=== dmem_arbiter ===
**dmem_arbiter: clock distribution**

(4 px per micron)
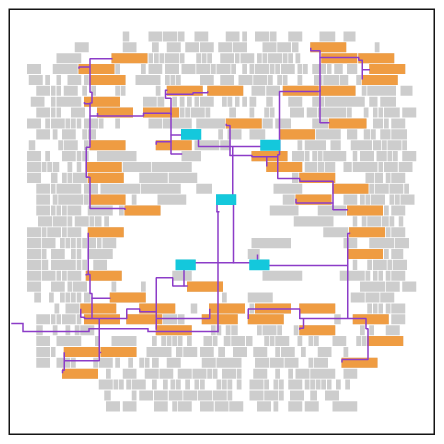

[src/rtl/dmem_arbiter.sv]
// Two-port round-robin arbiter in front of the data SRAM, with lockable bursts
// capped at MAX_BURST grants while the other port is waiting.
module dmem_arbiter #(
  parameter int ADDR_W    = 11,
  parameter int DATA_W    = 32,
  parameter int MAX_BURST = 8,
  parameter int CNT_W     = 4
) (
  input  logic              clk_in,
  input  logic              reset,
  input  logic              req0,
  input  logic              we0,
  input  logic              lock0,
  input  logic [ADDR_W-1:0] addr0,
  input  logic [DATA_W-1:0] wdata0,
  output logic              gnt0,
  output logic              rvalid0,
  input  logic              req1,
  input  logic              we1,
  input  logic              lock1,
  input  logic [ADDR_W-1:0] addr1,
  input  logic [DATA_W-1:0] wdata1,
  output logic              gnt1,
  output logic              rvalid1,
  output logic [DATA_W-1:0] rdata,
  output logic [ADDR_W-1:0] mem_addr,
  output logic              mem_we,
  output logic [DATA_W-1:0] mem_wdata,
  input  logic [DATA_W-1:0] mem_rdata
);

  typedef enum logic [1:0] {IDLE, OWN0, OWN1} state_t;

  localparam logic [CNT_W-1:0] BCAP = CNT_W'(MAX_BURST - 1);

  state_t            r_state, w_state_nxt;
  logic              r_last;
  logic [CNT_W-1:0]  r_bcnt, w_bcnt_nxt;
  logic              w_gnt0, w_gnt1, w_burst_ok, w_same;
  logic [ADDR_W-1:0] r_mem_addr;
  logic [DATA_W-1:0] r_mem_wdata;
  logic              r_mem_we, r_rvalid0, r_rvalid1;

  assign w_burst_ok = (r_bcnt < BCAP);

  // State register
  always_ff @(posedge clk_in or posedge reset) begin
    if (reset) begin
      r_state <= IDLE;
      r_bcnt  <= '0;
    end else begin
      r_state <= w_state_nxt;
      r_bcnt  <= w_bcnt_nxt;
    end
  end

  // Next-state: ownership follows the grant; any idle cycle ends the burst
  always_comb begin
    w_state_nxt = IDLE;
    if (w_gnt0)      w_state_nxt = OWN0;
    else if (w_gnt1) w_state_nxt = OWN1;
    w_same = (w_gnt0 && r_state == OWN0) || (w_gnt1 && r_state == OWN1);
    w_bcnt_nxt = '0;
    if (w_same) w_bcnt_nxt = (r_bcnt >= BCAP) ? BCAP : r_bcnt + 1'b1;
  end

  // Grant outputs; lock only matters when both ports compete
  always_comb begin
    w_gnt0 = 1'b0;
    w_gnt1 = 1'b0;
    if (!reset) begin
      if (req0 && !req1)      w_gnt0 = 1'b1;
      else if (req1 && !req0) w_gnt1 = 1'b1;
      else if (req0 && req1) begin
        if (r_state == OWN0 && lock0 && w_burst_ok)      w_gnt0 = 1'b1;
        else if (r_state == OWN1 && lock1 && w_burst_ok) w_gnt1 = 1'b1;
        else if (r_last)                                 w_gnt0 = 1'b1;
        else                                             w_gnt1 = 1'b1;
      end
    end
  end

  // Registered SRAM command and read-valid tracking
  always_ff @(posedge clk_in or posedge reset) begin
    if (reset) begin
      r_last      <= 1'b1;
      r_mem_addr  <= '0;
      r_mem_wdata <= '0;
      r_mem_we    <= 1'b0;
      r_rvalid0   <= 1'b0;
      r_rvalid1   <= 1'b0;
    end else begin
      r_rvalid0 <= w_gnt0 && !we0;
      r_rvalid1 <= w_gnt1 && !we1;
      if (w_gnt0) begin
        r_mem_addr  <= addr0;
        r_mem_wdata <= wdata0;
        r_mem_we    <= we0;
        r_last      <= 1'b0;
      end else if (w_gnt1) begin
        r_mem_addr  <= addr1;
        r_mem_wdata <= wdata1;
        r_mem_we    <= we1;
        r_last      <= 1'b1;
      end else begin
        r_mem_we    <= 1'b0;
      end
    end
  end

  assign gnt0      = w_gnt0;
  assign gnt1      = w_gnt1;
  assign rvalid0   = r_rvalid0;
  assign rvalid1   = r_rvalid1;
  assign rdata     = mem_rdata;
  assign mem_addr  = r_mem_addr;
  assign mem_we    = r_mem_we;
  assign mem_wdata = r_mem_wdata;

endmodule

[config.mk]
export PLATFORM = sky130hd
export DESIGN_NAME = dmem_arbiter
export DESIGN_NICKNAME = d
export VERILOG_FILES = /design/src/rtl/dmem_arbiter.sv
export SDC_FILE = /design/constraint.sdc
export NUM_CORES = 1
export LEC_CHECK = 0
export ABC_AREA = 1
export CAP_MARGIN = 15
export CORE_MARGIN = 4
export CORE_UTILIZATION = 33
export DETAILED_ROUTE_END_ITERATION = 8
export PLACE_DENSITY = 0.77
export REMOVE_ABC_BUFFERS = 1
export SETUP_SLACK_MARGIN = 0.5
export SLEW_MARGIN = 20
export SYNTH_ARGS = -nofsm -noshare
export SYNTH_HDL_FRONTEND = slang
export SYNTH_SLANG_ARGS = --single-unit
[constraint.sdc]
create_clock -name clk_in -period 1.8 [get_ports clk_in]
set_input_delay 0.27 -clock clk_in [delete_from_list [all_inputs] [get_ports clk_in]]
set_output_delay 0.27 -clock clk_in [all_outputs]
set_load 0.02 [all_outputs]
=== key_gear_ctrl ===
`src/rtl/key_gear_ctrl.sv`:
```
// Rider control panel front end: synchronises and debounces six active-low keys and
// turns them into registered speed-trim pulses, a saturating gear select and a direction level.
module key_gear_ctrl #(
    parameter int DEB_CYCLES   = 50000,
    parameter int REPEAT_DELAY = 25000000,
    parameter int REPEAT_RATE  = 5000000,
    parameter int CNT_W        = 26
) (
    input  logic       clk,
    input  logic       reset,
    input  logic       key_up_n,
    input  logic       key_down_n,
    input  logic       key_gup_n,
    input  logic       key_gdn_n,
    input  logic       key_dir_n,
    input  logic       key_stop_n,
    output logic       up,
    output logic       down,
    output logic [1:0] division,
    output logic       direction,
    output logic       dir_reject
);

    localparam int NK     = 6;
    localparam int K_UP   = 0;
    localparam int K_DN   = 1;
    localparam int K_GUP  = 2;
    localparam int K_GDN  = 3;
    localparam int K_DIR  = 4;
    localparam int K_STOP = 5;

    localparam logic [CNT_W-1:0] DEB_LAST   = CNT_W'(DEB_CYCLES - 1);
    localparam logic [CNT_W-1:0] DELAY_LAST = CNT_W'(REPEAT_DELAY - 1);
    localparam logic [CNT_W-1:0] RATE_LAST  = CNT_W'(REPEAT_RATE - 1);

    localparam logic [1:0] ST_IDLE   = 2'd0;
    localparam logic [1:0] ST_WAIT   = 2'd1;
    localparam logic [1:0] ST_REPEAT = 2'd2;

    logic [NK-1:0]            keys_n;
    logic [NK-1:0]            sync1;
    logic [NK-1:0]            sync2;
    logic [NK-1:0]            stable;
    logic [NK-1:0]            armed;
    logic [NK-1:0]            press;
    logic [1:0]               sync_valid;
    logic [NK-1:0][CNT_W-1:0] deb_cnt;

    assign keys_n = {key_stop_n, key_dir_n, key_gdn_n, key_gup_n, key_down_n, key_up_n};

    // A key only produces a press after it has been seen released since reset, so a
    // key held through reset stays silent until it is let go and pressed again.
    always_ff @(posedge clk) begin
        if (reset) begin
            sync1      <= '1;
            sync2      <= '1;
            stable     <= '1;
            armed      <= '0;
            press      <= '0;
            sync_valid <= '0;
            deb_cnt    <= '0;
        end else begin
            sync1      <= keys_n;
            sync2      <= sync1;
            sync_valid <= {sync_valid[0], 1'b1};
            if (sync_valid[1]) begin
                armed <= armed | sync2;
            end
            for (int i = 0; i < NK; i++) begin
                press[i] <= armed[i] & stable[i] & ~sync2[i] & (deb_cnt[i] == DEB_LAST);
                if (sync2[i] == stable[i]) begin
                    deb_cnt[i] <= '0;
                end else if (deb_cnt[i] == DEB_LAST) begin
                    stable[i]  <= sync2[i];
                    deb_cnt[i] <= '0;
                end else begin
                    deb_cnt[i] <= deb_cnt[i] + 1'b1;
                end
            end
        end
    end

    // Repeat engines: index 0 serves the up key, index 1 the down key.
    logic [1:0][1:0]       rep_state;
    logic [1:0][1:0]       rep_state_nxt;
    logic [1:0][CNT_W-1:0] rep_cnt;
    logic [1:0][CNT_W-1:0] rep_cnt_nxt;
    logic [1:0]            fire;
    logic [1:0]            held;
    logic                  both_held;
    logic                  both_press;
    logic                  stop_ev;

    assign held       = ~stable[K_DN:K_UP];
    assign both_held  = held[0] & held[1];
    assign both_press = press[K_UP] & press[K_DN];
    assign stop_ev    = press[K_STOP];

    always_comb begin
        rep_state_nxt = rep_state;
        rep_cnt_nxt   = rep_cnt;
        fire          = '0;
        for (int i = 0; i < 2; i++) begin
            if (stop_ev || !held[i]) begin
                rep_state_nxt[i] = ST_IDLE;
                rep_cnt_nxt[i]   = '0;
            end else begin
                case (rep_state[i])
                    ST_IDLE: begin
                        if (press[i] && !both_press) begin
                            fire[i]          = 1'b1;
                            rep_cnt_nxt[i]   = '0;
                            rep_state_nxt[i] = ST_WAIT;
                        end
                    end
                    ST_WAIT: begin
                        if (rep_cnt[i] == DELAY_LAST) begin
                            fire[i]          = ~both_held;
                            rep_cnt_nxt[i]   = '0;
                            rep_state_nxt[i] = ST_REPEAT;
                        end else begin
                            rep_cnt_nxt[i] = rep_cnt[i] + 1'b1;
                        end
                    end
                    ST_REPEAT: begin
                        if (rep_cnt[i] == RATE_LAST) begin
                            fire[i]        = ~both_held;
                            rep_cnt_nxt[i] = '0;
                        end else begin
                            rep_cnt_nxt[i] = rep_cnt[i] + 1'b1;
                        end
                    end
                    default: begin
                        rep_state_nxt[i] = ST_IDLE;
                        rep_cnt_nxt[i]   = '0;
                    end
                endcase
            end
        end
    end

    // Direction decisions look at the gear value before this cycle's gear update.
    always_ff @(posedge clk) begin
        if (reset) begin
            rep_state  <= {ST_IDLE, ST_IDLE};
            rep_cnt    <= '0;
            up         <= 1'b0;
            down       <= 1'b0;
            division   <= 2'd0;
            direction  <= 1'b1;
            dir_reject <= 1'b0;
        end else begin
            rep_state  <= rep_state_nxt;
            rep_cnt    <= rep_cnt_nxt;
            up         <= fire[0] & ~fire[1];
            down       <= fire[1] & ~fire[0];
            dir_reject <= 1'b0;
            if (stop_ev) begin
                division <= 2'd0;
            end else begin
                if (press[K_DIR]) begin
                    if (division == 2'd0) begin
                        direction <= ~direction;
                    end else begin
                        dir_reject <= 1'b1;
                    end
                end
                if (press[K_GUP] && !press[K_GDN] && division != 2'd3) begin
                    division <= division + 2'd1;
                end else if (press[K_GDN] && !press[K_GUP] && division != 2'd0) begin
                    division <= division - 2'd1;
                end
            end
        end
    end

endmodule
```
`config.mk`:
```
export PLATFORM = sky130hd
export DESIGN_NAME = key_gear_ctrl
export DESIGN_NICKNAME = d
export VERILOG_FILES = /design/src/rtl/key_gear_ctrl.sv
export SDC_FILE = /design/constraint.sdc
export NUM_CORES = 1
export LEC_CHECK = 0
export CAP_MARGIN = 20
export CORE_ASPECT_RATIO = 0.75
export CORE_MARGIN = 2
export CORE_UTILIZATION = 25
export CTS_BUF_LIST = sky130_fd_sc_hd__clkbuf_16
export CTS_CLUSTER_SIZE = 20
export DETAILED_ROUTE_END_ITERATION = 8
export GPL_TIMING_DRIVEN = 0
export PLACE_DENSITY = 0.38
export SLEW_MARGIN = 30
export SYNTH_ARGS = -nofsm -noshare
export SYNTH_HDL_FRONTEND = slang
export SYNTH_SLANG_ARGS = --single-unit
```
`constraint.sdc`:
```
create_clock -name clk -period 3 [get_ports clk]
set_input_delay 0.75 -clock clk [delete_from_list [all_inputs] [get_ports clk]]
set_output_delay 0.75 -clock clk [all_outputs]
set_load 0.02 [all_outputs]
```
=== pipe_hazard_ctrl ===
File: src/rtl/pipe_hazard_ctrl.sv
// Pipeline sequencer for the 5-stage CPU: generates pause/clear controls for
// load-use, taken-branch, shared-RAM structural conflicts and RAM waits.
module pipe_hazard_ctrl #(
  parameter int REG_ADDR_W  = 4,
  parameter int BR_FLUSH    = 2,
  parameter int MEM_TIMEOUT = 64,
  parameter int CNT_W       = 16
) (
  input  logic                  clk,
  input  logic                  rst,
  input  logic                  id_rs_valid,
  input  logic [REG_ADDR_W-1:0] id_rs_addr,
  input  logic                  id_rt_valid,
  input  logic [REG_ADDR_W-1:0] id_rt_addr,
  input  logic                  ex_mem_read,
  input  logic [REG_ADDR_W-1:0] ex_rd_addr,
  input  logic                  ex_branch_taken,
  input  logic                  mem_data_access,
  input  logic                  mem_ready,
  output logic                  pc_pause,
  output logic                  if_id_pause,
  output logic                  if_id_clear,
  output logic                  id_ex_pause,
  output logic                  id_ex_clear,
  output logic                  ex_mem_pause,
  output logic                  mem_wb_clear,
  output logic [CNT_W-1:0]      stall_cnt,
  output logic                  mem_timeout
);

  localparam int FLUSH_W = 3;
  localparam int WAIT_W  = $clog2(MEM_TIMEOUT);

  localparam logic [FLUSH_W-1:0] FLUSH_INIT = FLUSH_W'(BR_FLUSH - 1);
  localparam logic [FLUSH_W-1:0] FLUSH_ONE  = FLUSH_W'(1);
  localparam logic [WAIT_W-1:0]  WAIT_PRE   = WAIT_W'(MEM_TIMEOUT - 2);
  localparam logic [WAIT_W-1:0]  WAIT_LAST  = WAIT_W'(MEM_TIMEOUT - 1);
  localparam logic [WAIT_W-1:0]  WAIT_ONE   = WAIT_W'(1);
  localparam logic [CNT_W-1:0]   CNT_MAX    = {CNT_W{1'b1}};
  localparam logic [CNT_W-1:0]   CNT_ONE    = CNT_W'(1);

  typedef enum logic [1:0] {
    ST_RUN      = 2'd0,
    ST_FLUSH    = 2'd1,
    ST_MEM_WAIT = 2'd2
  } state_t;

  state_t               state_r;
  state_t               ret_r;
  state_t               eff_state_s;
  logic [FLUSH_W-1:0]   flush_cnt_r;
  logic [WAIT_W-1:0]    wait_cnt_r;
  logic [CNT_W-1:0]     stall_cnt_r;
  logic                 mem_timeout_r;
  logic                 wait_cond_s;
  logic                 structural_s;
  logic                 load_use_s;
  logic                 rs_hit_s;
  logic                 rt_hit_s;

  // Hazard detection terms
  always_comb begin
    wait_cond_s  = mem_data_access & ~mem_ready;
    structural_s = mem_data_access & mem_ready;
    rs_hit_s     = id_rs_valid & (id_rs_addr == ex_rd_addr);
    rt_hit_s     = id_rt_valid & (id_rt_addr == ex_rd_addr);
    load_use_s   = ex_mem_read & (ex_rd_addr != {REG_ADDR_W{1'b0}}) & (rs_hit_s | rt_hit_s);
    // On the MEM_WAIT exit cycle the recorded state's rules apply
    if (state_r == ST_MEM_WAIT) begin
      eff_state_s = ret_r;
    end else begin
      eff_state_s = state_r;
    end
  end

  // Pause/clear control generation by priority
  always_comb begin
    pc_pause     = 1'b0;
    if_id_pause  = 1'b0;
    if_id_clear  = 1'b0;
    id_ex_pause  = 1'b0;
    id_ex_clear  = 1'b0;
    ex_mem_pause = 1'b0;
    mem_wb_clear = 1'b0;
    if (rst) begin
      if_id_clear  = 1'b1;
      id_ex_clear  = 1'b1;
      mem_wb_clear = 1'b1;
    end else if (wait_cond_s) begin
      pc_pause     = 1'b1;
      if_id_pause  = 1'b1;
      id_ex_pause  = 1'b1;
      ex_mem_pause = 1'b1;
      mem_wb_clear = 1'b1;
    end else begin
      case (eff_state_s)
        ST_FLUSH: begin
          if_id_clear = 1'b1;
          pc_pause    = structural_s;
        end
        ST_RUN: begin
          if (ex_branch_taken) begin
            if_id_clear = 1'b1;
            id_ex_clear = 1'b1;
          end else if (load_use_s) begin
            pc_pause    = 1'b1;
            if_id_pause = 1'b1;
            id_ex_clear = 1'b1;
          end else if (structural_s) begin
            pc_pause    = 1'b1;
            if_id_clear = 1'b1;
          end else begin
            pc_pause = 1'b0;
          end
        end
        default: begin
          pc_pause = 1'b0;
        end
      endcase
    end
  end

  // Sequencer state, wait/flush counters, stall counter and timeout flag
  always_ff @(posedge clk) begin
    if (rst) begin
      state_r       <= ST_RUN;
      ret_r         <= ST_RUN;
      flush_cnt_r   <= {FLUSH_W{1'b0}};
      wait_cnt_r    <= {WAIT_W{1'b0}};
      stall_cnt_r   <= {CNT_W{1'b0}};
      mem_timeout_r <= 1'b0;
    end else begin
      if (pc_pause && (stall_cnt_r != CNT_MAX)) begin
        stall_cnt_r <= stall_cnt_r + CNT_ONE;
      end
      if (wait_cond_s) begin
        if (state_r != ST_MEM_WAIT) begin
          ret_r      <= state_r;
          state_r    <= ST_MEM_WAIT;
          wait_cnt_r <= {WAIT_W{1'b0}};
        end else begin
          if (wait_cnt_r != WAIT_LAST) begin
            wait_cnt_r <= wait_cnt_r + WAIT_ONE;
          end
          if (wait_cnt_r == WAIT_PRE) begin
            mem_timeout_r <= 1'b1;
          end
        end
      end else begin
        case (eff_state_s)
          ST_FLUSH: begin
            flush_cnt_r <= flush_cnt_r - FLUSH_ONE;
            if (flush_cnt_r <= FLUSH_ONE) begin
              state_r <= ST_RUN;
            end else begin
              state_r <= ST_FLUSH;
            end
          end
          ST_RUN: begin
            if (ex_branch_taken && (BR_FLUSH > 1)) begin
              state_r     <= ST_FLUSH;
              flush_cnt_r <= FLUSH_INIT;
            end else begin
              state_r <= ST_RUN;
            end
          end
          default: begin
            state_r <= ST_RUN;
          end
        endcase
      end
    end
  end

  assign stall_cnt   = stall_cnt_r;
  assign mem_timeout = mem_timeout_r;

endmodule

File: config.mk
export PLATFORM = sky130hd
export DESIGN_NAME = pipe_hazard_ctrl
export DESIGN_NICKNAME = d
export VERILOG_FILES = /design/src/rtl/pipe_hazard_ctrl.sv
export SDC_FILE = /design/constraint.sdc
export NUM_CORES = 1
export LEC_CHECK = 0
export ABC_AREA = 0
export CORE_ASPECT_RATIO = 1.75
export CORE_UTILIZATION = 52
export CTS_CLUSTER_SIZE = 12
export DETAILED_ROUTE_END_ITERATION = 7
export GPL_TIMING_DRIVEN = 0
export HOLD_SLACK_MARGIN = 0.03
export PLACE_DENSITY = 0.9
export RECOVER_POWER = 50
export SLEW_MARGIN = 10
export SYNTH_ARGS = -nofsm -noshare
export SYNTH_HDL_FRONTEND = slang
export SYNTH_SLANG_ARGS = --single-unit
File: constraint.sdc
create_clock -name clk -period 4.57 [get_ports clk]
set_input_delay 0.6855 -clock clk [delete_from_list [all_inputs] [get_ports clk]]
set_output_delay 0.6855 -clock clk [all_outputs]
set_load 0.005 [all_outputs]
=== sht40_frame_decoder ===
`src/rtl/sht40_pkg.sv`:
```
// Shared constants and FSM encoding for the SHT40 frame decoder.
package sht40_pkg;

  localparam logic [7:0] CRC_POLY = 8'h31;
  localparam logic [7:0] CRC_INIT = 8'hFF;

  localparam int T_SCALE     = 17500;
  localparam int RH_SCALE    = 12500;
  localparam int T_OFFSET    = 4500;
  localparam int RH_OFFSET   = 600;
  localparam int RH_MAX      = 10000;
  localparam int FRAME_BYTES = 6;

  typedef enum logic [2:0] {
    WAIT_BYTE,
    CRC_SHIFT,
    CHECK_T,
    CHECK_RH,
    MULT,
    SCALE
  } state_e;

endpackage

```
`src/rtl/sht40_crc8_serial.sv`:
```
// Serial CRC-8 (poly 0x31, MSB first), one bit per clock after a byte load.
module sht40_crc8_serial
  import sht40_pkg::*;
(
  input  logic       clk,
  input  logic       rst_n,
  input  logic       init_i,
  input  logic       load_i,
  input  logic [7:0] data_i,
  output logic       done_o,
  output logic [7:0] residue_o
);

  logic [7:0] crc_q, sh_q;
  logic [3:0] cnt_q;
  logic       fb;

  assign fb = crc_q[7] ^ sh_q[7];

  always_ff @(posedge clk or negedge rst_n) begin
    if (!rst_n) begin
      crc_q <= CRC_INIT;
      sh_q  <= 8'h00;
      cnt_q <= 4'd0;
    end else if (init_i) begin
      // init also cancels any shift in flight (frame discard)
      crc_q <= CRC_INIT;
      cnt_q <= 4'd0;
    end else if (load_i) begin
      sh_q  <= data_i;
      cnt_q <= 4'd8;
    end else if (cnt_q != 4'd0) begin
      crc_q <= {crc_q[6:0], 1'b0} ^ (fb ? CRC_POLY : 8'h00);
      sh_q  <= {sh_q[6:0], 1'b0};
      cnt_q <= cnt_q - 4'd1;
    end
  end

  // High during the cycle whose closing edge performs the final shift.
  assign done_o    = (cnt_q == 4'd1);
  assign residue_o = crc_q;

endmodule

```
`src/rtl/sht40_frame_decoder.sv`:
```
// Decodes a 6-byte SHT40 measurement frame: CRC check per word, then scale to centi-units.
module sht40_frame_decoder
  import sht40_pkg::*;
(
  input  logic        clk,
  input  logic        rst_n,
  input  logic        frame_start,
  input  logic [7:0]  byte_in,
  input  logic        byte_valid,
  output logic        byte_ready,
  output logic [15:0] temp_raw,
  output logic [15:0] rh_raw,
  output logic [15:0] temp_centi,
  output logic [13:0] rh_centi,
  output logic        crc_err_t,
  output logic        crc_err_rh,
  output logic        data_valid,
  output logic        frame_abort
);

  state_e      state_q, state_d;
  logic [2:0]  cnt_q, cnt_d;
  logic        accept, crc_init, crc_done;
  logic [7:0]  crc_res;
  logic [15:0] t_word_q, rh_word_q;
  logic        err_t_q, err_rh_q;
  logic [30:0] prod_t_q, prod_rh_q;
  logic [14:0] rh_int;
  logic [15:0] temp_next;
  logic [13:0] rh_next;

  sht40_crc8_serial u_crc (
    .clk       (clk),
    .rst_n     (rst_n),
    .init_i    (crc_init),
    .load_i    (accept),
    .data_i    (byte_in),
    .done_o    (crc_done),
    .residue_o (crc_res)
  );

  assign byte_ready = (state_q == WAIT_BYTE);

  always_comb begin
    state_d  = state_q;
    cnt_d    = cnt_q;
    accept   = 1'b0;
    crc_init = 1'b0;
    if (frame_start) begin
      state_d  = WAIT_BYTE;
      cnt_d    = 3'd0;
      crc_init = 1'b1;
    end else begin
      case (state_q)
        WAIT_BYTE: if (byte_valid) begin
          accept  = 1'b1;
          cnt_d   = cnt_q + 3'd1;
          state_d = CRC_SHIFT;
        end
        // cnt_q already counts the byte being shifted
        CRC_SHIFT: if (crc_done) begin
          if (cnt_q == 3'(FRAME_BYTES / 2))  state_d = CHECK_T;
          else if (cnt_q == 3'(FRAME_BYTES)) state_d = CHECK_RH;
          else                               state_d = WAIT_BYTE;
        end
        CHECK_T: begin
          crc_init = 1'b1;
          state_d  = WAIT_BYTE;
        end
        CHECK_RH: begin
          crc_init = 1'b1;
          state_d  = MULT;
        end
        MULT:  state_d = SCALE;
        SCALE: begin
          state_d = WAIT_BYTE;
          cnt_d   = 3'd0;
        end
        default: state_d = WAIT_BYTE;
      endcase
    end
  end

  always_ff @(posedge clk or negedge rst_n) begin
    if (!rst_n) begin
      state_q <= WAIT_BYTE;
      cnt_q   <= 3'd0;
    end else begin
      state_q <= state_d;
      cnt_q   <= cnt_d;
    end
  end

  // Scaling: integer part of product/65536, minus offset; RH clamped to 0..RH_MAX.
  always_comb begin
    temp_next = {1'b0, prod_t_q[30:16]} - 16'(T_OFFSET);
    rh_int    = prod_rh_q[30:16];
    if (rh_int < 15'(RH_OFFSET))               rh_next = 14'd0;
    else if (rh_int > 15'(RH_OFFSET + RH_MAX)) rh_next = 14'(RH_MAX);
    else                                       rh_next = 14'(rh_int - 15'(RH_OFFSET));
  end

  always_ff @(posedge clk or negedge rst_n) begin
    if (!rst_n) begin
      t_word_q    <= 16'h0;
      rh_word_q   <= 16'h0;
      err_t_q     <= 1'b0;
      err_rh_q    <= 1'b0;
      prod_t_q    <= 31'h0;
      prod_rh_q   <= 31'h0;
      temp_raw    <= 16'h0;
      rh_raw      <= 16'h0;
      temp_centi  <= 16'h0;
      rh_centi    <= 14'h0;
      crc_err_t   <= 1'b0;
      crc_err_rh  <= 1'b0;
      data_valid  <= 1'b0;
      frame_abort <= 1'b0;
    end else begin
      data_valid  <= 1'b0;
      frame_abort <= frame_start && (cnt_q != 3'd0) && (cnt_q <= 3'(FRAME_BYTES - 1));
      if (accept) begin
        case (cnt_q)
          3'd0: t_word_q[15:8]  <= byte_in;
          3'd1: t_word_q[7:0]   <= byte_in;
          3'd3: rh_word_q[15:8] <= byte_in;
          3'd4: rh_word_q[7:0]  <= byte_in;
          default: ;
        endcase
      end
      if (!frame_start) begin
        if (state_q == CHECK_T)  err_t_q  <= (crc_res != 8'h00);
        if (state_q == CHECK_RH) err_rh_q <= (crc_res != 8'h00);
        if (state_q == MULT) begin
          prod_t_q  <= 31'(t_word_q) * 31'(T_SCALE);
          prod_rh_q <= 31'(rh_word_q) * 31'(RH_SCALE);
        end
        if (state_q == SCALE) begin
          temp_raw   <= t_word_q;
          rh_raw     <= rh_word_q;
          temp_centi <= temp_next;
          rh_centi   <= rh_next;
          crc_err_t  <= err_t_q;
          crc_err_rh <= err_rh_q;
          data_valid <= 1'b1;
        end
      end
    end
  end

endmodule

```
`config.mk`:
```
export PLATFORM = sky130hd
export DESIGN_NAME = sht40_frame_decoder
export DESIGN_NICKNAME = d
export VERILOG_FILES = /design/src/rtl/sht40_pkg.sv /design/src/rtl/sht40_crc8_serial.sv /design/src/rtl/sht40_frame_decoder.sv
export SDC_FILE = /design/constraint.sdc
export NUM_CORES = 1
export LEC_CHECK = 0
export CORE_ASPECT_RATIO = 1.25
export CORE_MARGIN = 8
export CORE_UTILIZATION = 45
export DETAILED_ROUTE_END_ITERATION = 8
export PLACE_DENSITY = 0.74
export REMOVE_ABC_BUFFERS = 1
export SETUP_SLACK_MARGIN = 0.3
export SKIP_CTS_REPAIR_TIMING = 1
export SLEW_MARGIN = 20
export SYNTH_ARGS = -nofsm -noshare
export SYNTH_HDL_FRONTEND = slang
export SYNTH_SLANG_ARGS = --single-unit
```
`constraint.sdc`:
```
create_clock -name clk -period 4.8 [get_ports clk]
set_input_delay 0.72 -clock clk [delete_from_list [all_inputs] [get_ports clk]]
set_output_delay 0.72 -clock clk [all_outputs]
set_load 0.02 [all_outputs]
```
**dmem_arbiter: routing congestion**

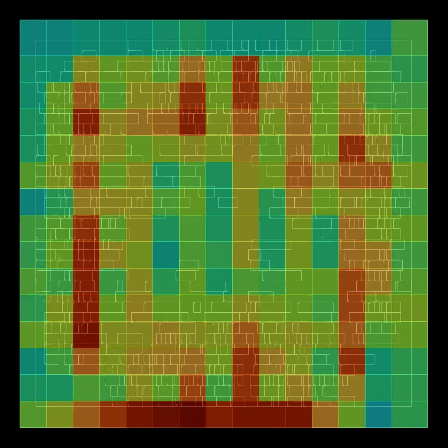
fin util: 59.73%
met3 Usage GRT: 8.573%
Most Used Layer, Global Route: met2
met2 Use GR: 32.19%
WL per Instance: 16.58 microns

## Picture notes: 'clock distribution' of dmem_arbiter
flip-flops -> orange  # count 53
clock-net drivers -> cyan  # count 5
clock wires -> purple  # length 644 microns
routed clock nets = 6

==> flow_metrics.env, dmem_arbiter <==
# implementation run metrics
export IMPL_status="complete, but fails checks"
export IMPL_violations="negative setup slack"
export IMPL_dr_pass1_iters=4
export IMPL_dr_wl_met3_microns=1000
export IMPL_setup_viol=18
export IMPL_yosysChipArea_sq_um=3162
export IMPL_ys_seq_share_pct=41.99
export IMPL_common_cells="141 x nand2_1, 95 x inv_1, 89 x nand3_1"
export IMPL_stdcell_area_sq_um=5545
export IMPL_dpl_hpwl_microns=7751
export IMPL_r2r_cells=12
export IMPL_top_area_cell_class="buffers"
export IMPL_core_sq_um=9284
export IMPL_topCellsByArea="dfrtp_1 41%, nand2_1 17%, nand3_1 14%"
export IMPL_hp_class="in -> async"
export IMPL_fin_tns_setup_ns=-1.117
export IMPL_track_usage_pct=20.48
export IMPL_crit_end="gnt1"
export IMPL_clkLatencyLatePin_ns=0.30
export IMPL_place_area_sq_um=4544
export IMPL_nFillCells=788
export IMPL_clk_share_pct=1.895
export IMPL_worst_path_buf_inv=2
export IMPL_cts_made_buffers=5
export IMPL_cp_end_kind="output pin"
export IMPL_wl_met1_microns=4926
export IMPL_wl_microns=11770
export IMPL_postRouteAntennaNets=0
export IMPL_simple_gate_area_share_pct=33.76
export IMPL_largest_area_cell="dfrtp_1"
export IMPL_crit_path_frequent_cell="nand2_2"
export IMPL_setup_ws_ns=-0.09138
export IMPL_dp_slack_ns=-0.3233
export IMPL_drtIter0Drc=80
export IMPL_maxCapViolations=0
export IMPL_area_growth_pct=75.39
export IMPL_num_nets_final=707
export IMPL_yosys_cells=451
export IMPL_max_stage_delay_ns=0.40
export IMPL_clock_sinks=53
export IMPL_viasPerCell=4.621
export IMPL_ys_flop_type="dfrtp_1"
export IMPL_worst_setup_path_type="reg -> out"
export IMPL_final_nonclk_buf_share_pct=32.76
export IMPL_lay_top_count="nand2_1"
export IMPL_signal_buffers=174
export IMPL_overflow=0
export IMPL_inv_count=98
export IMPL_nMultiInputCombCells=248
export IMPL_place_port_buffers=141
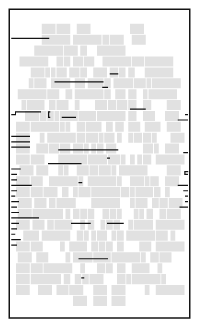
**Above:** pipe_hazard_ctrl (M3 wires).
(4 px per micron)
longest straight run = 14.7 microns
nets with wire on the layer = 37
share of all routed wire = 3.3%

==> flow_metrics.env, pipe_hazard_ctrl <==
# implementation run metrics
export IMPL_wl_met1_microns=1517
export IMPL_status="complete, no violations"
export IMPL_syn_nets=222
export IMPL_cts_made_buffers=5
export IMPL_final_util_pct=74.46
export IMPL_worstSetupPathDepth=7
export IMPL_dpl_hpwl_microns=2951
export IMPL_synthArstFlopShare_pct=0
export IMPL_critical_path_arrival_ns=2.95
export IMPL_postRouteAntennaNets=0
export IMPL_rsz0062_at_grt="no"
export IMPL_dp_slack_ns=1.109
export IMPL_grt_pass1_vias=1542
export IMPL_relSlewSlack_pct=59.87
export IMPL_setup_ws_ns=0.9324
export IMPL_cts_resized=0
export IMPL_warning_count=28
export IMPL_worst_setup_path_start_kind="primary input"
export IMPL_area_growth_pct=34.01
export IMPL_placedCellCount=282
export IMPL_clkSlewWorstSetupHoldPaths_ns=0.06
export IMPL_top_area_cell_class="multi-input combinational cells"
export IMPL_common_cells="30 x dfxtp_1, 26 x nor2_1, 18 x a21oi_1"
export IMPL_dieArea_sq_um=3437
export IMPL_yosysChipArea_sq_um=1663
export IMPL_topCellsByArea="dfxtp_1 36%, nor2_1 5.9%, a21oi_1 5.4%"
export IMPL_cts_path_max_buffers=2
export IMPL_cts_tree="yes"
export IMPL_hold_path_end="mem_timeout$_SDFFE_PP0P_"
export IMPL_finalNonFillerCells=288
export IMPL_nClkBuffers=6
export IMPL_nFillCells=231
export IMPL_grt_max_degree=11
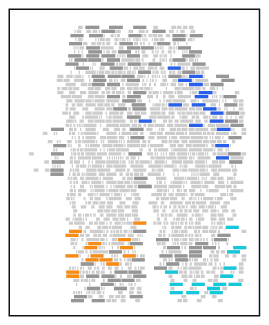
**Above:** sht40_frame_decoder (where the registers sit).
(1.5 px per micron) Other sequential cells in the stronger grey, the rest of the logic in the fainter grey.
prod_t_q -> orange  # placed flops 15
rh_word_q -> blue  # placed flops 16
rh_centi -> cyan  # placed flops 14, where south-east

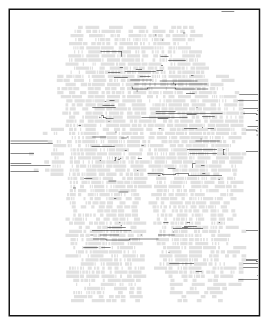
**Above:** sht40_frame_decoder (M3 wires).
(1.5 px per micron)
main direction = horizontal
longest straight run = 48.3 microns
share of all routed wire = 3.2%

==> flow_metrics.env, sht40_frame_decoder <==
# implementation run metrics
export IMPL_status="complete, no violations"
export IMPL_ys_flop_type="dfrtp_1"
export IMPL_ys_seq_share_pct=30.78
export IMPL_cts_root_buffer="clkbuf_16"
export IMPL_stdcell_area_sq_um=15690
export IMPL_dr_total_vias=9548
export IMPL_track_usage_pct=17.61
export IMPL_wl_per_cell_microns=18.23
export IMPL_hp_class="in -> async"
export IMPL_flop_count=155
export IMPL_ys_ff=155
export IMPL_grt_pass1_vias=9556
export IMPL_grt_pass1_wl_microns=48110
export IMPL_simple_gate_area_share_pct=10.53
export IMPL_overflow=0
export IMPL_nMultiInputCombCells=915
export IMPL_clkSlewWorstSetupHoldPaths_ns=0.07
export IMPL_finalNonFillerCells=1758
export IMPL_topCellsByArea="dfrtp_1 29%, ha_1 21%, fa_1 13%"
export IMPL_tightest_slew_ns=0.9623
export IMPL_syn_avg_cell_area_sq_um=10.09
export IMPL_yosys_cells=1252
export IMPL_mux_area_share_pct=3.971
export IMPL_clkLatencyLatePin_ns=0.43
export IMPL_dr_pass1_iters=5
export IMPL_well_tap_count=350
export IMPL_core_sq_um=27650
export IMPL_ios=79
export IMPL_busiest_layer="met2"
export IMPL_critPathMaxFanout=5
export IMPL_drtIter0Drc=482
export IMPL_worst_setup_path_start_kind="flop"
export IMPL_wl_met2_microns=17370
export IMPL_placedCellCount=1678
export IMPL_drive_above_1_share_pct=19.89
export IMPL_place_area_sq_um=13940
export IMPL_edf_count=0
export IMPL_critPathSlowestCell="fa_1"
export IMPL_crit_path_frequent_cell="inv_1"
export IMPL_postRouteAntennaNets=0
export IMPL_rsz0062_at_grt="yes"
export IMPL_grt_max_degree=78
export IMPL_r2r_end="prod_rh_q[25]$_DFFE_PN0P_"
export IMPL_logic_family="adder cells"
export IMPL_critical_path_arrival_ns=4.83
export IMPL_largest_area_cell="dfrtp_1"
export IMPL_slew_viol_final=0
export IMPL_max_freq_mhz=221.3
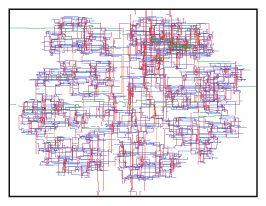
**Above:** key_gear_ctrl (signal wires by layer).
(1 px per micron)
M4 -> orange  # wire length 538 microns
M3 -> green  # wire length 906 microns
M1 -> blue  # wire length 14,100 microns
M2 -> red  # wire length 9,710 microns

==> flow_metrics.env, key_gear_ctrl <==
# implementation run metrics
export IMPL_status="complete, no violations"
export IMPL_required_ns=3.44
export IMPL_layout_area_comb_sq_um=5787
export IMPL_ys_ff=250
export IMPL_overflow=0
export IMPL_htree_levels=1
export IMPL_reg2reg_from="rep_cnt[0]$_SDFFE_PP0P_"
export IMPL_dpl_hpwl_microns=17810
export IMPL_crit_path_frequent_cell="clkbuf_1"
export IMPL_dr_wl_met3_microns=906
export IMPL_wl_met2_microns=9707
export IMPL_relSlewSlack_pct=42.79
export IMPL_yosysWarnings=0
export IMPL_tightest_slew_ns=0.8530
export IMPL_dr_pass1_iters=4
export IMPL_seq_area_share_pct=39.37
export IMPL_yosysMostFrequentCell="dfxtp_1"
export IMPL_wl_met1_microns=14070
export IMPL_wl_per_cell_microns=13.11
export IMPL_mux_area_share_pct=0.6368
export IMPL_clkSlewWorstSetupHoldPaths_ns=0.06
export IMPL_syn_avg_cell_area_sq_um=8.603
export IMPL_nFillCells=4617
export IMPL_antenna_found_initial=1
export IMPL_use_met1_pct=17.20
export IMPL_use_met3_pct=2.379
export IMPL_cts_tree="yes"
export IMPL_nClkBuffers=29
export IMPL_period_minus_slack_ns=2.835
export IMPL_edf_count=0
export IMPL_final_util_pct=29.32
export IMPL_drtIter0Drc=423
export IMPL_antenna_cells=0
export IMPL_clk_share_pct=6.585
export IMPL_core_sq_um=43350
export IMPL_ys_types=59
export IMPL_common_cells="250 x dfxtp_1, 243 x nor2_1, 110 x nand2_1"
export IMPL_r2r_end="rep_cnt[5]$_SDFFE_PP0P_"
export IMPL_syn_nets=1303
export IMPL_ctsHoldBuffers=0
export IMPL_worst_setup_path_start_kind="primary input"
export IMPL_top_register="deb_cnt"
export IMPL_cp_end_kind="flop"
export IMPL_slew_viol_final=0
export IMPL_whs_ns=0.4090
export IMPL_top_layer="met4"
export IMPL_worst_setup_path_type="in -> reg"
export IMPL_cts_resized=0
export IMPL_logic_family="simple AND/OR/NAND/NOR gates"
export IMPL_maxCapViolations=0
export IMPL_fin_skew_ns=0.01183
export IMPL_ys_seq_share_pct=45.49
export IMPL_final_nonclk_buf_share_pct=2.185
export IMPL_r2r_slack_ns=0.35
export IMPL_yosys_cells=1279
export IMPL_dp_slack_ns=-0.6079
export IMPL_largest_area_cell="dfxtp_1"
export IMPL_hp_class="reg -> reg"
export IMPL_hold_path_depth=1
export IMPL_well_tap_count=578
export IMPL_fa_ha_area_share_pct=1.819
export IMPL_stdcell_area_sq_um=12710

=== pwm_adc_mc ===
### src/rtl/pwm_adc_pkg.sv
// rtl/pwm_adc_pkg.sv - shared types and helpers for the PWM-DAC converter
package pwm_adc_pkg;

  typedef enum logic {MODE_RAMP, MODE_SAR} conv_mode_e;

  typedef enum logic [2:0] {IDLE, LOAD, SETTLE, DECIDE, DONE} chan_state_e;

  function automatic int full_scale(input int nbits);
    return (1 << nbits) - 1;
  endfunction

  // Period equals full-scale so a full-scale duty is a constant high level.
  function automatic int pwm_period(input int nbits);
    return (1 << nbits) - 1;
  endfunction

endpackage

### src/rtl/pwm_adc_chan.sv
// rtl/pwm_adc_chan.sv - one converter channel: cmp synchroniser, PWM, ramp/SAR FSM, result.
// PWM_ADC_AVG_EN defined: four back-to-back conversions are averaged into each result.
module pwm_adc_chan
  import pwm_adc_pkg::*;
#(
  parameter int               NBITS          = 6,
  parameter int               SETTLE_PERIODS = 8,
  parameter logic [NBITS-1:0] ResetValue     = '0
) (
  input  logic             clk_i,
  input  logic             rst_i,
  input  logic             enable_i,
  input  logic             mode_i,
  input  logic             reverse_i,
  input  logic [NBITS-1:0] step_i,
  input  logic             cmp_i,
  input  logic             adc_ready_i,
  output logic             pwm_o,
  output logic [NBITS-1:0] adc_value_o,
  output logic             adc_valid_o,
  output logic             busy_o
);

  localparam logic [NBITS-1:0] FS    = NBITS'(full_scale(NBITS));
  localparam logic [NBITS-1:0] LAST  = NBITS'(pwm_period(NBITS) - 1);
  localparam logic [NBITS-1:0] MSB   = {1'b1, {(NBITS-1){1'b0}}};
  localparam int               SW    = $clog2(SETTLE_PERIODS + 1);
  localparam logic [SW-1:0]    SLAST = SW'(SETTLE_PERIODS);

  chan_state_e      state_q, state_d;
  conv_mode_e       mode_q, mode_d;
  logic             rev_q, rev_d;
  logic [NBITS-1:0] step_q, step_d;
  logic [NBITS-1:0] code_q, code_d;
  logic [NBITS-1:0] bit_q, bit_d;
  logic [NBITS-1:0] trial_q, trial_d;
  logic [NBITS-1:0] duty_q;
  logic [NBITS-1:0] value_q, value_d;
  logic [NBITS-1:0] cnt_q;
  logic [SW-1:0]    settle_q, settle_d;
  logic [1:0]       sync_q;
  logic             cmp, wrap, busy, fin;
  logic [NBITS-1:0] res;
`ifdef PWM_ADC_AVG_EN
  logic [NBITS+1:0] acc_q, acc_d, sum_w;
  logic [1:0]       nconv_q, nconv_d;
  logic [NBITS+2:0] avg_w;
`endif

  assign cmp  = sync_q[1];
  assign wrap = (cnt_q == LAST);
  assign busy = (state_q == LOAD) || (state_q == SETTLE) || (state_q == DECIDE);

  assign pwm_o       = (state_q != IDLE) && (cnt_q < duty_q);
  assign busy_o      = busy;
  assign adc_valid_o = (state_q == DONE);
  assign adc_value_o = value_q;

  always_ff @(posedge clk_i or posedge rst_i) begin
    if (rst_i) begin
      state_q  <= IDLE;
      mode_q   <= MODE_RAMP;
      rev_q    <= 1'b0;
      step_q   <= '0;
      code_q   <= ResetValue;
      bit_q    <= '0;
      trial_q  <= ResetValue;
      duty_q   <= ResetValue;
      value_q  <= ResetValue;
      cnt_q    <= '0;
      settle_q <= '0;
      sync_q   <= '0;
`ifdef PWM_ADC_AVG_EN
      acc_q    <= '0;
      nconv_q  <= '0;
`endif
    end else begin
      state_q  <= state_d;
      mode_q   <= mode_d;
      rev_q    <= rev_d;
      step_q   <= step_d;
      code_q   <= code_d;
      bit_q    <= bit_d;
      trial_q  <= trial_d;
      value_q  <= value_d;
      settle_q <= settle_d;
      sync_q   <= {sync_q[0], cmp_i};
      cnt_q    <= wrap ? '0 : cnt_q + NBITS'(1);
      // New duty only lands on a period boundary, so no runt pulses.
      if (wrap) duty_q <= trial_q;
`ifdef PWM_ADC_AVG_EN
      acc_q    <= acc_d;
      nconv_q  <= nconv_d;
`endif
    end
  end

  always_comb begin
    state_d  = state_q;
    mode_d   = mode_q;
    rev_d    = rev_q;
    step_d   = step_q;
    code_d   = code_q;
    bit_d    = bit_q;
    trial_d  = trial_q;
    settle_d = settle_q;
    value_d  = value_q;
    fin      = 1'b0;
    res      = '0;
    case (state_q)
      IDLE: begin
        trial_d = ResetValue;
        if (enable_i) begin
          mode_d  = mode_i ? MODE_SAR : MODE_RAMP;
          rev_d   = reverse_i;
          step_d  = (step_i == '0) ? NBITS'(1) : step_i;
          code_d  = (!mode_i && reverse_i) ? FS : '0;
          bit_d   = MSB;
          state_d = LOAD;
        end
      end
      LOAD: begin
        trial_d  = (mode_q == MODE_SAR) ? (code_q | bit_q) : code_q;
        settle_d = '0;
        state_d  = SETTLE;
      end
      SETTLE: begin
        // First wrap applies the duty; the following SETTLE_PERIODS wraps are the settling time.
        if (wrap) begin
          if (settle_q == SLAST) state_d = DECIDE;
          else settle_d = settle_q + SW'(1);
        end
      end
      DECIDE: begin
        state_d = LOAD;
        if (mode_q == MODE_SAR) begin
          if (!cmp) code_d = code_q | bit_q;
          if (bit_q[0]) begin
            fin = 1'b1;
            res = cmp ? code_q : (code_q | bit_q);
          end else begin
            bit_d = bit_q >> 1;
          end
        end else if (!rev_q) begin
          if (cmp) begin
            fin = 1'b1;
            res = (code_q >= step_q) ? code_q - step_q : '0;
          end else if (code_q == FS) begin
            fin = 1'b1;
            res = FS;
          end else begin
            code_d = ((FS - code_q) <= step_q) ? FS : code_q + step_q;
          end
        end else begin
          if (!cmp) begin
            fin = 1'b1;
            res = code_q;
          end else if (code_q == '0) begin
            fin = 1'b1;
            res = '0;
          end else begin
            code_d = (code_q > step_q) ? code_q - step_q : '0;
          end
        end
      end
      DONE: begin
        if (adc_ready_i) state_d = IDLE;
      end
      default: state_d = IDLE;
    endcase

`ifdef PWM_ADC_AVG_EN
    acc_d   = acc_q;
    nconv_d = nconv_q;
    sum_w   = acc_q + {2'b00, res};
    avg_w   = ({1'b0, sum_w} + (NBITS+3)'(2)) >> 2;
    if (fin) begin
      if (nconv_q == 2'd3) begin
        value_d = (avg_w > {3'b000, FS}) ? FS : avg_w[NBITS-1:0];
        acc_d   = '0;
        nconv_d = '0;
        state_d = DONE;
      end else begin
        acc_d   = sum_w;
        nconv_d = nconv_q + 2'd1;
        code_d  = (mode_q == MODE_RAMP && rev_q) ? FS : '0;
        bit_d   = MSB;
      end
    end
    if (!enable_i && busy) begin
      acc_d   = '0;
      nconv_d = '0;
    end
`else
    if (fin) begin
      value_d = res;
      state_d = DONE;
    end
`endif

    // Abort drops the conversion; a result already in DONE stays until accepted.
    if (!enable_i && busy) state_d = IDLE;
  end

endmodule

### src/rtl/pwm_adc_mc.sv
// rtl/pwm_adc_mc.sv - NCH independent PWM-DAC converter channels with packed outputs.
// PWM_ADC_AVG_EN selects per-channel four-conversion averaging inside pwm_adc_chan.
module pwm_adc_mc
  import pwm_adc_pkg::*;
#(
  parameter int               NBITS          = 6,
  parameter int               NCH            = 4,
  parameter int               SETTLE_PERIODS = 8,
  parameter logic [NBITS-1:0] ResetValue     = '0
) (
  input  logic                 clk_i,
  input  logic                 rst_i,
  input  logic [NCH-1:0]       enable_i,
  input  logic                 mode_i,
  input  logic                 reverse_i,
  input  logic [NBITS-1:0]     step_i,
  input  logic [NCH-1:0]       cmp_i,
  input  logic [NCH-1:0]       adc_ready_i,
  output logic [NCH-1:0]       pwm_o,
  output logic [NCH*NBITS-1:0] adc_value_o,
  output logic [NCH-1:0]       adc_valid_o,
  output logic [NCH-1:0]       busy_o
);

  for (genvar c = 0; c < NCH; c++) begin : g_chan
    pwm_adc_chan #(
      .NBITS          (NBITS),
      .SETTLE_PERIODS (SETTLE_PERIODS),
      .ResetValue     (ResetValue)
    ) u_chan (
      .clk_i       (clk_i),
      .rst_i       (rst_i),
      .enable_i    (enable_i[c]),
      .mode_i      (mode_i),
      .reverse_i   (reverse_i),
      .step_i      (step_i),
      .cmp_i       (cmp_i[c]),
      .adc_ready_i (adc_ready_i[c]),
      .pwm_o       (pwm_o[c]),
      .adc_value_o (adc_value_o[c*NBITS +: NBITS]),
      .adc_valid_o (adc_valid_o[c]),
      .busy_o      (busy_o[c])
    );
  end

endmodule

### config.mk
export PLATFORM = sky130hd
export DESIGN_NAME = pwm_adc_mc
export DESIGN_NICKNAME = d
export VERILOG_FILES = /design/src/rtl/pwm_adc_pkg.sv /design/src/rtl/pwm_adc_chan.sv /design/src/rtl/pwm_adc_mc.sv
export SDC_FILE = /design/constraint.sdc
export NUM_CORES = 1
export LEC_CHECK = 0
export ABC_AREA = 1
export CAP_MARGIN = 15
export CORE_MARGIN = 2
export CORE_UTILIZATION = 44
export CTS_CLUSTER_SIZE = 10
export DETAILED_ROUTE_END_ITERATION = 8
export GPL_ROUTABILITY_DRIVEN = 1
export PLACE_DENSITY = 0.62
export SYNTH_ARGS = -nofsm -noshare
export SYNTH_HDL_FRONTEND = slang
export SYNTH_SLANG_ARGS = --single-unit
### constraint.sdc
create_clock -name clk_i -period 12.8 [get_ports clk_i]
set_input_delay 1.92 -clock clk_i [delete_from_list [all_inputs] [get_ports clk_i]]
set_output_delay 1.92 -clock clk_i [all_outputs]
set_load 0.01 [all_outputs]
=== axi_frame_burst_writer ===
[config.mk]
export PLATFORM = sky130hd
export DESIGN_NAME = axi_frame_burst_writer
export DESIGN_NICKNAME = d
export VERILOG_FILES = /design/src/rtl/axi_frame_burst_writer.sv
export SDC_FILE = /design/constraint.sdc
export NUM_CORES = 1
export LEC_CHECK = 0
export ABC_AREA = 1
export CELL_PAD_IN_SITES_DETAIL_PLACEMENT = 1
export CELL_PAD_IN_SITES_GLOBAL_PLACEMENT = 2
export CORE_MARGIN = 2
export CORE_UTILIZATION = 34
export CTS_BUF_LIST = sky130_fd_sc_hd__clkbuf_4 sky130_fd_sc_hd__clkbuf_8 sky130_fd_sc_hd__clkbuf_16
export DETAILED_ROUTE_END_ITERATION = 10
export HOLD_SLACK_MARGIN = 0.03
export PLACE_DENSITY_LB_ADDON = 0.05
export SKIP_CTS_REPAIR_TIMING = 1
export SLEW_MARGIN = 0
export SYNTH_ARGS = -nofsm -noshare
export SYNTH_HDL_FRONTEND = slang
export SYNTH_SLANG_ARGS = --single-unit
[constraint.sdc]
create_clock -name aclk -period 12.3 [get_ports aclk]
set_clock_uncertainty 0.2 [all_clocks]
set_input_delay 1.23 -clock aclk [delete_from_list [all_inputs] [get_ports aclk]]
set_output_delay 1.23 -clock aclk [all_outputs]
set_load 0.02 [all_outputs]
[src/rtl/axi_frame_burst_writer.sv]
// rtl/axi_frame_burst_writer.sv - AXI3 burst master writing one generated test-pattern frame per pass
`timescale 1ns/1ps
module axi_frame_burst_writer #(
  parameter int                ADDR_W    = 32,
  parameter int                DATA_W    = 64,
  parameter int                BURST_LEN = 16,
  parameter int                FRAME_W   = 1920,
  parameter int                FRAME_H   = 1080,
  parameter logic [ADDR_W-1:0] FB_BASE   = ADDR_W'(32'h10000000)
) (
  input  logic                  aclk,
  input  logic                  areset,
  input  logic                  enable,
  input  logic [1:0]            pattern_mode,
  output logic [ADDR_W-1:0]     m_axi_awaddr,
  output logic [3:0]            m_axi_awlen,
  output logic [2:0]            m_axi_awsize,
  output logic [1:0]            m_axi_awburst,
  output logic [3:0]            m_axi_awcache,
  output logic [2:0]            m_axi_awprot,
  output logic                  m_axi_awvalid,
  input  logic                  m_axi_awready,
  output logic [DATA_W-1:0]     m_axi_wdata,
  output logic [DATA_W/8-1:0]   m_axi_wstrb,
  output logic                  m_axi_wlast,
  output logic                  m_axi_wvalid,
  input  logic                  m_axi_wready,
  input  logic [1:0]            m_axi_bresp,
  input  logic                  m_axi_bvalid,
  output logic                  m_axi_bready,
  output logic                  vsync,
  output logic                  busy,
  output logic [15:0]           frame_count,
  output logic                  err_sticky
);

  localparam int          PPB         = DATA_W / 32;
  localparam int          BYTES       = DATA_W / 8;
  localparam logic [31:0] TOTAL_BEATS = 32'(FRAME_W * FRAME_H / PPB);
  localparam logic [31:0] BLEN        = 32'(BURST_LEN);
  localparam logic [31:0] PPB32       = 32'(PPB);
  localparam logic [31:0] FRAME_W32   = 32'(FRAME_W);
  localparam logic [31:0] BYTES32     = 32'(BYTES);

  typedef enum logic [1:0] {IDLE, ADDR, DATA, RESP} state_t;

  state_t              state_q;
  logic [ADDR_W-1:0]   awaddr_q;
  logic [3:0]          awlen_q;
  logic                awvalid_q, wvalid_q, wlast_q, bready_q, vsync_q, err_q;
  logic [DATA_W-1:0]   wdata_q;
  logic [15:0]         frame_count_q;
  logic [31:0]         beats_left_q, x_q, y_q;
  logic [3:0]          beat_rem_q;
  logic [2:0]          color_q;
  logic [1:0]          mode_q;

  logic [31:0]         x_d, y_d;
  logic [3:0]          first_awlen_d, awlen_d;
  logic [ADDR_W-1:0]   addr_step_d;

  assign m_axi_awsize  = 3'($clog2(BYTES));
  assign m_axi_awburst = 2'b01;
  assign m_axi_awcache = 4'd0;
  assign m_axi_awprot  = 3'd0;
  assign m_axi_wstrb   = '1;
  assign m_axi_awaddr  = awaddr_q;
  assign m_axi_awlen   = awlen_q;
  assign m_axi_awvalid = awvalid_q;
  assign m_axi_wdata   = wdata_q;
  assign m_axi_wlast   = wlast_q;
  assign m_axi_wvalid  = wvalid_q;
  assign m_axi_bready  = bready_q;
  assign vsync         = vsync_q;
  assign busy          = (state_q != IDLE);
  assign frame_count   = frame_count_q;
  assign err_sticky    = err_q;

  // One 0RGB pixel for the latched mode; only x[7:0] and y[3] ever matter
  function automatic logic [31:0] pixel(input logic [1:0] mode, input logic [2:0] cidx,
                                        input logic [7:0] px, input logic py3);
    logic [31:0] p;
    case (mode)
      2'd1: p = {8'h00, px, px, px};
      2'd2: p = (px[3] ^ py3) ? 32'h00FFFFFF : 32'h00000000;
      default: begin
        case (cidx)
          3'd0:    p = 32'h00FF0000;
          3'd1:    p = 32'h0000FF00;
          3'd2:    p = 32'h000000FF;
          3'd3:    p = 32'h00FFFF00;
          3'd4:    p = 32'h00FF00FF;
          3'd5:    p = 32'h0000FFFF;
          default: p = 32'h00FFFFFF;
        endcase
      end
    endcase
    return p;
  endfunction

  // A full beat of PPB pixels starting at x, pixel 0 in the LSBs
  function automatic logic [DATA_W-1:0] beat_data(input logic [1:0] mode, input logic [2:0] cidx,
                                                  input logic [7:0] bx, input logic by3);
    logic [DATA_W-1:0] d;
    d = '0;
    for (int i = 0; i < PPB; i++) d[i*32 +: 32] = pixel(mode, cidx, bx + 8'(i), by3);
    return d;
  endfunction

  // Next pixel position, next burst length and address increment
  always_comb begin
    x_d           = x_q + PPB32;
    y_d           = y_q;
    if (x_q + PPB32 == FRAME_W32) begin
      x_d = 32'd0;
      y_d = y_q + 32'd1;
    end
    first_awlen_d = (TOTAL_BEATS >= BLEN) ? 4'(BLEN - 32'd1) : 4'(TOTAL_BEATS - 32'd1);
    awlen_d       = (beats_left_q >= BLEN) ? 4'(BLEN - 32'd1) : 4'(beats_left_q - 32'd1);
    addr_step_d   = ADDR_W'(({28'd0, awlen_q} + 32'd1) * BYTES32);
  end

  // Burst FSM with registered AXI outputs; one transaction outstanding at a time
  always_ff @(posedge aclk or posedge areset) begin
    if (areset) begin
      state_q       <= IDLE;
      awaddr_q      <= '0;
      awlen_q       <= '0;
      awvalid_q     <= 1'b0;
      wvalid_q      <= 1'b0;
      wlast_q       <= 1'b0;
      wdata_q       <= '0;
      bready_q      <= 1'b0;
      vsync_q       <= 1'b0;
      err_q         <= 1'b0;
      frame_count_q <= '0;
      beats_left_q  <= '0;
      x_q           <= '0;
      y_q           <= '0;
      beat_rem_q    <= '0;
      color_q       <= '0;
      mode_q        <= '0;
    end else begin
      vsync_q <= 1'b0;
      case (state_q)
        IDLE: begin
          if (enable) begin
            awaddr_q     <= FB_BASE;
            awlen_q      <= first_awlen_d;
            awvalid_q    <= 1'b1;
            x_q          <= '0;
            y_q          <= '0;
            beats_left_q <= TOTAL_BEATS;
            mode_q       <= pattern_mode;
            state_q      <= ADDR;
          end
        end
        ADDR: begin
          if (m_axi_awready) begin
            awvalid_q  <= 1'b0;
            wvalid_q   <= 1'b1;
            wlast_q    <= (awlen_q == 4'd0);
            beat_rem_q <= awlen_q;
            wdata_q    <= beat_data(mode_q, color_q, x_q[7:0], y_q[3]);
            state_q    <= DATA;
          end
        end
        DATA: begin
          if (m_axi_wready) begin
            x_q          <= x_d;
            y_q          <= y_d;
            beats_left_q <= beats_left_q - 32'd1;
            if (wlast_q) begin
              wvalid_q <= 1'b0;
              wlast_q  <= 1'b0;
              bready_q <= 1'b1;
              state_q  <= RESP;
            end else begin
              beat_rem_q <= beat_rem_q - 4'd1;
              wlast_q    <= (beat_rem_q == 4'd1);
              wdata_q    <= beat_data(mode_q, color_q, x_d[7:0], y_d[3]);
            end
          end
        end
        RESP: begin
          if (m_axi_bvalid) begin
            bready_q <= 1'b0;
            if (m_axi_bresp != 2'b00) err_q <= 1'b1;
            if (beats_left_q != 32'd0) begin
              awaddr_q  <= awaddr_q + addr_step_d;
              awlen_q   <= awlen_d;
              awvalid_q <= 1'b1;
              state_q   <= ADDR;
            end else begin
              vsync_q       <= 1'b1;
              frame_count_q <= frame_count_q + 16'd1;
              color_q       <= (color_q == 3'd6) ? 3'd0 : color_q + 3'd1;
              if (enable) begin
                awaddr_q     <= FB_BASE;
                awlen_q      <= first_awlen_d;
                awvalid_q    <= 1'b1;
                x_q          <= '0;
                y_q          <= '0;
                beats_left_q <= TOTAL_BEATS;
                mode_q       <= pattern_mode;
                state_q      <= ADDR;
              end else begin
                state_q <= IDLE;
              end
            end
          end
        end
        default: state_q <= IDLE;
      endcase
    end
  end

endmodule

=== dmem_bus_ctrl ===
===== config.mk =====
export PLATFORM = sky130hd
export DESIGN_NAME = dmem_bus_ctrl
export DESIGN_NICKNAME = d
export VERILOG_FILES = /design/src/rtl/dmem_bus_ctrl.sv
export SDC_FILE = /design/constraint.sdc
export NUM_CORES = 1
export LEC_CHECK = 0
export CORE_AREA = 2 2 109 111
export DETAILED_ROUTE_END_ITERATION = 8
export DIE_AREA = 0 0 111 113
export PLACE_DENSITY = 0.85
export SLEW_MARGIN = 20
export SYNTH_ARGS = -nofsm -noshare
export SYNTH_HDL_FRONTEND = slang
export SYNTH_SLANG_ARGS = --single-unit

===== constraint.sdc =====
create_clock -name clk -period 1.6 [get_ports clk]
set_clock_uncertainty 0.05 [all_clocks]
set_input_delay 0.16 -clock clk [delete_from_list [all_inputs] [get_ports clk]]
set_output_delay 0.16 -clock clk [all_outputs]
set_load 0.05 [all_outputs]

===== src/rtl/dmem_bus_ctrl.sv =====
// Data-memory bus controller: turns mem-stage load/store requests into single
// outstanding transactions on a request/addr_ok/data_ok bus, stalling the pipe meanwhile.
module dmem_bus_ctrl (
  input  logic        clk,
  input  logic        rst,
  input  logic        mem_ce_i,
  input  logic [3:0]  mem_we_i,
  input  logic [31:0] mem_addr_i,
  input  logic [31:0] mem_wdata_i,
  input  logic [2:0]  r_size_i,
  input  logic [2:0]  w_size_i,
  input  logic        flush_i,
  input  logic        pipe_stall_i,
  output logic        stall_o,
  output logic [31:0] rdata_o,
  output logic        data_req,
  output logic        data_wr,
  output logic [1:0]  data_size,
  output logic [31:0] data_addr,
  output logic [3:0]  data_wstrb,
  output logic [31:0] data_wdata,
  input  logic        data_addr_ok,
  input  logic [31:0] data_rdata,
  input  logic        data_data_ok
);

  typedef enum logic [2:0] {
    S_IDLE,
    S_REQ,
    S_WAIT,
    S_DONE,
    S_CANCEL
  } state_t;

  state_t      r_state;
  state_t      w_next;
  logic        r_post_rst;
  logic        r_wr;
  logic [1:0]  r_size;
  logic [31:0] r_addr;
  logic [3:0]  r_wstrb;
  logic [31:0] r_wdata;
  logic [31:0] r_rdata;
  logic        w_access;
  logic        w_new;
  logic        w_capture;
  logic        w_unused;

  assign w_access = (mem_ce_i | (|mem_we_i)) & ~flush_i;
  // The cycle right after reset never starts an access, so stall_o stays low then.
  assign w_new    = (r_state == S_IDLE) & w_access & ~r_post_rst;
  assign w_unused = r_size_i[2] ^ w_size_i[2];

  always_comb begin
    w_next    = r_state;
    w_capture = 1'b0;
    stall_o   = 1'b0;
    case (r_state)
      S_IDLE: begin
        if (w_new) begin
          w_next  = S_REQ;
          stall_o = 1'b1;
        end
      end
      S_REQ: begin
        stall_o = 1'b1;
        if (flush_i) begin
          if (data_addr_ok && !data_data_ok) w_next = S_CANCEL;
          else                               w_next = S_IDLE;
        end else if (data_addr_ok) begin
          if (data_data_ok) begin
            w_next    = S_DONE;
            w_capture = ~r_wr;
          end else begin
            w_next = S_WAIT;
          end
        end
      end
      S_WAIT: begin
        stall_o = 1'b1;
        if (data_data_ok) begin
          w_next    = flush_i ? S_IDLE : S_DONE;
          w_capture = ~flush_i & ~r_wr;
        end else if (flush_i) begin
          w_next = S_CANCEL;
        end
      end
      S_DONE: begin
        if (flush_i || !pipe_stall_i) w_next = S_IDLE;
      end
      S_CANCEL: begin
        stall_o = w_access;
        if (data_data_ok) w_next = S_IDLE;
      end
      default: w_next = S_IDLE;
    endcase
  end

  always_ff @(posedge clk) begin
    if (!rst) begin
      r_state    <= S_IDLE;
      r_post_rst <= 1'b1;
      r_wr       <= 1'b0;
      r_size     <= 2'd0;
      r_addr     <= 32'd0;
      r_wstrb    <= 4'd0;
      r_wdata    <= 32'd0;
      r_rdata    <= 32'd0;
    end else begin
      r_state    <= w_next;
      r_post_rst <= 1'b0;
      if (w_new) begin
        r_wr    <= |mem_we_i;
        r_size  <= (|mem_we_i) ? w_size_i[1:0] : r_size_i[1:0];
        r_addr  <= mem_addr_i;
        r_wstrb <= mem_we_i;
        r_wdata <= mem_wdata_i;
      end
      if (w_capture) r_rdata <= data_rdata;
    end
  end

  assign data_req   = (r_state == S_REQ);
  assign data_wr    = r_wr;
  assign data_size  = r_size;
  assign data_addr  = r_addr;
  assign data_wstrb = r_wstrb;
  assign data_wdata = r_wdata;
  assign rdata_o    = r_rdata;

endmodule


=== context_operand_feeder ===
## src/rtl/context_operand_feeder.sv

```systemverilog
// Buffers operand pairs, holds each on A/B for HOLD cycles, then captures XOUT as a result.
// Latency HOLD+1 cycles from accept to OUT_VALID; IN_READY drops only when the FIFO is full, OUT_VALID holds until OUT_READY.
module context_operand_feeder #(
  parameter int DEPTH = 4,
  parameter int HOLD  = 27
) (
  input  logic                   CLK,
  input  logic                   RST,
  input  logic                   IN_VALID,
  output logic                   IN_READY,
  input  logic [7:0]             IN_A,
  input  logic [7:0]             IN_B,
  output logic [7:0]             A,
  output logic [7:0]             B,
  input  logic [7:0]             XOUT,
  output logic                   OUT_VALID,
  input  logic                   OUT_READY,
  output logic [7:0]             OUT_DATA,
  output logic                   OUT_DZ,
  output logic [$clog2(DEPTH):0] COUNT
);
  localparam int PW = $clog2(DEPTH);
  localparam int HW = $clog2(HOLD + 1);
  localparam logic [PW:0]   FULL_CNT = (PW+1)'(DEPTH);
  localparam logic [PW:0]   ONE_CNT  = (PW+1)'(1);
  localparam logic [PW-1:0] ONE_PTR  = PW'(1);
  localparam logic [HW-1:0] HOLD_LD  = HW'(HOLD - 1);
  localparam logic [HW-1:0] ONE_HLD  = HW'(1);

  typedef enum logic [1:0] {IDLE, DRIVE, EMIT} state_t;

  typedef struct packed {
    logic       dz;
    logic [7:0] a;
    logic [7:0] b;
  } entry_t;

  entry_t        mem_q [DEPTH];
  entry_t        in_ent;
  entry_t        head;
  logic          in_dz;
  logic [PW-1:0] wr_ptr_q, rd_ptr_q;
  logic [PW:0]   count_q, count_d;
  logic          push, pop;

  state_t        state_q;
  logic [HW-1:0] hold_q;
  logic [7:0]    a_q, b_q, out_dat_q;
  logic          dz_q, out_vld_q, out_dz_q;

  // A zero divisor is replaced by 1 at the FIFO input so B never reaches the datapath as 0.
  assign in_dz  = (IN_B == 8'd0);
  assign in_ent = {in_dz, IN_A, (in_dz ? 8'd1 : IN_B)};
  assign head   = mem_q[rd_ptr_q];

  assign IN_READY = (count_q < FULL_CNT);
  assign push     = IN_VALID && IN_READY;
  assign pop      = (count_q != '0) &&
                    ((state_q == IDLE) || ((state_q == EMIT) && OUT_READY));

  always_comb begin
    count_d = count_q;
    if (push && !pop)
      count_d = count_q + ONE_CNT;
    else if (!push && pop)
      count_d = count_q - ONE_CNT;
  end

  always_ff @(posedge CLK) begin
    if (RST) begin
      wr_ptr_q <= '0;
      rd_ptr_q <= '0;
      count_q  <= '0;
    end else begin
      if (push) wr_ptr_q <= wr_ptr_q + ONE_PTR;
      if (pop)  rd_ptr_q <= rd_ptr_q + ONE_PTR;
      count_q <= count_d;
    end
  end

  always_ff @(posedge CLK) begin
    if (push) mem_q[wr_ptr_q] <= in_ent;
  end

  always_ff @(posedge CLK) begin
    if (RST) begin
      state_q   <= IDLE;
      hold_q    <= '0;
      a_q       <= 8'd0;
      b_q       <= 8'd1;
      dz_q      <= 1'b0;
      out_vld_q <= 1'b0;
      out_dat_q <= 8'd0;
      out_dz_q  <= 1'b0;
    end else begin
      case (state_q)
        IDLE: begin
          if (count_q != '0) begin
            a_q     <= head.a;
            b_q     <= head.b;
            dz_q    <= head.dz;
            hold_q  <= HOLD_LD;
            state_q <= DRIVE;
          end
        end
        DRIVE: begin
          if (hold_q == '0) begin
            out_dat_q <= XOUT;
            out_dz_q  <= dz_q;
            out_vld_q <= 1'b1;
            state_q   <= EMIT;
          end else begin
            hold_q <= hold_q - ONE_HLD;
          end
        end
        EMIT: begin
          if (OUT_READY) begin
            out_vld_q <= 1'b0;
            if (count_q != '0) begin
              a_q     <= head.a;
              b_q     <= head.b;
              dz_q    <= head.dz;
              hold_q  <= HOLD_LD;
              state_q <= DRIVE;
            end else begin
              state_q <= IDLE;
            end
          end
        end
        default: state_q <= IDLE;
      endcase
    end
  end

  assign A         = a_q;
  assign B         = b_q;
  assign OUT_VALID = out_vld_q;
  assign OUT_DATA  = out_dat_q;
  assign OUT_DZ    = out_dz_q;
  assign COUNT     = count_q;

endmodule

```

## config.mk

```make
export PLATFORM = sky130hd
export DESIGN_NAME = context_operand_feeder
export DESIGN_NICKNAME = d
export VERILOG_FILES = /design/src/rtl/context_operand_feeder.sv
export SDC_FILE = /design/constraint.sdc
export NUM_CORES = 1
export LEC_CHECK = 0
export CAP_MARGIN = 20
export CORE_UTILIZATION = 30
export CTS_BUF_LIST = sky130_fd_sc_hd__clkbuf_4
export DETAILED_ROUTE_END_ITERATION = 6
export GPL_ROUTABILITY_DRIVEN = 0
export SYNTH_ARGS = -nofsm -noshare
export SYNTH_HDL_FRONTEND = slang
export SYNTH_SLANG_ARGS = --single-unit
export TNS_END_PERCENT = 30
```

## constraint.sdc

```tcl
create_clock -name CLK -period 2.4 [get_ports CLK]
set_clock_uncertainty 0.1 [all_clocks]
set_input_delay 0.72 -clock CLK [delete_from_list [all_inputs] [get_ports CLK]]
set_output_delay 0.72 -clock CLK [all_outputs]
set_load 0.05 [all_outputs]
```

**context_operand_feeder: signal wires by layer**

(2 px per micron)
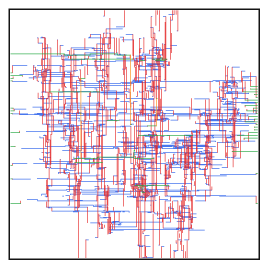
M3 -> green  # wire length 369 microns
M2 -> red  # wire length 4,500 microns
M1 -> blue  # wire length 4,100 microns
M4 -> orange  # wire length 88.4 microns

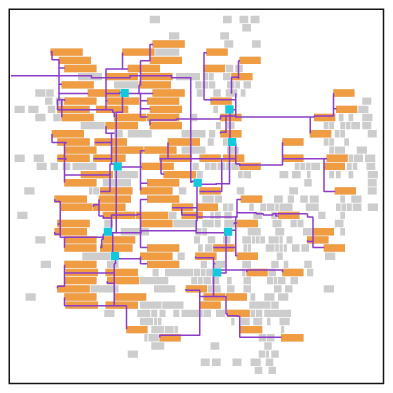
**Above:** context_operand_feeder (clock distribution).
(3 px per micron)
flip-flops -> orange  # count 111
clock-net drivers -> cyan  # count 9
clock wires -> purple  # length 1,170 microns
routed clock nets = 10

==> flow_metrics.env, context_operand_feeder <==
# implementation run metrics
export IMPL_dpl_hpwl_microns=6239
export IMPL_max_stage_delay_ns=0.43
export IMPL_reg2reg_from="COUNT[0]$_SDFFE_PP0P_"
export IMPL_dr_pass1_iters=4
export IMPL_core_sq_um=14530
export IMPL_internal_power_mw=3.609
export IMPL_use_met3_pct=2.112
export IMPL_cts_tree="yes"
export IMPL_p_seq_mw=2.58
export IMPL_required_ns=2.70
export IMPL_num_nets_final=419
export IMPL_antenna_cells=0
export IMPL_final_util_pct=38.00
export IMPL_drive_above_1_share_pct=18.77
export IMPL_slew_viol_final=0
export IMPL_critPathSlowestCell="clkdlybuf4s50_1"
export IMPL_crit_path_start="OUT_READY"
export IMPL_max_freq_mhz=431.0
export IMPL_wl_met2_microns=4497
export IMPL_placedCellCount=557
export IMPL_largest_area_cell="edfxtp_1"
export IMPL_dr_total_vias=2838
export IMPL_final_cell_mix="68 x edfxtp_1, 40 x dfxtp_1, 30 x buf_4"
export IMPL_logic_family="multiplexers"
export IMPL_wl_per_cell_microns=15.81
export IMPL_top_area_share_pct=45.56
export IMPL_grt_pass1_wl_microns=14380
export IMPL_ys_sh_aoi_pct=9.101
export IMPL_largest_reg_flops=68
export IMPL_top_layer="met4"
export IMPL_syn_nets=356
export IMPL_cts_path_max_buffers=2
export IMPL_rows=44
export IMPL_r2r_cells=8
export IMPL_status="complete, no violations"
export IMPL_ys_flop_type="edfxtp_1"
export IMPL_critPathMaxFanout=2
export IMPL_layout_area_comb_sq_um=1420
export IMPL_edf_count=68
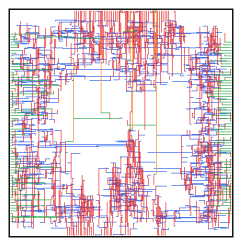
**Above:** dmem_bus_ctrl (signal wires by layer).
(2 px per micron)
M1 -> blue  # wire length 4,380 microns
M2 -> red  # wire length 5,520 microns
M3 -> green  # wire length 924 microns
M4 -> orange  # wire length 243 microns

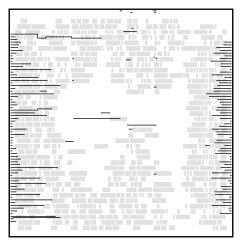
**Above:** dmem_bus_ctrl (M3 wires).
(2 px per micron)
share of all routed wire = 8.4%
main direction = horizontal
wire length on this layer = 924 microns
longest straight run = 24.6 microns

==> flow_metrics.env, dmem_bus_ctrl <==
# implementation run metrics
export IMPL_wl_met2_microns=5520
export IMPL_worstSetupPathDepth=6
export IMPL_yosysWarnings=0
export IMPL_yosys_cells=453
export IMPL_crit_path_frequent_cell="buf_6"
export IMPL_p_seq_mw=2.88
export IMPL_place_port_buffers=215
export IMPL_final_util_pct=57.74
export IMPL_fin_tns_setup_ns=-0.1340
export IMPL_track_usage_pct=17.07
export IMPL_r2r_slack_ns=0.11
export IMPL_grt_pass1_vias=3883
export IMPL_setup_viol=1
export IMPL_final_cell_mix="139 x nand2_1, 118 x buf_4, 106 x clkdlybuf4s50_1"
export IMPL_setup_ws_ns=-0.1340
export IMPL_ys_ff=107
export IMPL_area_growth_pct=67.81
export IMPL_nFillCells=955
export IMPL_violations="negative setup slack"
export IMPL_place_area_sq_um=6113
export IMPL_status="complete, but fails checks"
export IMPL_logic_family="simple AND/OR/NAND/NOR gates"
export IMPL_hold_path_end="data_wstrb[1]$_SDFFE_PN0P_"
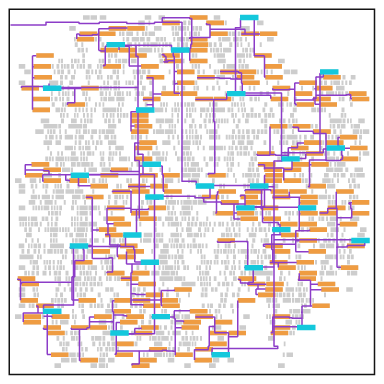
**Above:** pwm_adc_mc (clock distribution).
(2 px per micron)
flip-flops -> orange  # count 212
clock-net drivers -> cyan  # count 27
clock wires -> purple  # length 3,100 microns
flops lie = spread over the die
routed clock nets = 28

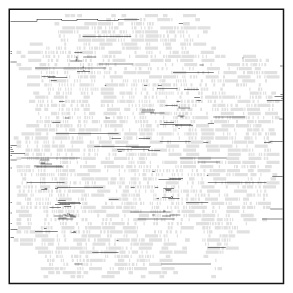
**Above:** pwm_adc_mc (M3 wires).
(1.5 px per micron)
share of all routed wire = 3.8%
longest straight run = 47.2 microns
nets with wire on the layer = 103

==> flow_metrics.env, pwm_adc_mc <==
# implementation run metrics
export IMPL_status="complete, no violations"
export IMPL_critPathSlowestCell="clkdlybuf4s50_1"
export IMPL_antenna_cells=0
export IMPL_dpl_hpwl_microns=24340
export IMPL_nClkBuffers=36
export IMPL_final_nonclk_buf_share_pct=3.721
export IMPL_power_total_mw=4.039
export IMPL_place_port_buffers=57
export IMPL_dp_slack_ns=8.548
export IMPL_layout_area_comb_sq_um=7221
export IMPL_comb_cell_power_mw=2.18
export IMPL_critical_path_top_delay_family="buffers and inverters"
export IMPL_clk_share_pct=5.244
export IMPL_hold_violations=0
export IMPL_drc_errors=0
export IMPL_setup_ws_ns=8.598
export IMPL_hold_start="g_chan[2].u_chan.sync_q[0]$_DFF_PP0_"
export IMPL_top_area_share_pct=38.10
export IMPL_maxCapViolations=0
export IMPL_max_freq_mhz=238.0
export IMPL_wl_per_cell_microns=14.29
export IMPL_fin_tns_setup_ns=0
export IMPL_placedCellCount=2270
export IMPL_inv_count=293
export IMPL_grt_max_degree=135
export IMPL_hold_path_end="g_chan[2].u_chan.sync_q[1]$_DFF_PP0_"
export IMPL_period_used_pct=32.83
export IMPL_stdcell_area_sq_um=15530
export IMPL_clock_sinks=212
export IMPL_grt_pass1_vias=11460
export IMPL_p_sw_share_pct=48.25
export IMPL_postRouteAntennaNets=0
export IMPL_dieArea_sq_um=33080
export IMPL_ys_sh_xor_pct=1.321
export IMPL_drive_above_1_share_pct=5.765
export IMPL_overflow=0
export IMPL_rsz0062_at_grt="no"
export IMPL_ys_ff=212
export IMPL_lay_top_count="nand2_1"
export IMPL_signal_buffers=58
export IMPL_edf_count=0
export IMPL_place_area_sq_um=14720
export IMPL_powerDensity_nw_per_um2=260.0
export IMPL_r2r_end="g_chan[1].u_chan.code_q[5]$_DFFE_PP0P_"
export IMPL_synthArstFlopShare_pct=100.0
export IMPL_fp_dieW_microns=181.9
export IMPL_ios=58
export IMPL_rows=65
export IMPL_mux_area_share_pct=0
export IMPL_top_layer="met4"
export IMPL_ys_types=52
export IMPL_logic_family="simple AND/OR/NAND/NOR gates"
export IMPL_fin_skew_ns=0.01261
export IMPL_cts_resized=0
export IMPL_simple_gate_area_share_pct=24.41
export IMPL_ys_seq_share_pct=38.10
export IMPL_max_stage_delay_ns=0.57
export IMPL_pwr_share_comb_pct=54.1
export IMPL_met2_usage_pct=33.93
export IMPL_seq_area_sq_um=5305
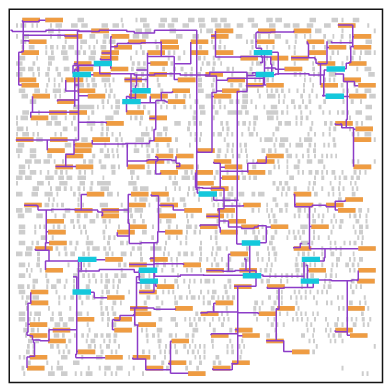
**Above:** axi_frame_burst_writer (clock distribution).
(2 px per micron)
flip-flops -> orange  # count 185
clock wires -> purple  # length 2,910 microns
clock-net drivers -> cyan  # count 17
flops lie = spread over the die
routed clock nets = 18

==> flow_metrics.env, axi_frame_burst_writer <==
# implementation run metrics
export IMPL_final_util_pct=40.93
export IMPL_met2_usage_pct=35.82
export IMPL_status="complete, no violations"
export IMPL_final_cell_mix="288 x nand2_1, 235 x nor2_1, 192 x inv_1"
export IMPL_yosysWarnings=0
export IMPL_ys_ff=185
export IMPL_dpl_hpwl_microns=26610
export IMPL_required_ns=12.43
export IMPL_layout_area_comb_sq_um=5597
export IMPL_grt_pass1_wl_microns=58880
export IMPL_overflow=0
export IMPL_drive_above_1_share_pct=5.718
export IMPL_use_met3_pct=3.561
export IMPL_cp_end_kind="flop"
export IMPL_common_cells="288 x nand2_1, 235 x nor2_1, 193 x inv_1"
export IMPL_path_cells="inv_1, ha_1, inv_1, nor2_1, inv_1, o21ai_0, nand2_1, inv_1, buf_4, nand2_1, nor2_1, a21oi_1"
export IMPL_signal_buffers=122
export IMPL_cts_root_buffer="clkbuf_16"
export IMPL_worst_path_buf_inv=5
export IMPL_crit_path_frequent_cell="inv_1"

==> layout pictures side by side <==
Where the registers sit.
(a)
(1.5 px per micron) Other sequential cells in the stronger grey, the rest of the logic in the fainter grey.
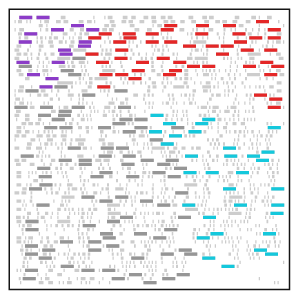
(b)
(2 px per micron) Other sequential cells in the stronger grey, the rest of the logic in the fainter grey.
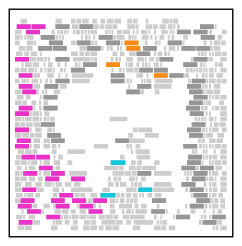
(c)
(2 px per micron) Other sequential cells in the stronger grey, the rest of the logic in the fainter grey.
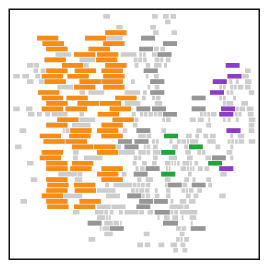
For axi_frame_burst_writer, see (a).
For context_operand_feeder, see (c).
For dmem_bus_ctrl, see (b).
- most sequential cells: (a)
- most cells: (a)


=== leaf_tx_packetizer ===
**leaf_tx_packetizer: routing congestion**

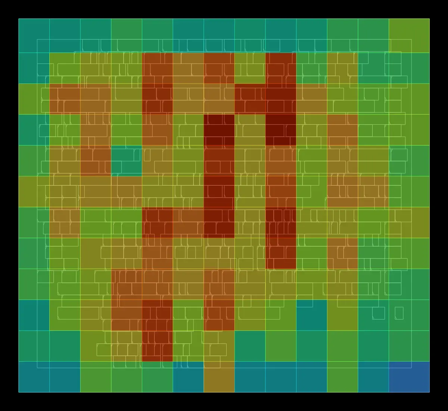

===== src/rtl/leaf_pkg.sv =====
// Shared definitions for the leaf transmit packetizer: packet layout,
// counter widths and FSM state encoding.
package leaf_pkg;

   localparam int PACKET_BITS           = 49;
   localparam int PAYLOAD_BITS          = 32;
   localparam int NUM_LEAF_BITS         = 5;
   localparam int NUM_PORT_BITS         = 4;
   localparam int NUM_ADDR_BITS         = 7;
   localparam int FREESPACE_UPDATE_SIZE = 64;

   // Packet field positions
   localparam int VALID_BIT = 48;
   localparam int LEAF_LSB  = 43;
   localparam int PORT_LSB  = 39;
   localparam int ADDR_LSB  = 32;

   // Credit counter holds 0..2**NUM_ADDR_BITS inclusive, hence one extra bit
   localparam int CREDIT_W = NUM_ADDR_BITS + 1;
   localparam logic [CREDIT_W-1:0] CREDIT_MAX = CREDIT_W'(2 ** NUM_ADDR_BITS);

   typedef struct packed {
      logic                     vld;
      logic [NUM_LEAF_BITS-1:0] leaf;
      logic [NUM_PORT_BITS-1:0] port;
      logic [NUM_ADDR_BITS-1:0] addr;
      logic [PAYLOAD_BITS-1:0]  payload;
   } pkt_t;

   typedef enum logic [1:0] {
      IDLE  = 2'd0,
      SEND  = 2'd1,
      STALL = 2'd2
   } state_e;

endpackage


===== src/rtl/leaf_credit_counter.sv =====
// Credit tracker for the receiving leaf's buffer. Decrements on each
// captured word, adds a block of credits per return event, saturates at
// the receiver depth and flags (stickily) any attempt to exceed it.
module leaf_credit_counter
   import leaf_pkg::*;
(
   input  logic                clk,
   input  logic                rst_n,
   input  logic                dec_i,
   input  logic                inc_i,
   input  logic                reload_i,
   output logic [CREDIT_W-1:0] credit_o,
   output logic                zero_o,
   output logic                ovf_o
);

   logic [CREDIT_W-1:0] credit_q, credit_d;
   logic                ovf_q, ovf_d;
   logic [CREDIT_W:0]   sum;

   // Next credit value: reload wins, otherwise net add/sub with saturation
   always_comb begin
      sum      = {1'b0, credit_q}
               + (inc_i ? (CREDIT_W+1)'(FREESPACE_UPDATE_SIZE) : '0)
               - (dec_i ? (CREDIT_W+1)'(1) : '0);
      credit_d = credit_q;
      ovf_d    = ovf_q;
      if (reload_i) begin
         credit_d = CREDIT_MAX;
      end else if (sum > {1'b0, CREDIT_MAX}) begin
         credit_d = CREDIT_MAX;
         ovf_d    = 1'b1;
      end else begin
         credit_d = sum[CREDIT_W-1:0];
      end
   end

   // Credit and sticky overflow registers; overflow clears only on reset
   always_ff @(posedge clk or negedge rst_n) begin
      if (!rst_n) begin
         credit_q <= CREDIT_MAX;
         ovf_q    <= 1'b0;
      end else begin
         credit_q <= credit_d;
         ovf_q    <= ovf_d;
      end
   end

   assign credit_o = credit_q;
   assign zero_o   = (credit_q == '0);
   assign ovf_o    = ovf_q;

endmodule


===== src/rtl/leaf_tx_packetizer.sv =====
// Transmit-side packetizer for one leaf output port. Wraps user words into
// BFT packets (valid, leaf, port, receiver address, payload) and throttles
// the user handshake against the receiver's credit budget.
module leaf_tx_packetizer
   import leaf_pkg::*;
(
   input  logic                     clk,
   input  logic                     reset,
   input  logic [NUM_LEAF_BITS-1:0] dest_leaf,
   input  logic [NUM_PORT_BITS-1:0] dest_port,
   input  logic [PAYLOAD_BITS-1:0]  din_user2tx,
   input  logic                     vld_user2tx,
   output logic                     ack_tx2user,
   output logic [PACKET_BITS-1:0]   dout_tx2bft,
   input  logic                     dout_ready,
   input  logic                     credit_vld,
   input  logic                     resend,
   output logic                     err_credit_ovf
);

   state_e                   state_q;
   pkt_t                     pkt_q;
   logic [NUM_ADDR_BITS-1:0] addr_q;
   logic [CREDIT_W-1:0]      credit;
   logic                     credit_zero;
   logic                     capture;

   // Capture a word only from IDLE with credit left; resend blocks it so a
   // word is never acked into a stream that is being torn down. The reset
   // term keeps ack low while reset is asserted.
   assign capture     = reset && (state_q == IDLE) && vld_user2tx
                        && !credit_zero && !resend;
   assign ack_tx2user = capture;
   assign dout_tx2bft = pkt_q;

   leaf_credit_counter u_credit (
      .clk      (clk),
      .rst_n    (reset),
      .dec_i    (capture),
      .inc_i    (credit_vld),
      .reload_i (resend),
      .credit_o (credit),
      .zero_o   (credit_zero),
      .ovf_o    (err_credit_ovf)
   );

   // Packet register, address counter and IDLE/SEND/STALL control
   always_ff @(posedge clk or negedge reset) begin
      if (!reset) begin
         state_q <= IDLE;
         pkt_q   <= '0;
         addr_q  <= '0;
      end else if (resend) begin
         // Drop any held packet; it was already acked so it is not resubmitted
         state_q <= IDLE;
         pkt_q   <= '0;
         addr_q  <= '0;
      end else begin
         unique case (state_q)
            IDLE: begin
               if (capture) begin
                  pkt_q.vld     <= 1'b1;
                  pkt_q.leaf    <= dest_leaf;
                  pkt_q.port    <= dest_port;
                  pkt_q.addr    <= addr_q;
                  pkt_q.payload <= din_user2tx;
                  addr_q        <= addr_q + 1'b1;
                  state_q       <= SEND;
               end else if (vld_user2tx && credit_zero) begin
                  state_q <= STALL;
               end
            end
            SEND: begin
               if (dout_ready) begin
                  pkt_q   <= '0;
                  state_q <= IDLE;
               end
            end
            STALL: begin
               if (!credit_zero) state_q <= IDLE;
            end
            default: state_q <= IDLE;
         endcase
      end
   end

   // Credit value is only consumed through the zero flag here
   logic unused_credit;
   assign unused_credit = ^credit;

endmodule

===== config.mk =====
export PLATFORM = sky130hd
export DESIGN_NAME = leaf_tx_packetizer
export DESIGN_NICKNAME = d
export VERILOG_FILES = /design/src/rtl/leaf_pkg.sv /design/src/rtl/leaf_credit_counter.sv /design/src/rtl/leaf_tx_packetizer.sv
export SDC_FILE = /design/constraint.sdc
export NUM_CORES = 1
export LEC_CHECK = 0
export CORE_ASPECT_RATIO = 0.9
export CORE_MARGIN = 4
export CORE_UTILIZATION = 50
export DETAILED_ROUTE_END_ITERATION = 10
export PLACE_DENSITY = 0.95
export SYNTH_ARGS = -nofsm -noshare
export SYNTH_HDL_FRONTEND = slang
export SYNTH_HIERARCHICAL = 1
export SYNTH_SLANG_ARGS = --single-unit

===== constraint.sdc =====
create_clock -name clk -period 7.7 [get_ports clk]
set_input_delay 1.155 -clock clk [delete_from_list [all_inputs] [get_ports clk]]
set_output_delay 1.155 -clock clk [all_outputs]
set_load 0.1 [all_outputs]

=== axi4_rd_long_burst_split ===
<file path="src/rtl/axi_long_split_pkg.sv">
// rtl/axi_long_split_pkg.sv - shared types, constants and sub-burst sizing for the long-burst read splitter
//
// Purpose : FSM state encoding, the AXI4 beat limit and the sub-burst sizing
//           function used by axi4_rd_long_burst_split.
// Ports   : none (package).

package axi_long_split_pkg;

    typedef enum logic [1:0] {
        IDLE  = 2'd0,
        CALC  = 2'd1,
        ISSUE = 2'd2,
        WAIT  = 2'd3
    } split_state_t;

    localparam int unsigned AXI4_MAX_BEATS = 256;

    // Beats in the next sub-burst: the smallest of what is left, the AXI4
    // limit, and the beats that fit before the next boundary line. Callers
    // pass module parameters for boundary/addr_step, so the divide and modulo
    // fold to shifts and masks.
    function automatic logic [31:0] sub_burst_beats(
        input logic [31:0] addr,
        input logic [31:0] remaining,
        input logic [31:0] boundary,
        input logic [31:0] addr_step
    );
        logic [31:0] room;
        logic [31:0] beats;
        room  = (boundary - (addr % boundary)) / addr_step;
        beats = remaining;
        if (beats > AXI4_MAX_BEATS) beats = AXI4_MAX_BEATS;
        if (beats > room)           beats = room;
        return beats;
    endfunction

endpackage

</file>
<file path="src/rtl/long_split_flag_fifo.sv">
// rtl/long_split_flag_fifo.sv - 1-bit flag FIFO holding the "final sub-burst" marks of one ID
//
// Purpose : remembers, in issue order, whether each outstanding sub-burst is
//           the last one of its upstream burst.
// Ports   : clk, rst_n (async active-low)
//           push/din  - write one flag (ignored when full)
//           pop       - drop the head flag (ignored when empty)
//           head      - oldest flag
//           full/empty- occupancy status

module long_split_flag_fifo #(
    parameter int DEPTH = 16
) (
    input  logic clk,
    input  logic rst_n,
    input  logic push,
    input  logic pop,
    input  logic din,
    output logic head,
    output logic full,
    output logic empty
);

    localparam int AW = (DEPTH > 1) ? $clog2(DEPTH) : 1;

    logic [DEPTH-1:0] mem;
    logic [AW-1:0]    wptr;
    logic [AW-1:0]    rptr;
    logic [AW:0]      count;
    logic             do_push;
    logic             do_pop;

    assign full    = (count == (AW+1)'(DEPTH));
    assign empty   = (count == '0);
    assign head    = mem[rptr];
    assign do_push = push && !full;
    assign do_pop  = pop && !empty;

    always_ff @(posedge clk or negedge rst_n) begin
        if (!rst_n) begin
            mem   <= '0;
            wptr  <= '0;
            rptr  <= '0;
            count <= '0;
        end else begin
            if (do_push) begin
                mem[wptr] <= din;
                wptr      <= wptr + 1'b1;
            end
            if (do_pop) rptr <= rptr + 1'b1;
            case ({do_push, do_pop})
                2'b10:   count <= count + 1'b1;
                2'b01:   count <= count - 1'b1;
                default: count <= count;
            endcase
        end
    end

endmodule

</file>
<file path="src/rtl/axi4_rd_long_burst_split.sv">
// rtl/axi4_rd_long_burst_split.sv - splits long AXI4 read bursts into legal sub-bursts and regenerates RLAST
//
// Purpose : accepts AR bursts of up to 2^LSIZE beats, issues sub-bursts of at
//           most 256 beats that never cross a BOUNDARY line, and passes R
//           data back with one RLAST per original burst.
// Ports   : axi_aclk, axi_aresetn (async active-low)
//           s_ar* - upstream read address (id, addr, len, valid/ready)
//           s_r*  - upstream read data (id, data, resp, last, valid/ready)
//           m_ar* - downstream sub-burst address (id, addr, len, valid/ready)
//           m_r*  - downstream read data (id, data, resp, last, valid/ready)

module axi4_rd_long_burst_split
    import axi_long_split_pkg::*;
#(
    parameter int IDSIZE     = 1,
    parameter int ASIZE      = 12,
    parameter int LSIZE      = 12,
    parameter int DSIZE      = 32,
    parameter int ADDR_STEP  = 1,
    parameter int BOUNDARY   = 4096,
    parameter int PEND_DEPTH = 16
) (
    input  logic              axi_aclk,
    input  logic              axi_aresetn,
    input  logic [IDSIZE-1:0] s_arid,
    input  logic [ASIZE-1:0]  s_araddr,
    input  logic [LSIZE-1:0]  s_arlen,
    input  logic              s_arvalid,
    output logic              s_arready,
    output logic [IDSIZE-1:0] s_rid,
    output logic [DSIZE-1:0]  s_rdata,
    output logic [1:0]        s_rresp,
    output logic              s_rlast,
    output logic              s_rvalid,
    input  logic              s_rready,
    output logic [IDSIZE-1:0] m_arid,
    output logic [ASIZE-1:0]  m_araddr,
    output logic [7:0]        m_arlen,
    output logic              m_arvalid,
    input  logic              m_arready,
    input  logic [IDSIZE-1:0] m_rid,
    input  logic [DSIZE-1:0]  m_rdata,
    input  logic [1:0]        m_rresp,
    input  logic              m_rlast,
    input  logic              m_rvalid,
    output logic              m_rready
);

    localparam int NID = 1 << IDSIZE;
    localparam int LW  = LSIZE + 1;

    split_state_t      state;
    logic [IDSIZE-1:0] id_q;
    logic [ASIZE-1:0]  addr_q;
    logic [LW-1:0]     rem_q;
    logic [8:0]        beats_q;
    logic              final_q;
    logic [8:0]        beats_calc;

    logic [NID-1:0]    f_push;
    logic [NID-1:0]    f_pop;
    logic [NID-1:0]    f_head;
    logic [NID-1:0]    f_full;
    logic [NID-1:0]    f_empty;
    logic              ar_hs;
    logic              r_last_hs;

    assign beats_calc = 9'(sub_burst_beats(32'(addr_q), 32'(rem_q),
                                           32'(BOUNDARY), 32'(ADDR_STEP)));
    assign ar_hs      = (state == ISSUE) && m_arvalid && m_arready;
    assign r_last_hs  = m_rvalid && s_rready && m_rlast;

    // R channel is a straight pass-through; only LAST is gated by the flag of
    // the sub-burst currently completing for that ID.
    assign s_rvalid = m_rvalid;
    assign m_rready = s_rready;
    assign s_rid    = m_rid;
    assign s_rdata  = m_rdata;
    assign s_rresp  = m_rresp;
    assign s_rlast  = m_rlast && f_head[m_rid] && !f_empty[m_rid];

    for (genvar i = 0; i < NID; i++) begin : g_fifo
        assign f_push[i] = ar_hs && (id_q == IDSIZE'(i));
        assign f_pop[i]  = r_last_hs && (m_rid == IDSIZE'(i));

        long_split_flag_fifo #(
            .DEPTH (PEND_DEPTH)
        ) u_flag_fifo (
            .clk   (axi_aclk),
            .rst_n (axi_aresetn),
            .push  (f_push[i]),
            .pop   (f_pop[i]),
            .din   (final_q),
            .head  (f_head[i]),
            .full  (f_full[i]),
            .empty (f_empty[i])
        );
    end

    // s_arready is registered: a FIFO can only fill in ISSUE, so while in
    // IDLE the previous cycle's "none full" is a safe (conservative) view.
    always_ff @(posedge axi_aclk or negedge axi_aresetn) begin
        if (!axi_aresetn) begin
            state     <= IDLE;
            s_arready <= 1'b0;
            m_arvalid <= 1'b0;
            m_arid    <= '0;
            m_araddr  <= '0;
            m_arlen   <= '0;
            id_q      <= '0;
            addr_q    <= '0;
            rem_q     <= '0;
            beats_q   <= '0;
            final_q   <= 1'b0;
        end else begin
            case (state)
                IDLE: begin
                    if (s_arvalid && s_arready) begin
                        id_q      <= s_arid;
                        addr_q    <= s_araddr;
                        rem_q     <= LW'(s_arlen) + 1'b1;
                        s_arready <= 1'b0;
                        state     <= CALC;
                    end else begin
                        s_arready <= !(|f_full);
                    end
                end
                CALC: begin
                    m_arid    <= id_q;
                    m_araddr  <= addr_q;
                    m_arlen   <= 8'(beats_calc - 9'd1);
                    beats_q   <= beats_calc;
                    final_q   <= (32'(beats_calc) == 32'(rem_q));
                    m_arvalid <= 1'b1;
                    state     <= ISSUE;
                end
                ISSUE: begin
                    if (m_arready) begin
                        m_arvalid <= 1'b0;
                        addr_q    <= addr_q + ASIZE'(32'(beats_q) * 32'(ADDR_STEP));
                        rem_q     <= rem_q - LW'(beats_q);
                        // The flag just pushed is only reflected in `full`
                        // next cycle, so non-final bursts re-check it in WAIT.
                        state     <= final_q ? IDLE : WAIT;
                    end
                end
                WAIT: begin
                    if (!f_full[id_q]) state <= CALC;
                end
                default: state <= IDLE;
            endcase
        end
    end

    rlast_has_flag: assert property (@(posedge axi_aclk) disable iff (!axi_aresetn)
        r_last_hs |-> !f_empty[m_rid]);

endmodule
</file>
<file path="config.mk">
export PLATFORM = sky130hd
export DESIGN_NAME = axi4_rd_long_burst_split
export DESIGN_NICKNAME = d
export VERILOG_FILES = /design/src/rtl/axi_long_split_pkg.sv /design/src/rtl/long_split_flag_fifo.sv /design/src/rtl/axi4_rd_long_burst_split.sv
export SDC_FILE = /design/constraint.sdc
export NUM_CORES = 1
export LEC_CHECK = 0
export ABC_AREA = 0
export ABC_CLOCK_PERIOD_IN_PS = 4750
export CAP_MARGIN = 20
export CORE_MARGIN = 1.5
export CORE_UTILIZATION = 40
export DETAILED_ROUTE_END_ITERATION = 12
export PLACE_DENSITY = 0.6
export SYNTH_ARGS = -nofsm -noshare
export SYNTH_HDL_FRONTEND = slang
export SYNTH_SLANG_ARGS = --single-unit
</file>
<file path="constraint.sdc">
create_clock -name axi_aclk -period 4.75 [get_ports axi_aclk]
set_clock_uncertainty 0.05 [all_clocks]
set_input_delay 0.475 -clock axi_aclk [delete_from_list [all_inputs] [get_ports axi_aclk]]
set_output_delay 0.475 -clock axi_aclk [all_outputs]
set_load 0.1 [all_outputs]
</file>
=== serial_port_tx_gen ===
## src/rtl/serial_port_tx_gen.sv

```systemverilog
// serial_port_tx_gen
//   Buffered serial transmitter. Host words are queued in a FIFO and sent
//   LSB-first on tx. Each frame is a start bit, DATA_BITS data bits, an
//   optional parity bit, and one or two stop bits. Bit timing is taken from
//   the shared baud generator: tick = (phase == 0) && change.
//
// Ports
//   clk, rst_n    clock; synchronous active-low reset
//   phase, change baud phase / phase-change strobe
//   parity_en     1 = append parity bit
//   parity_odd    1 = odd parity, 0 = even
//   two_stop      1 = two stop bits
//   tx_data/tx_dv word to queue / write strobe
//   full, empty   FIFO status
//   overflow      one-cycle pulse after a write was dropped on full
//   level         FIFO occupancy 0..FIFO_DEPTH
//   busy          frame in progress
//   tx            serial line
module serial_port_tx_gen #(
  parameter  int DATA_BITS  = 8,
  parameter  int FIFO_DEPTH = 32,
  localparam int FIFO_AW    = $clog2(FIFO_DEPTH)
) (
  input  logic                 clk,
  input  logic                 rst_n,
  input  logic [1:0]           phase,
  input  logic                 change,
  input  logic                 parity_en,
  input  logic                 parity_odd,
  input  logic                 two_stop,
  input  logic [DATA_BITS-1:0] tx_data,
  input  logic                 tx_dv,
  output logic                 full,
  output logic                 empty,
  output logic                 overflow,
  output logic [FIFO_AW:0]     level,
  output logic                 busy,
  output logic                 tx
);

  typedef enum logic [2:0] {
    S_IDLE,
    S_START,
    S_DATA,
    S_PARITY,
    S_STOP
  } state_t;

  localparam logic [3:0]       LAST_BIT = 4'(DATA_BITS);
  localparam logic [FIFO_AW:0] DEPTH_LV = (FIFO_AW+1)'(FIFO_DEPTH);

  logic tick;
  assign tick = (phase == 2'd0) && change;

  // ---------------------------------------------------------------------------
  // FIFO
  // ---------------------------------------------------------------------------
  logic [DATA_BITS-1:0] mem_q [FIFO_DEPTH];
  logic [FIFO_AW-1:0]   wr_ptr_q, rd_ptr_q;
  logic [FIFO_AW:0]     count_q;
  logic                 overflow_q;
  logic                 wr_en;
  logic                 pop;
  logic [DATA_BITS-1:0] head;

  assign full     = (count_q == DEPTH_LV);
  assign empty    = (count_q == '0);
  assign level    = count_q;
  assign overflow = overflow_q;
  assign head     = mem_q[rd_ptr_q];
  // full is the registered occupancy, so a pop in the same cycle does not
  // make room for a write that arrives while full.
  assign wr_en    = tx_dv && !full;

  always_ff @(posedge clk) begin
    if (wr_en) begin
      mem_q[wr_ptr_q] <= tx_data;
    end
  end

  always_ff @(posedge clk) begin
    if (!rst_n) begin
      wr_ptr_q   <= '0;
      rd_ptr_q   <= '0;
      count_q    <= '0;
      overflow_q <= 1'b0;
    end else begin
      overflow_q <= tx_dv && full;
      if (wr_en) begin
        wr_ptr_q <= wr_ptr_q + 1'b1;
      end
      if (pop) begin
        rd_ptr_q <= rd_ptr_q + 1'b1;
      end
      case ({wr_en, pop})
        2'b10:   count_q <= count_q + 1'b1;
        2'b01:   count_q <= count_q - 1'b1;
        default: count_q <= count_q;
      endcase
    end
  end

  // ---------------------------------------------------------------------------
  // Frame FSM; the state names the bit currently on the line.
  // ---------------------------------------------------------------------------
  state_t               state_q, state_d;
  logic [DATA_BITS-1:0] sh_q, sh_d;
  logic [3:0]           bit_cnt_q, bit_cnt_d;
  logic                 stop_cnt_q, stop_cnt_d;
  logic                 pen_q, pen_d;
  logic                 two_stop_q, two_stop_d;
  logic                 par_bit_q, par_bit_d;
  logic                 tx_q, tx_d;
  logic                 busy_q, busy_d;

  assign tx   = tx_q;
  assign busy = busy_q;

  always_ff @(posedge clk) begin
    if (!rst_n) begin
      state_q    <= S_IDLE;
      sh_q       <= '0;
      bit_cnt_q  <= '0;
      stop_cnt_q <= 1'b0;
      pen_q      <= 1'b0;
      two_stop_q <= 1'b0;
      par_bit_q  <= 1'b0;
      tx_q       <= 1'b1;
      busy_q     <= 1'b0;
    end else begin
      state_q    <= state_d;
      sh_q       <= sh_d;
      bit_cnt_q  <= bit_cnt_d;
      stop_cnt_q <= stop_cnt_d;
      pen_q      <= pen_d;
      two_stop_q <= two_stop_d;
      par_bit_q  <= par_bit_d;
      tx_q       <= tx_d;
      busy_q     <= busy_d;
    end
  end

  always_comb begin
    state_d    = state_q;
    sh_d       = sh_q;
    bit_cnt_d  = bit_cnt_q;
    stop_cnt_d = stop_cnt_q;
    pen_d      = pen_q;
    two_stop_d = two_stop_q;
    par_bit_d  = par_bit_q;
    tx_d       = tx_q;
    pop        = 1'b0;

    case (state_q)
      S_IDLE: begin
        tx_d = 1'b1;
        if (tick && !empty) begin
          pop        = 1'b1;
          sh_d       = head;
          pen_d      = parity_en;
          two_stop_d = two_stop;
          par_bit_d  = (^head) ^ parity_odd;
          tx_d       = 1'b0;
          state_d    = S_START;
        end
      end
      S_START: begin
        if (tick) begin
          // The data word is shifted out so the line bit is always sh_q[0].
          tx_d      = sh_q[0];
          sh_d      = sh_q >> 1;
          bit_cnt_d = 4'd1;
          state_d   = S_DATA;
        end
      end
      S_DATA: begin
        if (tick) begin
          if (bit_cnt_q < LAST_BIT) begin
            tx_d      = sh_q[0];
            sh_d      = sh_q >> 1;
            bit_cnt_d = bit_cnt_q + 4'd1;
          end else if (pen_q) begin
            tx_d    = par_bit_q;
            state_d = S_PARITY;
          end else begin
            tx_d       = 1'b1;
            stop_cnt_d = 1'b0;
            state_d    = S_STOP;
          end
        end
      end
      S_PARITY: begin
        if (tick) begin
          tx_d       = 1'b1;
          stop_cnt_d = 1'b0;
          state_d    = S_STOP;
        end
      end
      S_STOP: begin
        tx_d = 1'b1;
        if (tick) begin
          if (two_stop_q && !stop_cnt_q) begin
            stop_cnt_d = 1'b1;
          end else if (!empty) begin
            pop        = 1'b1;
            sh_d       = head;
            pen_d      = parity_en;
            two_stop_d = two_stop;
            par_bit_d  = (^head) ^ parity_odd;
            tx_d       = 1'b0;
            state_d    = S_START;
          end else begin
            state_d = S_IDLE;
          end
        end
      end
      default: begin
        tx_d    = 1'b1;
        state_d = S_IDLE;
      end
    endcase

    busy_d = (state_d != S_IDLE);
  end

endmodule

```

## config.mk

```make
export PLATFORM = sky130hd
export DESIGN_NAME = serial_port_tx_gen
export DESIGN_NICKNAME = d
export VERILOG_FILES = /design/src/rtl/serial_port_tx_gen.sv
export SDC_FILE = /design/constraint.sdc
export NUM_CORES = 1
export LEC_CHECK = 0
export CAP_MARGIN = 5
export CELL_PAD_IN_SITES_DETAIL_PLACEMENT = 1
export CELL_PAD_IN_SITES_GLOBAL_PLACEMENT = 2
export CORE_MARGIN = 2
export CORE_UTILIZATION = 47
export DETAILED_ROUTE_END_ITERATION = 10
export GPL_ROUTABILITY_DRIVEN = 0
export GPL_TIMING_DRIVEN = 0
export PLACE_DENSITY_LB_ADDON = 0.1
export SLEW_MARGIN = 0
export SYNTH_ARGS = -nofsm -noshare
export SYNTH_HDL_FRONTEND = slang
export SYNTH_SLANG_ARGS = --single-unit
```

## constraint.sdc

```tcl
create_clock -name clk -period 4.2 [get_ports clk]
set_input_delay 1.26 -clock clk [delete_from_list [all_inputs] [get_ports clk]]
set_output_delay 1.26 -clock clk [all_outputs]
set_load 0.01 [all_outputs]
```

=== booth_acc ===
### src/rtl/booth_pkg.sv
// Shared types and saturation helpers for the Booth-multiplier MAC back end.
package booth_pkg;

    localparam int DATAWIDTH = 10;

    typedef enum logic {
        ST_ACC  = 1'b0,
        ST_HOLD = 1'b1
    } state_t;

    // Clamp limits of a w-bit two's complement accumulator.
    function automatic logic signed [63:0] sat_max(input int w);
        return (64'sd1 <<< (w - 1)) - 64'sd1;
    endfunction

    function automatic logic signed [63:0] sat_min(input int w);
        return -(64'sd1 <<< (w - 1));
    endfunction

endpackage

### src/rtl/booth_sat_add.sv
// Combinational W-bit signed saturating adder: one guard bit, clamp on overflow.
module booth_sat_add
    import booth_pkg::*;
#(
    parameter int W = 24
) (
    input  logic [W-1:0] i_a,
    input  logic [W-1:0] i_b,
    output logic [W-1:0] o_sum,
    output logic         o_sat
);

    localparam logic [W-1:0] MAXV = W'(sat_max(W));
    localparam logic [W-1:0] MINV = W'(sat_min(W));

    logic [W:0] w_full;

    assign w_full = {i_a[W-1], i_a} + {i_b[W-1], i_b};

    // Guard bit disagreeing with the top bit means the true sum left the range.
    always_comb begin
        o_sum = w_full[W-1:0];
        o_sat = 1'b0;
        if (w_full[W] != w_full[W-1]) begin
            o_sat = 1'b1;
            o_sum = w_full[W] ? MINV : MAXV;
        end
    end

endmodule

### src/rtl/booth_acc.sv
// Accumulates LEN Booth products per group into a saturating sum and
// presents each finished sum on a valid/ready port.
module booth_acc
    import booth_pkg::*;
#(
    parameter int DATAWIDTH = booth_pkg::DATAWIDTH,
    parameter int PWIDTH    = 2 * DATAWIDTH,
    parameter int ACC_WIDTH = 24,
    parameter int LEN       = 4,
    parameter int CNTW      = $clog2(LEN) + 1
) (
    input  logic                 clk,
    input  logic                 rst,
    input  logic                 clr,
    input  logic                 done_in,
    input  logic [PWIDTH-1:0]    product_in,
    output logic                 in_ready,
    output logic [ACC_WIDTH-1:0] acc_out,
    output logic                 acc_valid,
    input  logic                 acc_ready,
    output logic                 sat_flag,
    output logic                 drop_err,
    output logic [CNTW-1:0]      term_cnt
);

    state_t r_state, w_state_nxt;

    logic                 r_done_d;
    logic [ACC_WIDTH-1:0] r_acc;
    logic [ACC_WIDTH-1:0] r_acc_out;
    logic                 r_valid;
    logic                 r_satf;
    logic                 r_drop;
    logic                 r_sat;
    logic [CNTW-1:0]      r_term;

    logic                 w_cap;
    logic                 w_last;
    logic                 w_accept;
    logic                 w_hs;
    logic                 w_drop;
    logic                 w_in_ready;
    logic [ACC_WIDTH-1:0] w_pext;
    logic [ACC_WIDTH-1:0] w_sum;
    logic                 w_clamp;

    assign w_cap  = done_in & ~r_done_d;
    assign w_last = (r_term == CNTW'(LEN - 1));
    assign w_pext = ACC_WIDTH'($signed(product_in));

    // In HOLD r_acc/r_term/r_sat are already zero, so a product accepted
    // alongside the handshake naturally starts a fresh group.
    booth_sat_add #(.W(ACC_WIDTH)) u_add (
        .i_a   (r_acc),
        .i_b   (w_pext),
        .o_sum (w_sum),
        .o_sat (w_clamp)
    );

    always_comb begin
        w_state_nxt = r_state;
        w_in_ready  = 1'b1;
        w_hs        = 1'b0;
        w_accept    = 1'b0;
        w_drop      = 1'b0;
        case (r_state)
            ST_ACC: begin
                w_accept = w_cap;
                if (w_cap && w_last) w_state_nxt = ST_HOLD;
            end
            ST_HOLD: begin
                w_in_ready = acc_ready;
                w_hs       = r_valid & acc_ready;
                w_accept   = w_cap & w_hs;
                w_drop     = w_cap & ~w_hs;
                if (w_hs && !(w_accept && w_last)) w_state_nxt = ST_ACC;
            end
            default: w_state_nxt = ST_ACC;
        endcase
        if (clr) w_state_nxt = ST_ACC;
    end

    always_ff @(posedge clk) begin
        if (rst) r_state <= ST_ACC;
        else     r_state <= w_state_nxt;
    end

    always_ff @(posedge clk) begin
        if (rst) begin
            r_done_d  <= 1'b1;
            r_acc     <= '0;
            r_acc_out <= '0;
            r_valid   <= 1'b0;
            r_satf    <= 1'b0;
            r_drop    <= 1'b0;
            r_sat     <= 1'b0;
            r_term    <= '0;
        end else begin
            r_done_d <= done_in;
            if (clr) begin
                r_acc   <= '0;
                r_term  <= '0;
                r_sat   <= 1'b0;
                r_valid <= 1'b0;
                r_satf  <= 1'b0;
                r_drop  <= 1'b0;
            end else begin
                if (w_drop) r_drop <= 1'b1;
                if (w_hs) begin
                    r_valid <= 1'b0;
                    r_satf  <= 1'b0;
                end
                if (w_accept) begin
                    if (w_last) begin
                        r_acc_out <= w_sum;
                        r_valid   <= 1'b1;
                        r_satf    <= r_sat | w_clamp;
                        r_acc     <= '0;
                        r_term    <= '0;
                        r_sat     <= 1'b0;
                    end else begin
                        r_acc  <= w_sum;
                        r_term <= r_term + CNTW'(1);
                        r_sat  <= r_sat | w_clamp;
                    end
                end
            end
        end
    end

    assign in_ready  = w_in_ready;
    assign acc_out   = r_acc_out;
    assign acc_valid = r_valid;
    assign sat_flag  = r_satf;
    assign drop_err  = r_drop;
    assign term_cnt  = r_term;

endmodule
### config.mk
export PLATFORM = sky130hd
export DESIGN_NAME = booth_acc
export DESIGN_NICKNAME = d
export VERILOG_FILES = /design/src/rtl/booth_pkg.sv /design/src/rtl/booth_sat_add.sv /design/src/rtl/booth_acc.sv
export SDC_FILE = /design/constraint.sdc
export NUM_CORES = 1
export LEC_CHECK = 0
export CORE_ASPECT_RATIO = 1.4
export CORE_MARGIN = 5
export CORE_UTILIZATION = 40
export DETAILED_ROUTE_END_ITERATION = 7
export SLEW_MARGIN = 0
export SYNTH_ARGS = -nofsm -noshare
export SYNTH_HDL_FRONTEND = slang
export SYNTH_SLANG_ARGS = --single-unit
### constraint.sdc
create_clock -name clk -period 8.95 [get_ports clk]
set_input_delay 1.3425 -clock clk [delete_from_list [all_inputs] [get_ports clk]]
set_output_delay 1.3425 -clock clk [all_outputs]
set_load 0.03 [all_outputs]

==> gallery <==
Where the registers sit.
panel A
(2 px per micron) Other sequential cells in the stronger grey, the rest of the logic in the fainter grey.
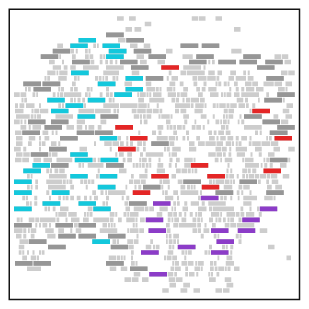
panel B
(1.5 px per micron) Other sequential cells in the stronger grey, the rest of the logic in the fainter grey.
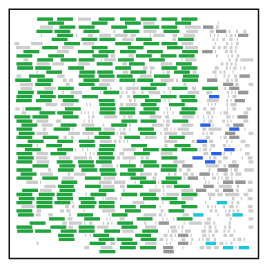
panel C
(3 px per micron) Other sequential cells in the stronger grey, the rest of the logic in the fainter grey.
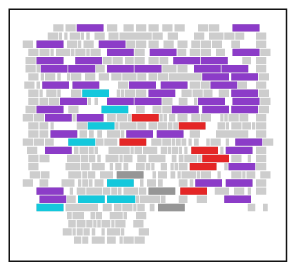
panel D
(2 px per micron) Other sequential cells in the stronger grey, the rest of the logic in the fainter grey.
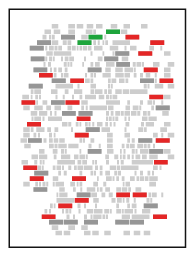
The one with the smallest die is panel C.
The one with the most sequential cells is panel B.
Panel A is axi4_rd_long_burst_split.
Panel C is leaf_tx_packetizer.
Panel B is serial_port_tx_gen.
Panel D is booth_acc.

**axi4_rd_long_burst_split: clock distribution**

(2 px per micron)
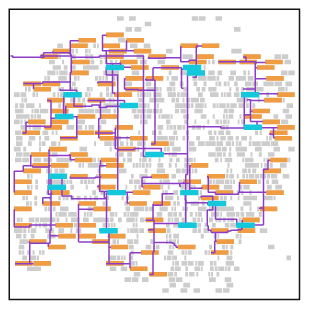
flip-flops -> orange  # count 119
clock-net drivers -> cyan  # count 17
clock wires -> purple  # length 1,770 microns
flops lie = spread over the die

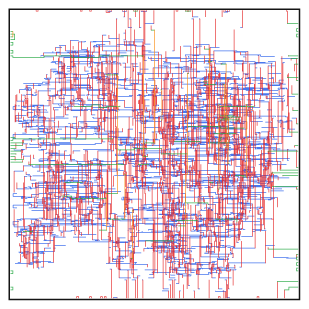
**Above:** axi4_rd_long_burst_split (signal wires by layer).
(2 px per micron)
M3 -> green  # wire length 693 microns
M4 -> orange  # wire length 533 microns
M2 -> red  # wire length 9,410 microns
M1 -> blue  # wire length 8,280 microns

==> flow_metrics.env, axi4_rd_long_burst_split <==
# implementation run metrics
export IMPL_status="complete, no violations"
export IMPL_ys_flop_type="dfrtp_1"
export IMPL_pwr_share_clk_pct=17.0
export IMPL_well_tap_count=265
export IMPL_wl_met1_microns=8279
export IMPL_dpl_hpwl_microns=13960
export IMPL_relSlewSlack_pct=33.61
export IMPL_pg_clk_mw=1.16
export IMPL_seq_area_share_pct=32.82
export IMPL_max_freq_mhz=248.2
export IMPL_wl_met2_microns=9413
export IMPL_hp_class="in -> async"
export IMPL_ys_seq_share_pct=37.26
export IMPL_r2r_cells=14
export IMPL_pwr_share_comb_pct=55.6
export IMPL_top_area_share_pct=37.26
export IMPL_antenna_found_initial=0
export IMPL_core_sq_um=19530
export IMPL_max_stage_delay_ns=0.51
export IMPL_setup_ws_ns=0.7215
export IMPL_cts_root_buffer="clkbuf_16"
export IMPL_met2_usage_pct=34.02
export IMPL_top_power_group="combinational cells"
export IMPL_yosysMostFrequentCell="dfrtp_1"
export IMPL_dr_total_vias=6043
export IMPL_fp_dieW_microns=144.3
export IMPL_syn_avg_cell_area_sq_um=9.143
export IMPL_cts_resized=0
export IMPL_maxCapViolations=0
export IMPL_rsz0062_at_grt="no"
export IMPL_r2r_slack_ns=0.72
export IMPL_grt_pass1_vias=6040
export IMPL_dr_pass1_iters=5
export IMPL_comb_cell_power_mw=3.79
export IMPL_critPathMaxFanout=9
export IMPL_top_regs="g_fifo.u_flag_fifo.mem x32, rem_q x13"
export IMPL_area_growth_pct=13.54
export IMPL_tightest_slew_ns=0.9928
export IMPL_nClkBuffers=19
export IMPL_grt_pass1_wl_microns=31130
export IMPL_warning_count=35
export IMPL_worst_setup_path_start_kind="flop"
export IMPL_signal_buffers=68
export IMPL_ys_ff=119
export IMPL_clk_share_pct=5.709
export IMPL_mux_area_share_pct=8.016
export IMPL_cts_path_max_buffers=2
export IMPL_logic_family="simple AND/OR/NAND/NOR gates"
export IMPL_place_area_sq_um=8556
export IMPL_common_cells="119 x dfrtp_1, 96 x nand2_1, 79 x o21ai_0"
export IMPL_syn_cell_area_sq_um=7991
export IMPL_die_h_microns=144.3
export IMPL_nFillCells=1927
export IMPL_track_usage_pct=19.57
export IMPL_final_cell_mix="119 x dfrtp_1, 96 x nand2_1, 78 x o21ai_0"
export IMPL_rows=51
export IMPL_worst_setup_path_type="reg -> reg"
export IMPL_p_sw_share_pct=48.84
export IMPL_clock_sinks=119
export IMPL_postSynthCellCount=874
export IMPL_top_layer="met4"
export IMPL_ys_sh_aoi_pct=13.98
export IMPL_viasPerCell=5.192
export IMPL_setup_viol=0
export IMPL_max_vdd_ir_drop_mv=0.3314
export IMPL_switching_power_mw=3.329
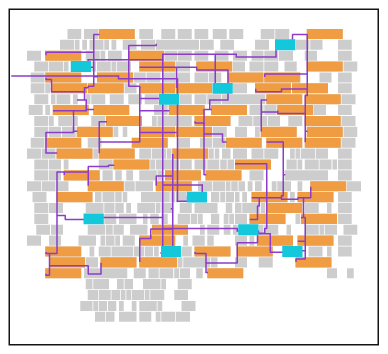
**Above:** leaf_tx_packetizer (clock distribution).
(4 px per micron)
flip-flops -> orange  # count 67
clock-net drivers -> cyan  # count 9
clock wires -> purple  # length 829 microns
routed clock nets = 10

## Picture notes: 'routing congestion' of leaf_tx_packetizer
Tot GR Track Use: 21.63%
met3 Usage GRT: 8.025%

==> flow_metrics.env, leaf_tx_packetizer <==
# implementation run metrics
export IMPL_place_port_buffers=97
export IMPL_critPathSlowestCell="clkdlybuf4s50_1"
export IMPL_relSlewSlack_pct=31.12
export IMPL_drc_errors=0
export IMPL_busiest_layer="met2"
export IMPL_ys_types=46
export IMPL_overflow=0
export IMPL_wl_met2_microns=4202
export IMPL_syn_cell_area_sq_um=3167
export IMPL_largest_area_cell="dfrtp_1"
export IMPL_logic_family="AND-OR/OR-AND gates"
export IMPL_worstSetupPathDepth=6
export IMPL_place_area_sq_um=4197
export IMPL_status="complete, no violations"
export IMPL_antenna_found_initial=0
export IMPL_top_power_group="combinational cells"
export IMPL_setup_ws_ns=2.391
export IMPL_clkLatencyLatePin_ns=0.35
export IMPL_switching_power_uw=675.6
export IMPL_yosys_cells=282
export IMPL_cts_path_max_buffers=2
export IMPL_cts_tree="yes"
export IMPL_flop_count=67
export IMPL_ys_sh_xor_pct=2.489
export IMPL_tightest_slew_ns=1.030
export IMPL_hold_start="dout_tx2bft[10]$_DFFE_PN0P_"
export IMPL_hold_path_end="dout_tx2bft[10]$_DFFE_PN0P_"
export IMPL_final_util_pct=72.57
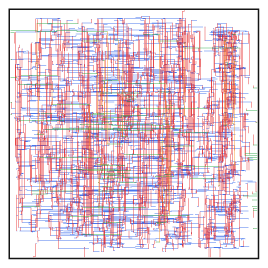
**Above:** serial_port_tx_gen (signal wires by layer).
(1.5 px per micron)
M2 -> red  # wire length 16,100 microns
M4 -> orange  # wire length 1,020 microns
M3 -> green  # wire length 1,450 microns
M1 -> blue  # wire length 12,800 microns

==> flow_metrics.env, serial_port_tx_gen <==
# implementation run metrics
export IMPL_hp_class="reg -> reg"
export IMPL_switching_power_mw=1.389
export IMPL_relSlewSlack_pct=16.05
export IMPL_common_cells="256 x edfxtp_1, 89 x nor2_1, 63 x mux4_2"
export IMPL_met2_usage_pct=41.40
export IMPL_ys_ff=299
export IMPL_nFillCells=2336
export IMPL_fp_util_pct=48.20
export IMPL_grt_max_degree=33
export IMPL_critPathMaxFanout=11
export IMPL_critPathSlowestCell="clkdlybuf4s50_1"
export IMPL_status="complete, no violations"
export IMPL_use_met1_pct=31.02
export IMPL_drive_above_1_share_pct=16.58
export IMPL_largest_area_cell="edfxtp_1"
export IMPL_simple_gate_area_share_pct=7.001
export IMPL_postRouteAntennaNets=0
export IMPL_ys_sh_xor_pct=1.476
export IMPL_required_ns=4.63
export IMPL_signal_buffers=65
export IMPL_yosysChipArea_sq_um=12210
export IMPL_pwr_share_seq_pct=52.8
export IMPL_maxCapViolations=0
export IMPL_syn_cell_area_sq_um=12210
export IMPL_topCellsByArea="edfxtp_1 63%, mux4_2 12%, dfxtp_1 7.1%"
export IMPL_slew_viol_final=0
export IMPL_worstSetupPathDepth=13
export IMPL_overflow=0
export IMPL_postSynthCellCount=728
export IMPL_r2r_slack_ns=0.43
export IMPL_well_tap_count=330
export IMPL_ctsHoldBuffers=0
export IMPL_seq_area_sq_um=8548
export IMPL_seq_area_share_pct=61.64
export IMPL_whs_ns=0.4895
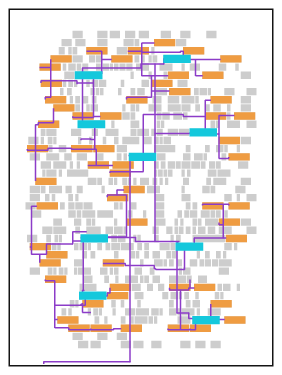
**Above:** booth_acc (clock distribution).
(3 px per micron)
flip-flops -> orange  # count 57
clock wires -> purple  # length 931 microns
clock-net drivers -> cyan  # count 9
flops lie = spread over the die
routed clock nets = 10

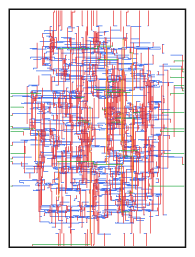
**Above:** booth_acc (signal wires by layer).
(2 px per micron)
M4 -> orange  # wire length 345 microns
M2 -> red  # wire length 4,830 microns
M1 -> blue  # wire length 3,930 microns
M3 -> green  # wire length 330 microns

==> flow_metrics.env, booth_acc <==
# implementation run metrics
export IMPL_place_area_sq_um=3964
export IMPL_ctsHoldBuffers=0
export IMPL_hold_path_end="r_sat$_SDFFE_PP0N_"
export IMPL_yosys_cells=415
export IMPL_placedCellCount=558
export IMPL_hold_violations=0
export IMPL_logic_family="AND-OR/OR-AND gates"
export IMPL_relSlewSlack_pct=28.81
export IMPL_gp_congestion=0.8911
export IMPL_worst_path_buf_inv=2
export IMPL_syn_nets=466
export IMPL_top_area_share_pct=34.04
export IMPL_place_port_buffers=55
export IMPL_edf_count=0
export IMPL_max_freq_mhz=210.3
export IMPL_ios=56
export IMPL_nMultiInputCombCells=334
export IMPL_met2_usage_pct=32.64
export IMPL_p_sw_share_pct=24.78
export IMPL_worstSetupPathDepth=12
export IMPL_nFillCells=821
export IMPL_ys_sh_xor_pct=4.181
export IMPL_clkSlewWorstSetupHoldPaths_ns=0.05
export IMPL_ys_seq_share_pct=34.04
export IMPL_core_sq_um=8198
export IMPL_clkLatencyLatePin_ns=0.33
export IMPL_r2r_end="acc_out[13]$_SDFFE_PP0P_"
export IMPL_fin_skew_ns=0.006928
export IMPL_critPathMaxFanout=22
export IMPL_top_power_group="the clock network"
export IMPL_antenna_cells=0
export IMPL_viasPerCell=5.467
export IMPL_critPathSlowestCell="nor3_4"
export IMPL_status="complete, no violations"
export IMPL_clock_sinks=57
export IMPL_r2r_cells=11
export IMPL_num_nets_final=518
export IMPL_rows=39
export IMPL_postRouteAntennaNets=0
export IMPL_htree_levels=3
export IMPL_wl_met1_microns=3930
export IMPL_drtIter0Drc=129
export IMPL_flop_count=57
export IMPL_signal_buffers=56
export IMPL_lay_top_count="dfxtp_1"
export IMPL_pwr_share_comb_pct=12.2
export IMPL_simple_gate_area_share_pct=19.56


==> layout pictures side by side <==
Routing congestion.
Plate I
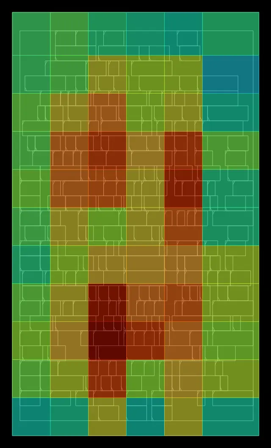
Plate II
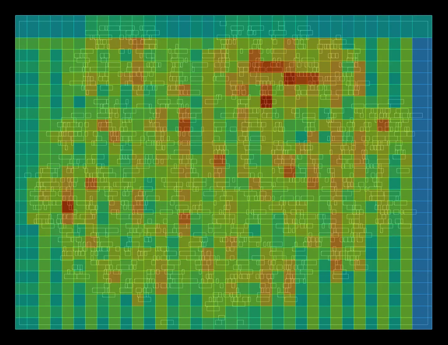
Plate III
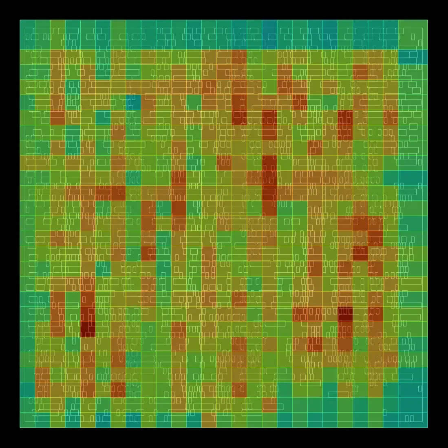
Plate IV
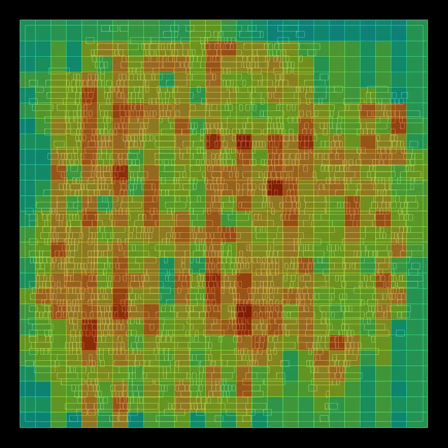
Plate V
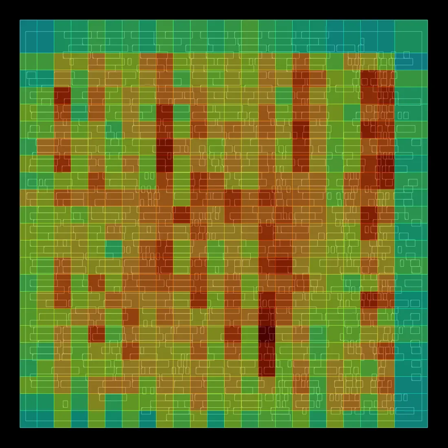
Plate VI
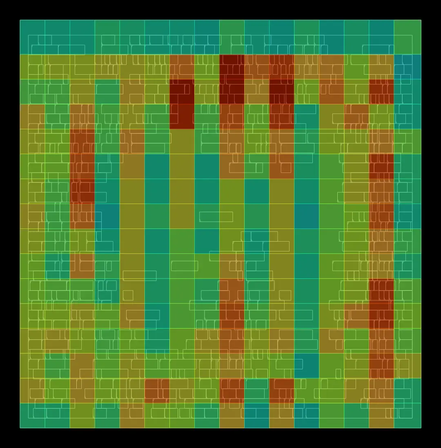
- highest utilization: Plate I
- lowest utilization: Plate II
- pwm_adc_mc = Plate IV
- serial_port_tx_gen = Plate V
- axi_frame_burst_writer = Plate III
- dmem_bus_ctrl = Plate VI
- key_gear_ctrl = Plate II
- pipe_hazard_ctrl = Plate I


==> screenshots <==
Signal wires by layer.
shot_01.png
(3 px per micron)
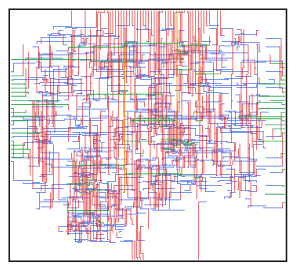
shot_02.png
(1.5 px per micron)
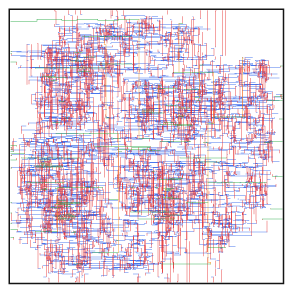
shot_03.png
(1.5 px per micron)
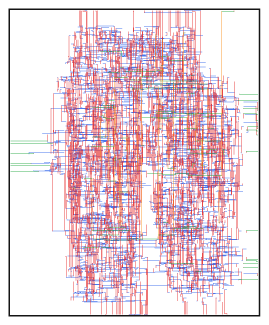
shot_04.png
(1.5 px per micron)
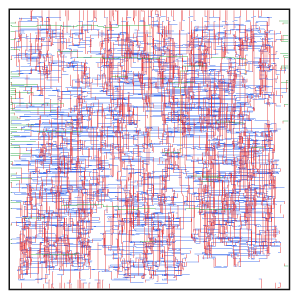
shot_05.png
(2 px per micron)
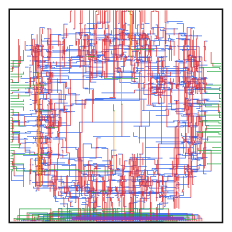
shot_06.png
(4 px per micron)
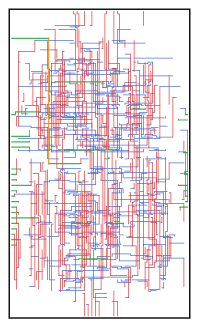
The one with the smallest die is shot_06.png.
shot_01.png: leaf_tx_packetizer
shot_05.png: dmem_arbiter
shot_06.png: pipe_hazard_ctrl
shot_02.png: pwm_adc_mc
shot_04.png: axi_frame_burst_writer
shot_03.png: sht40_frame_decoder

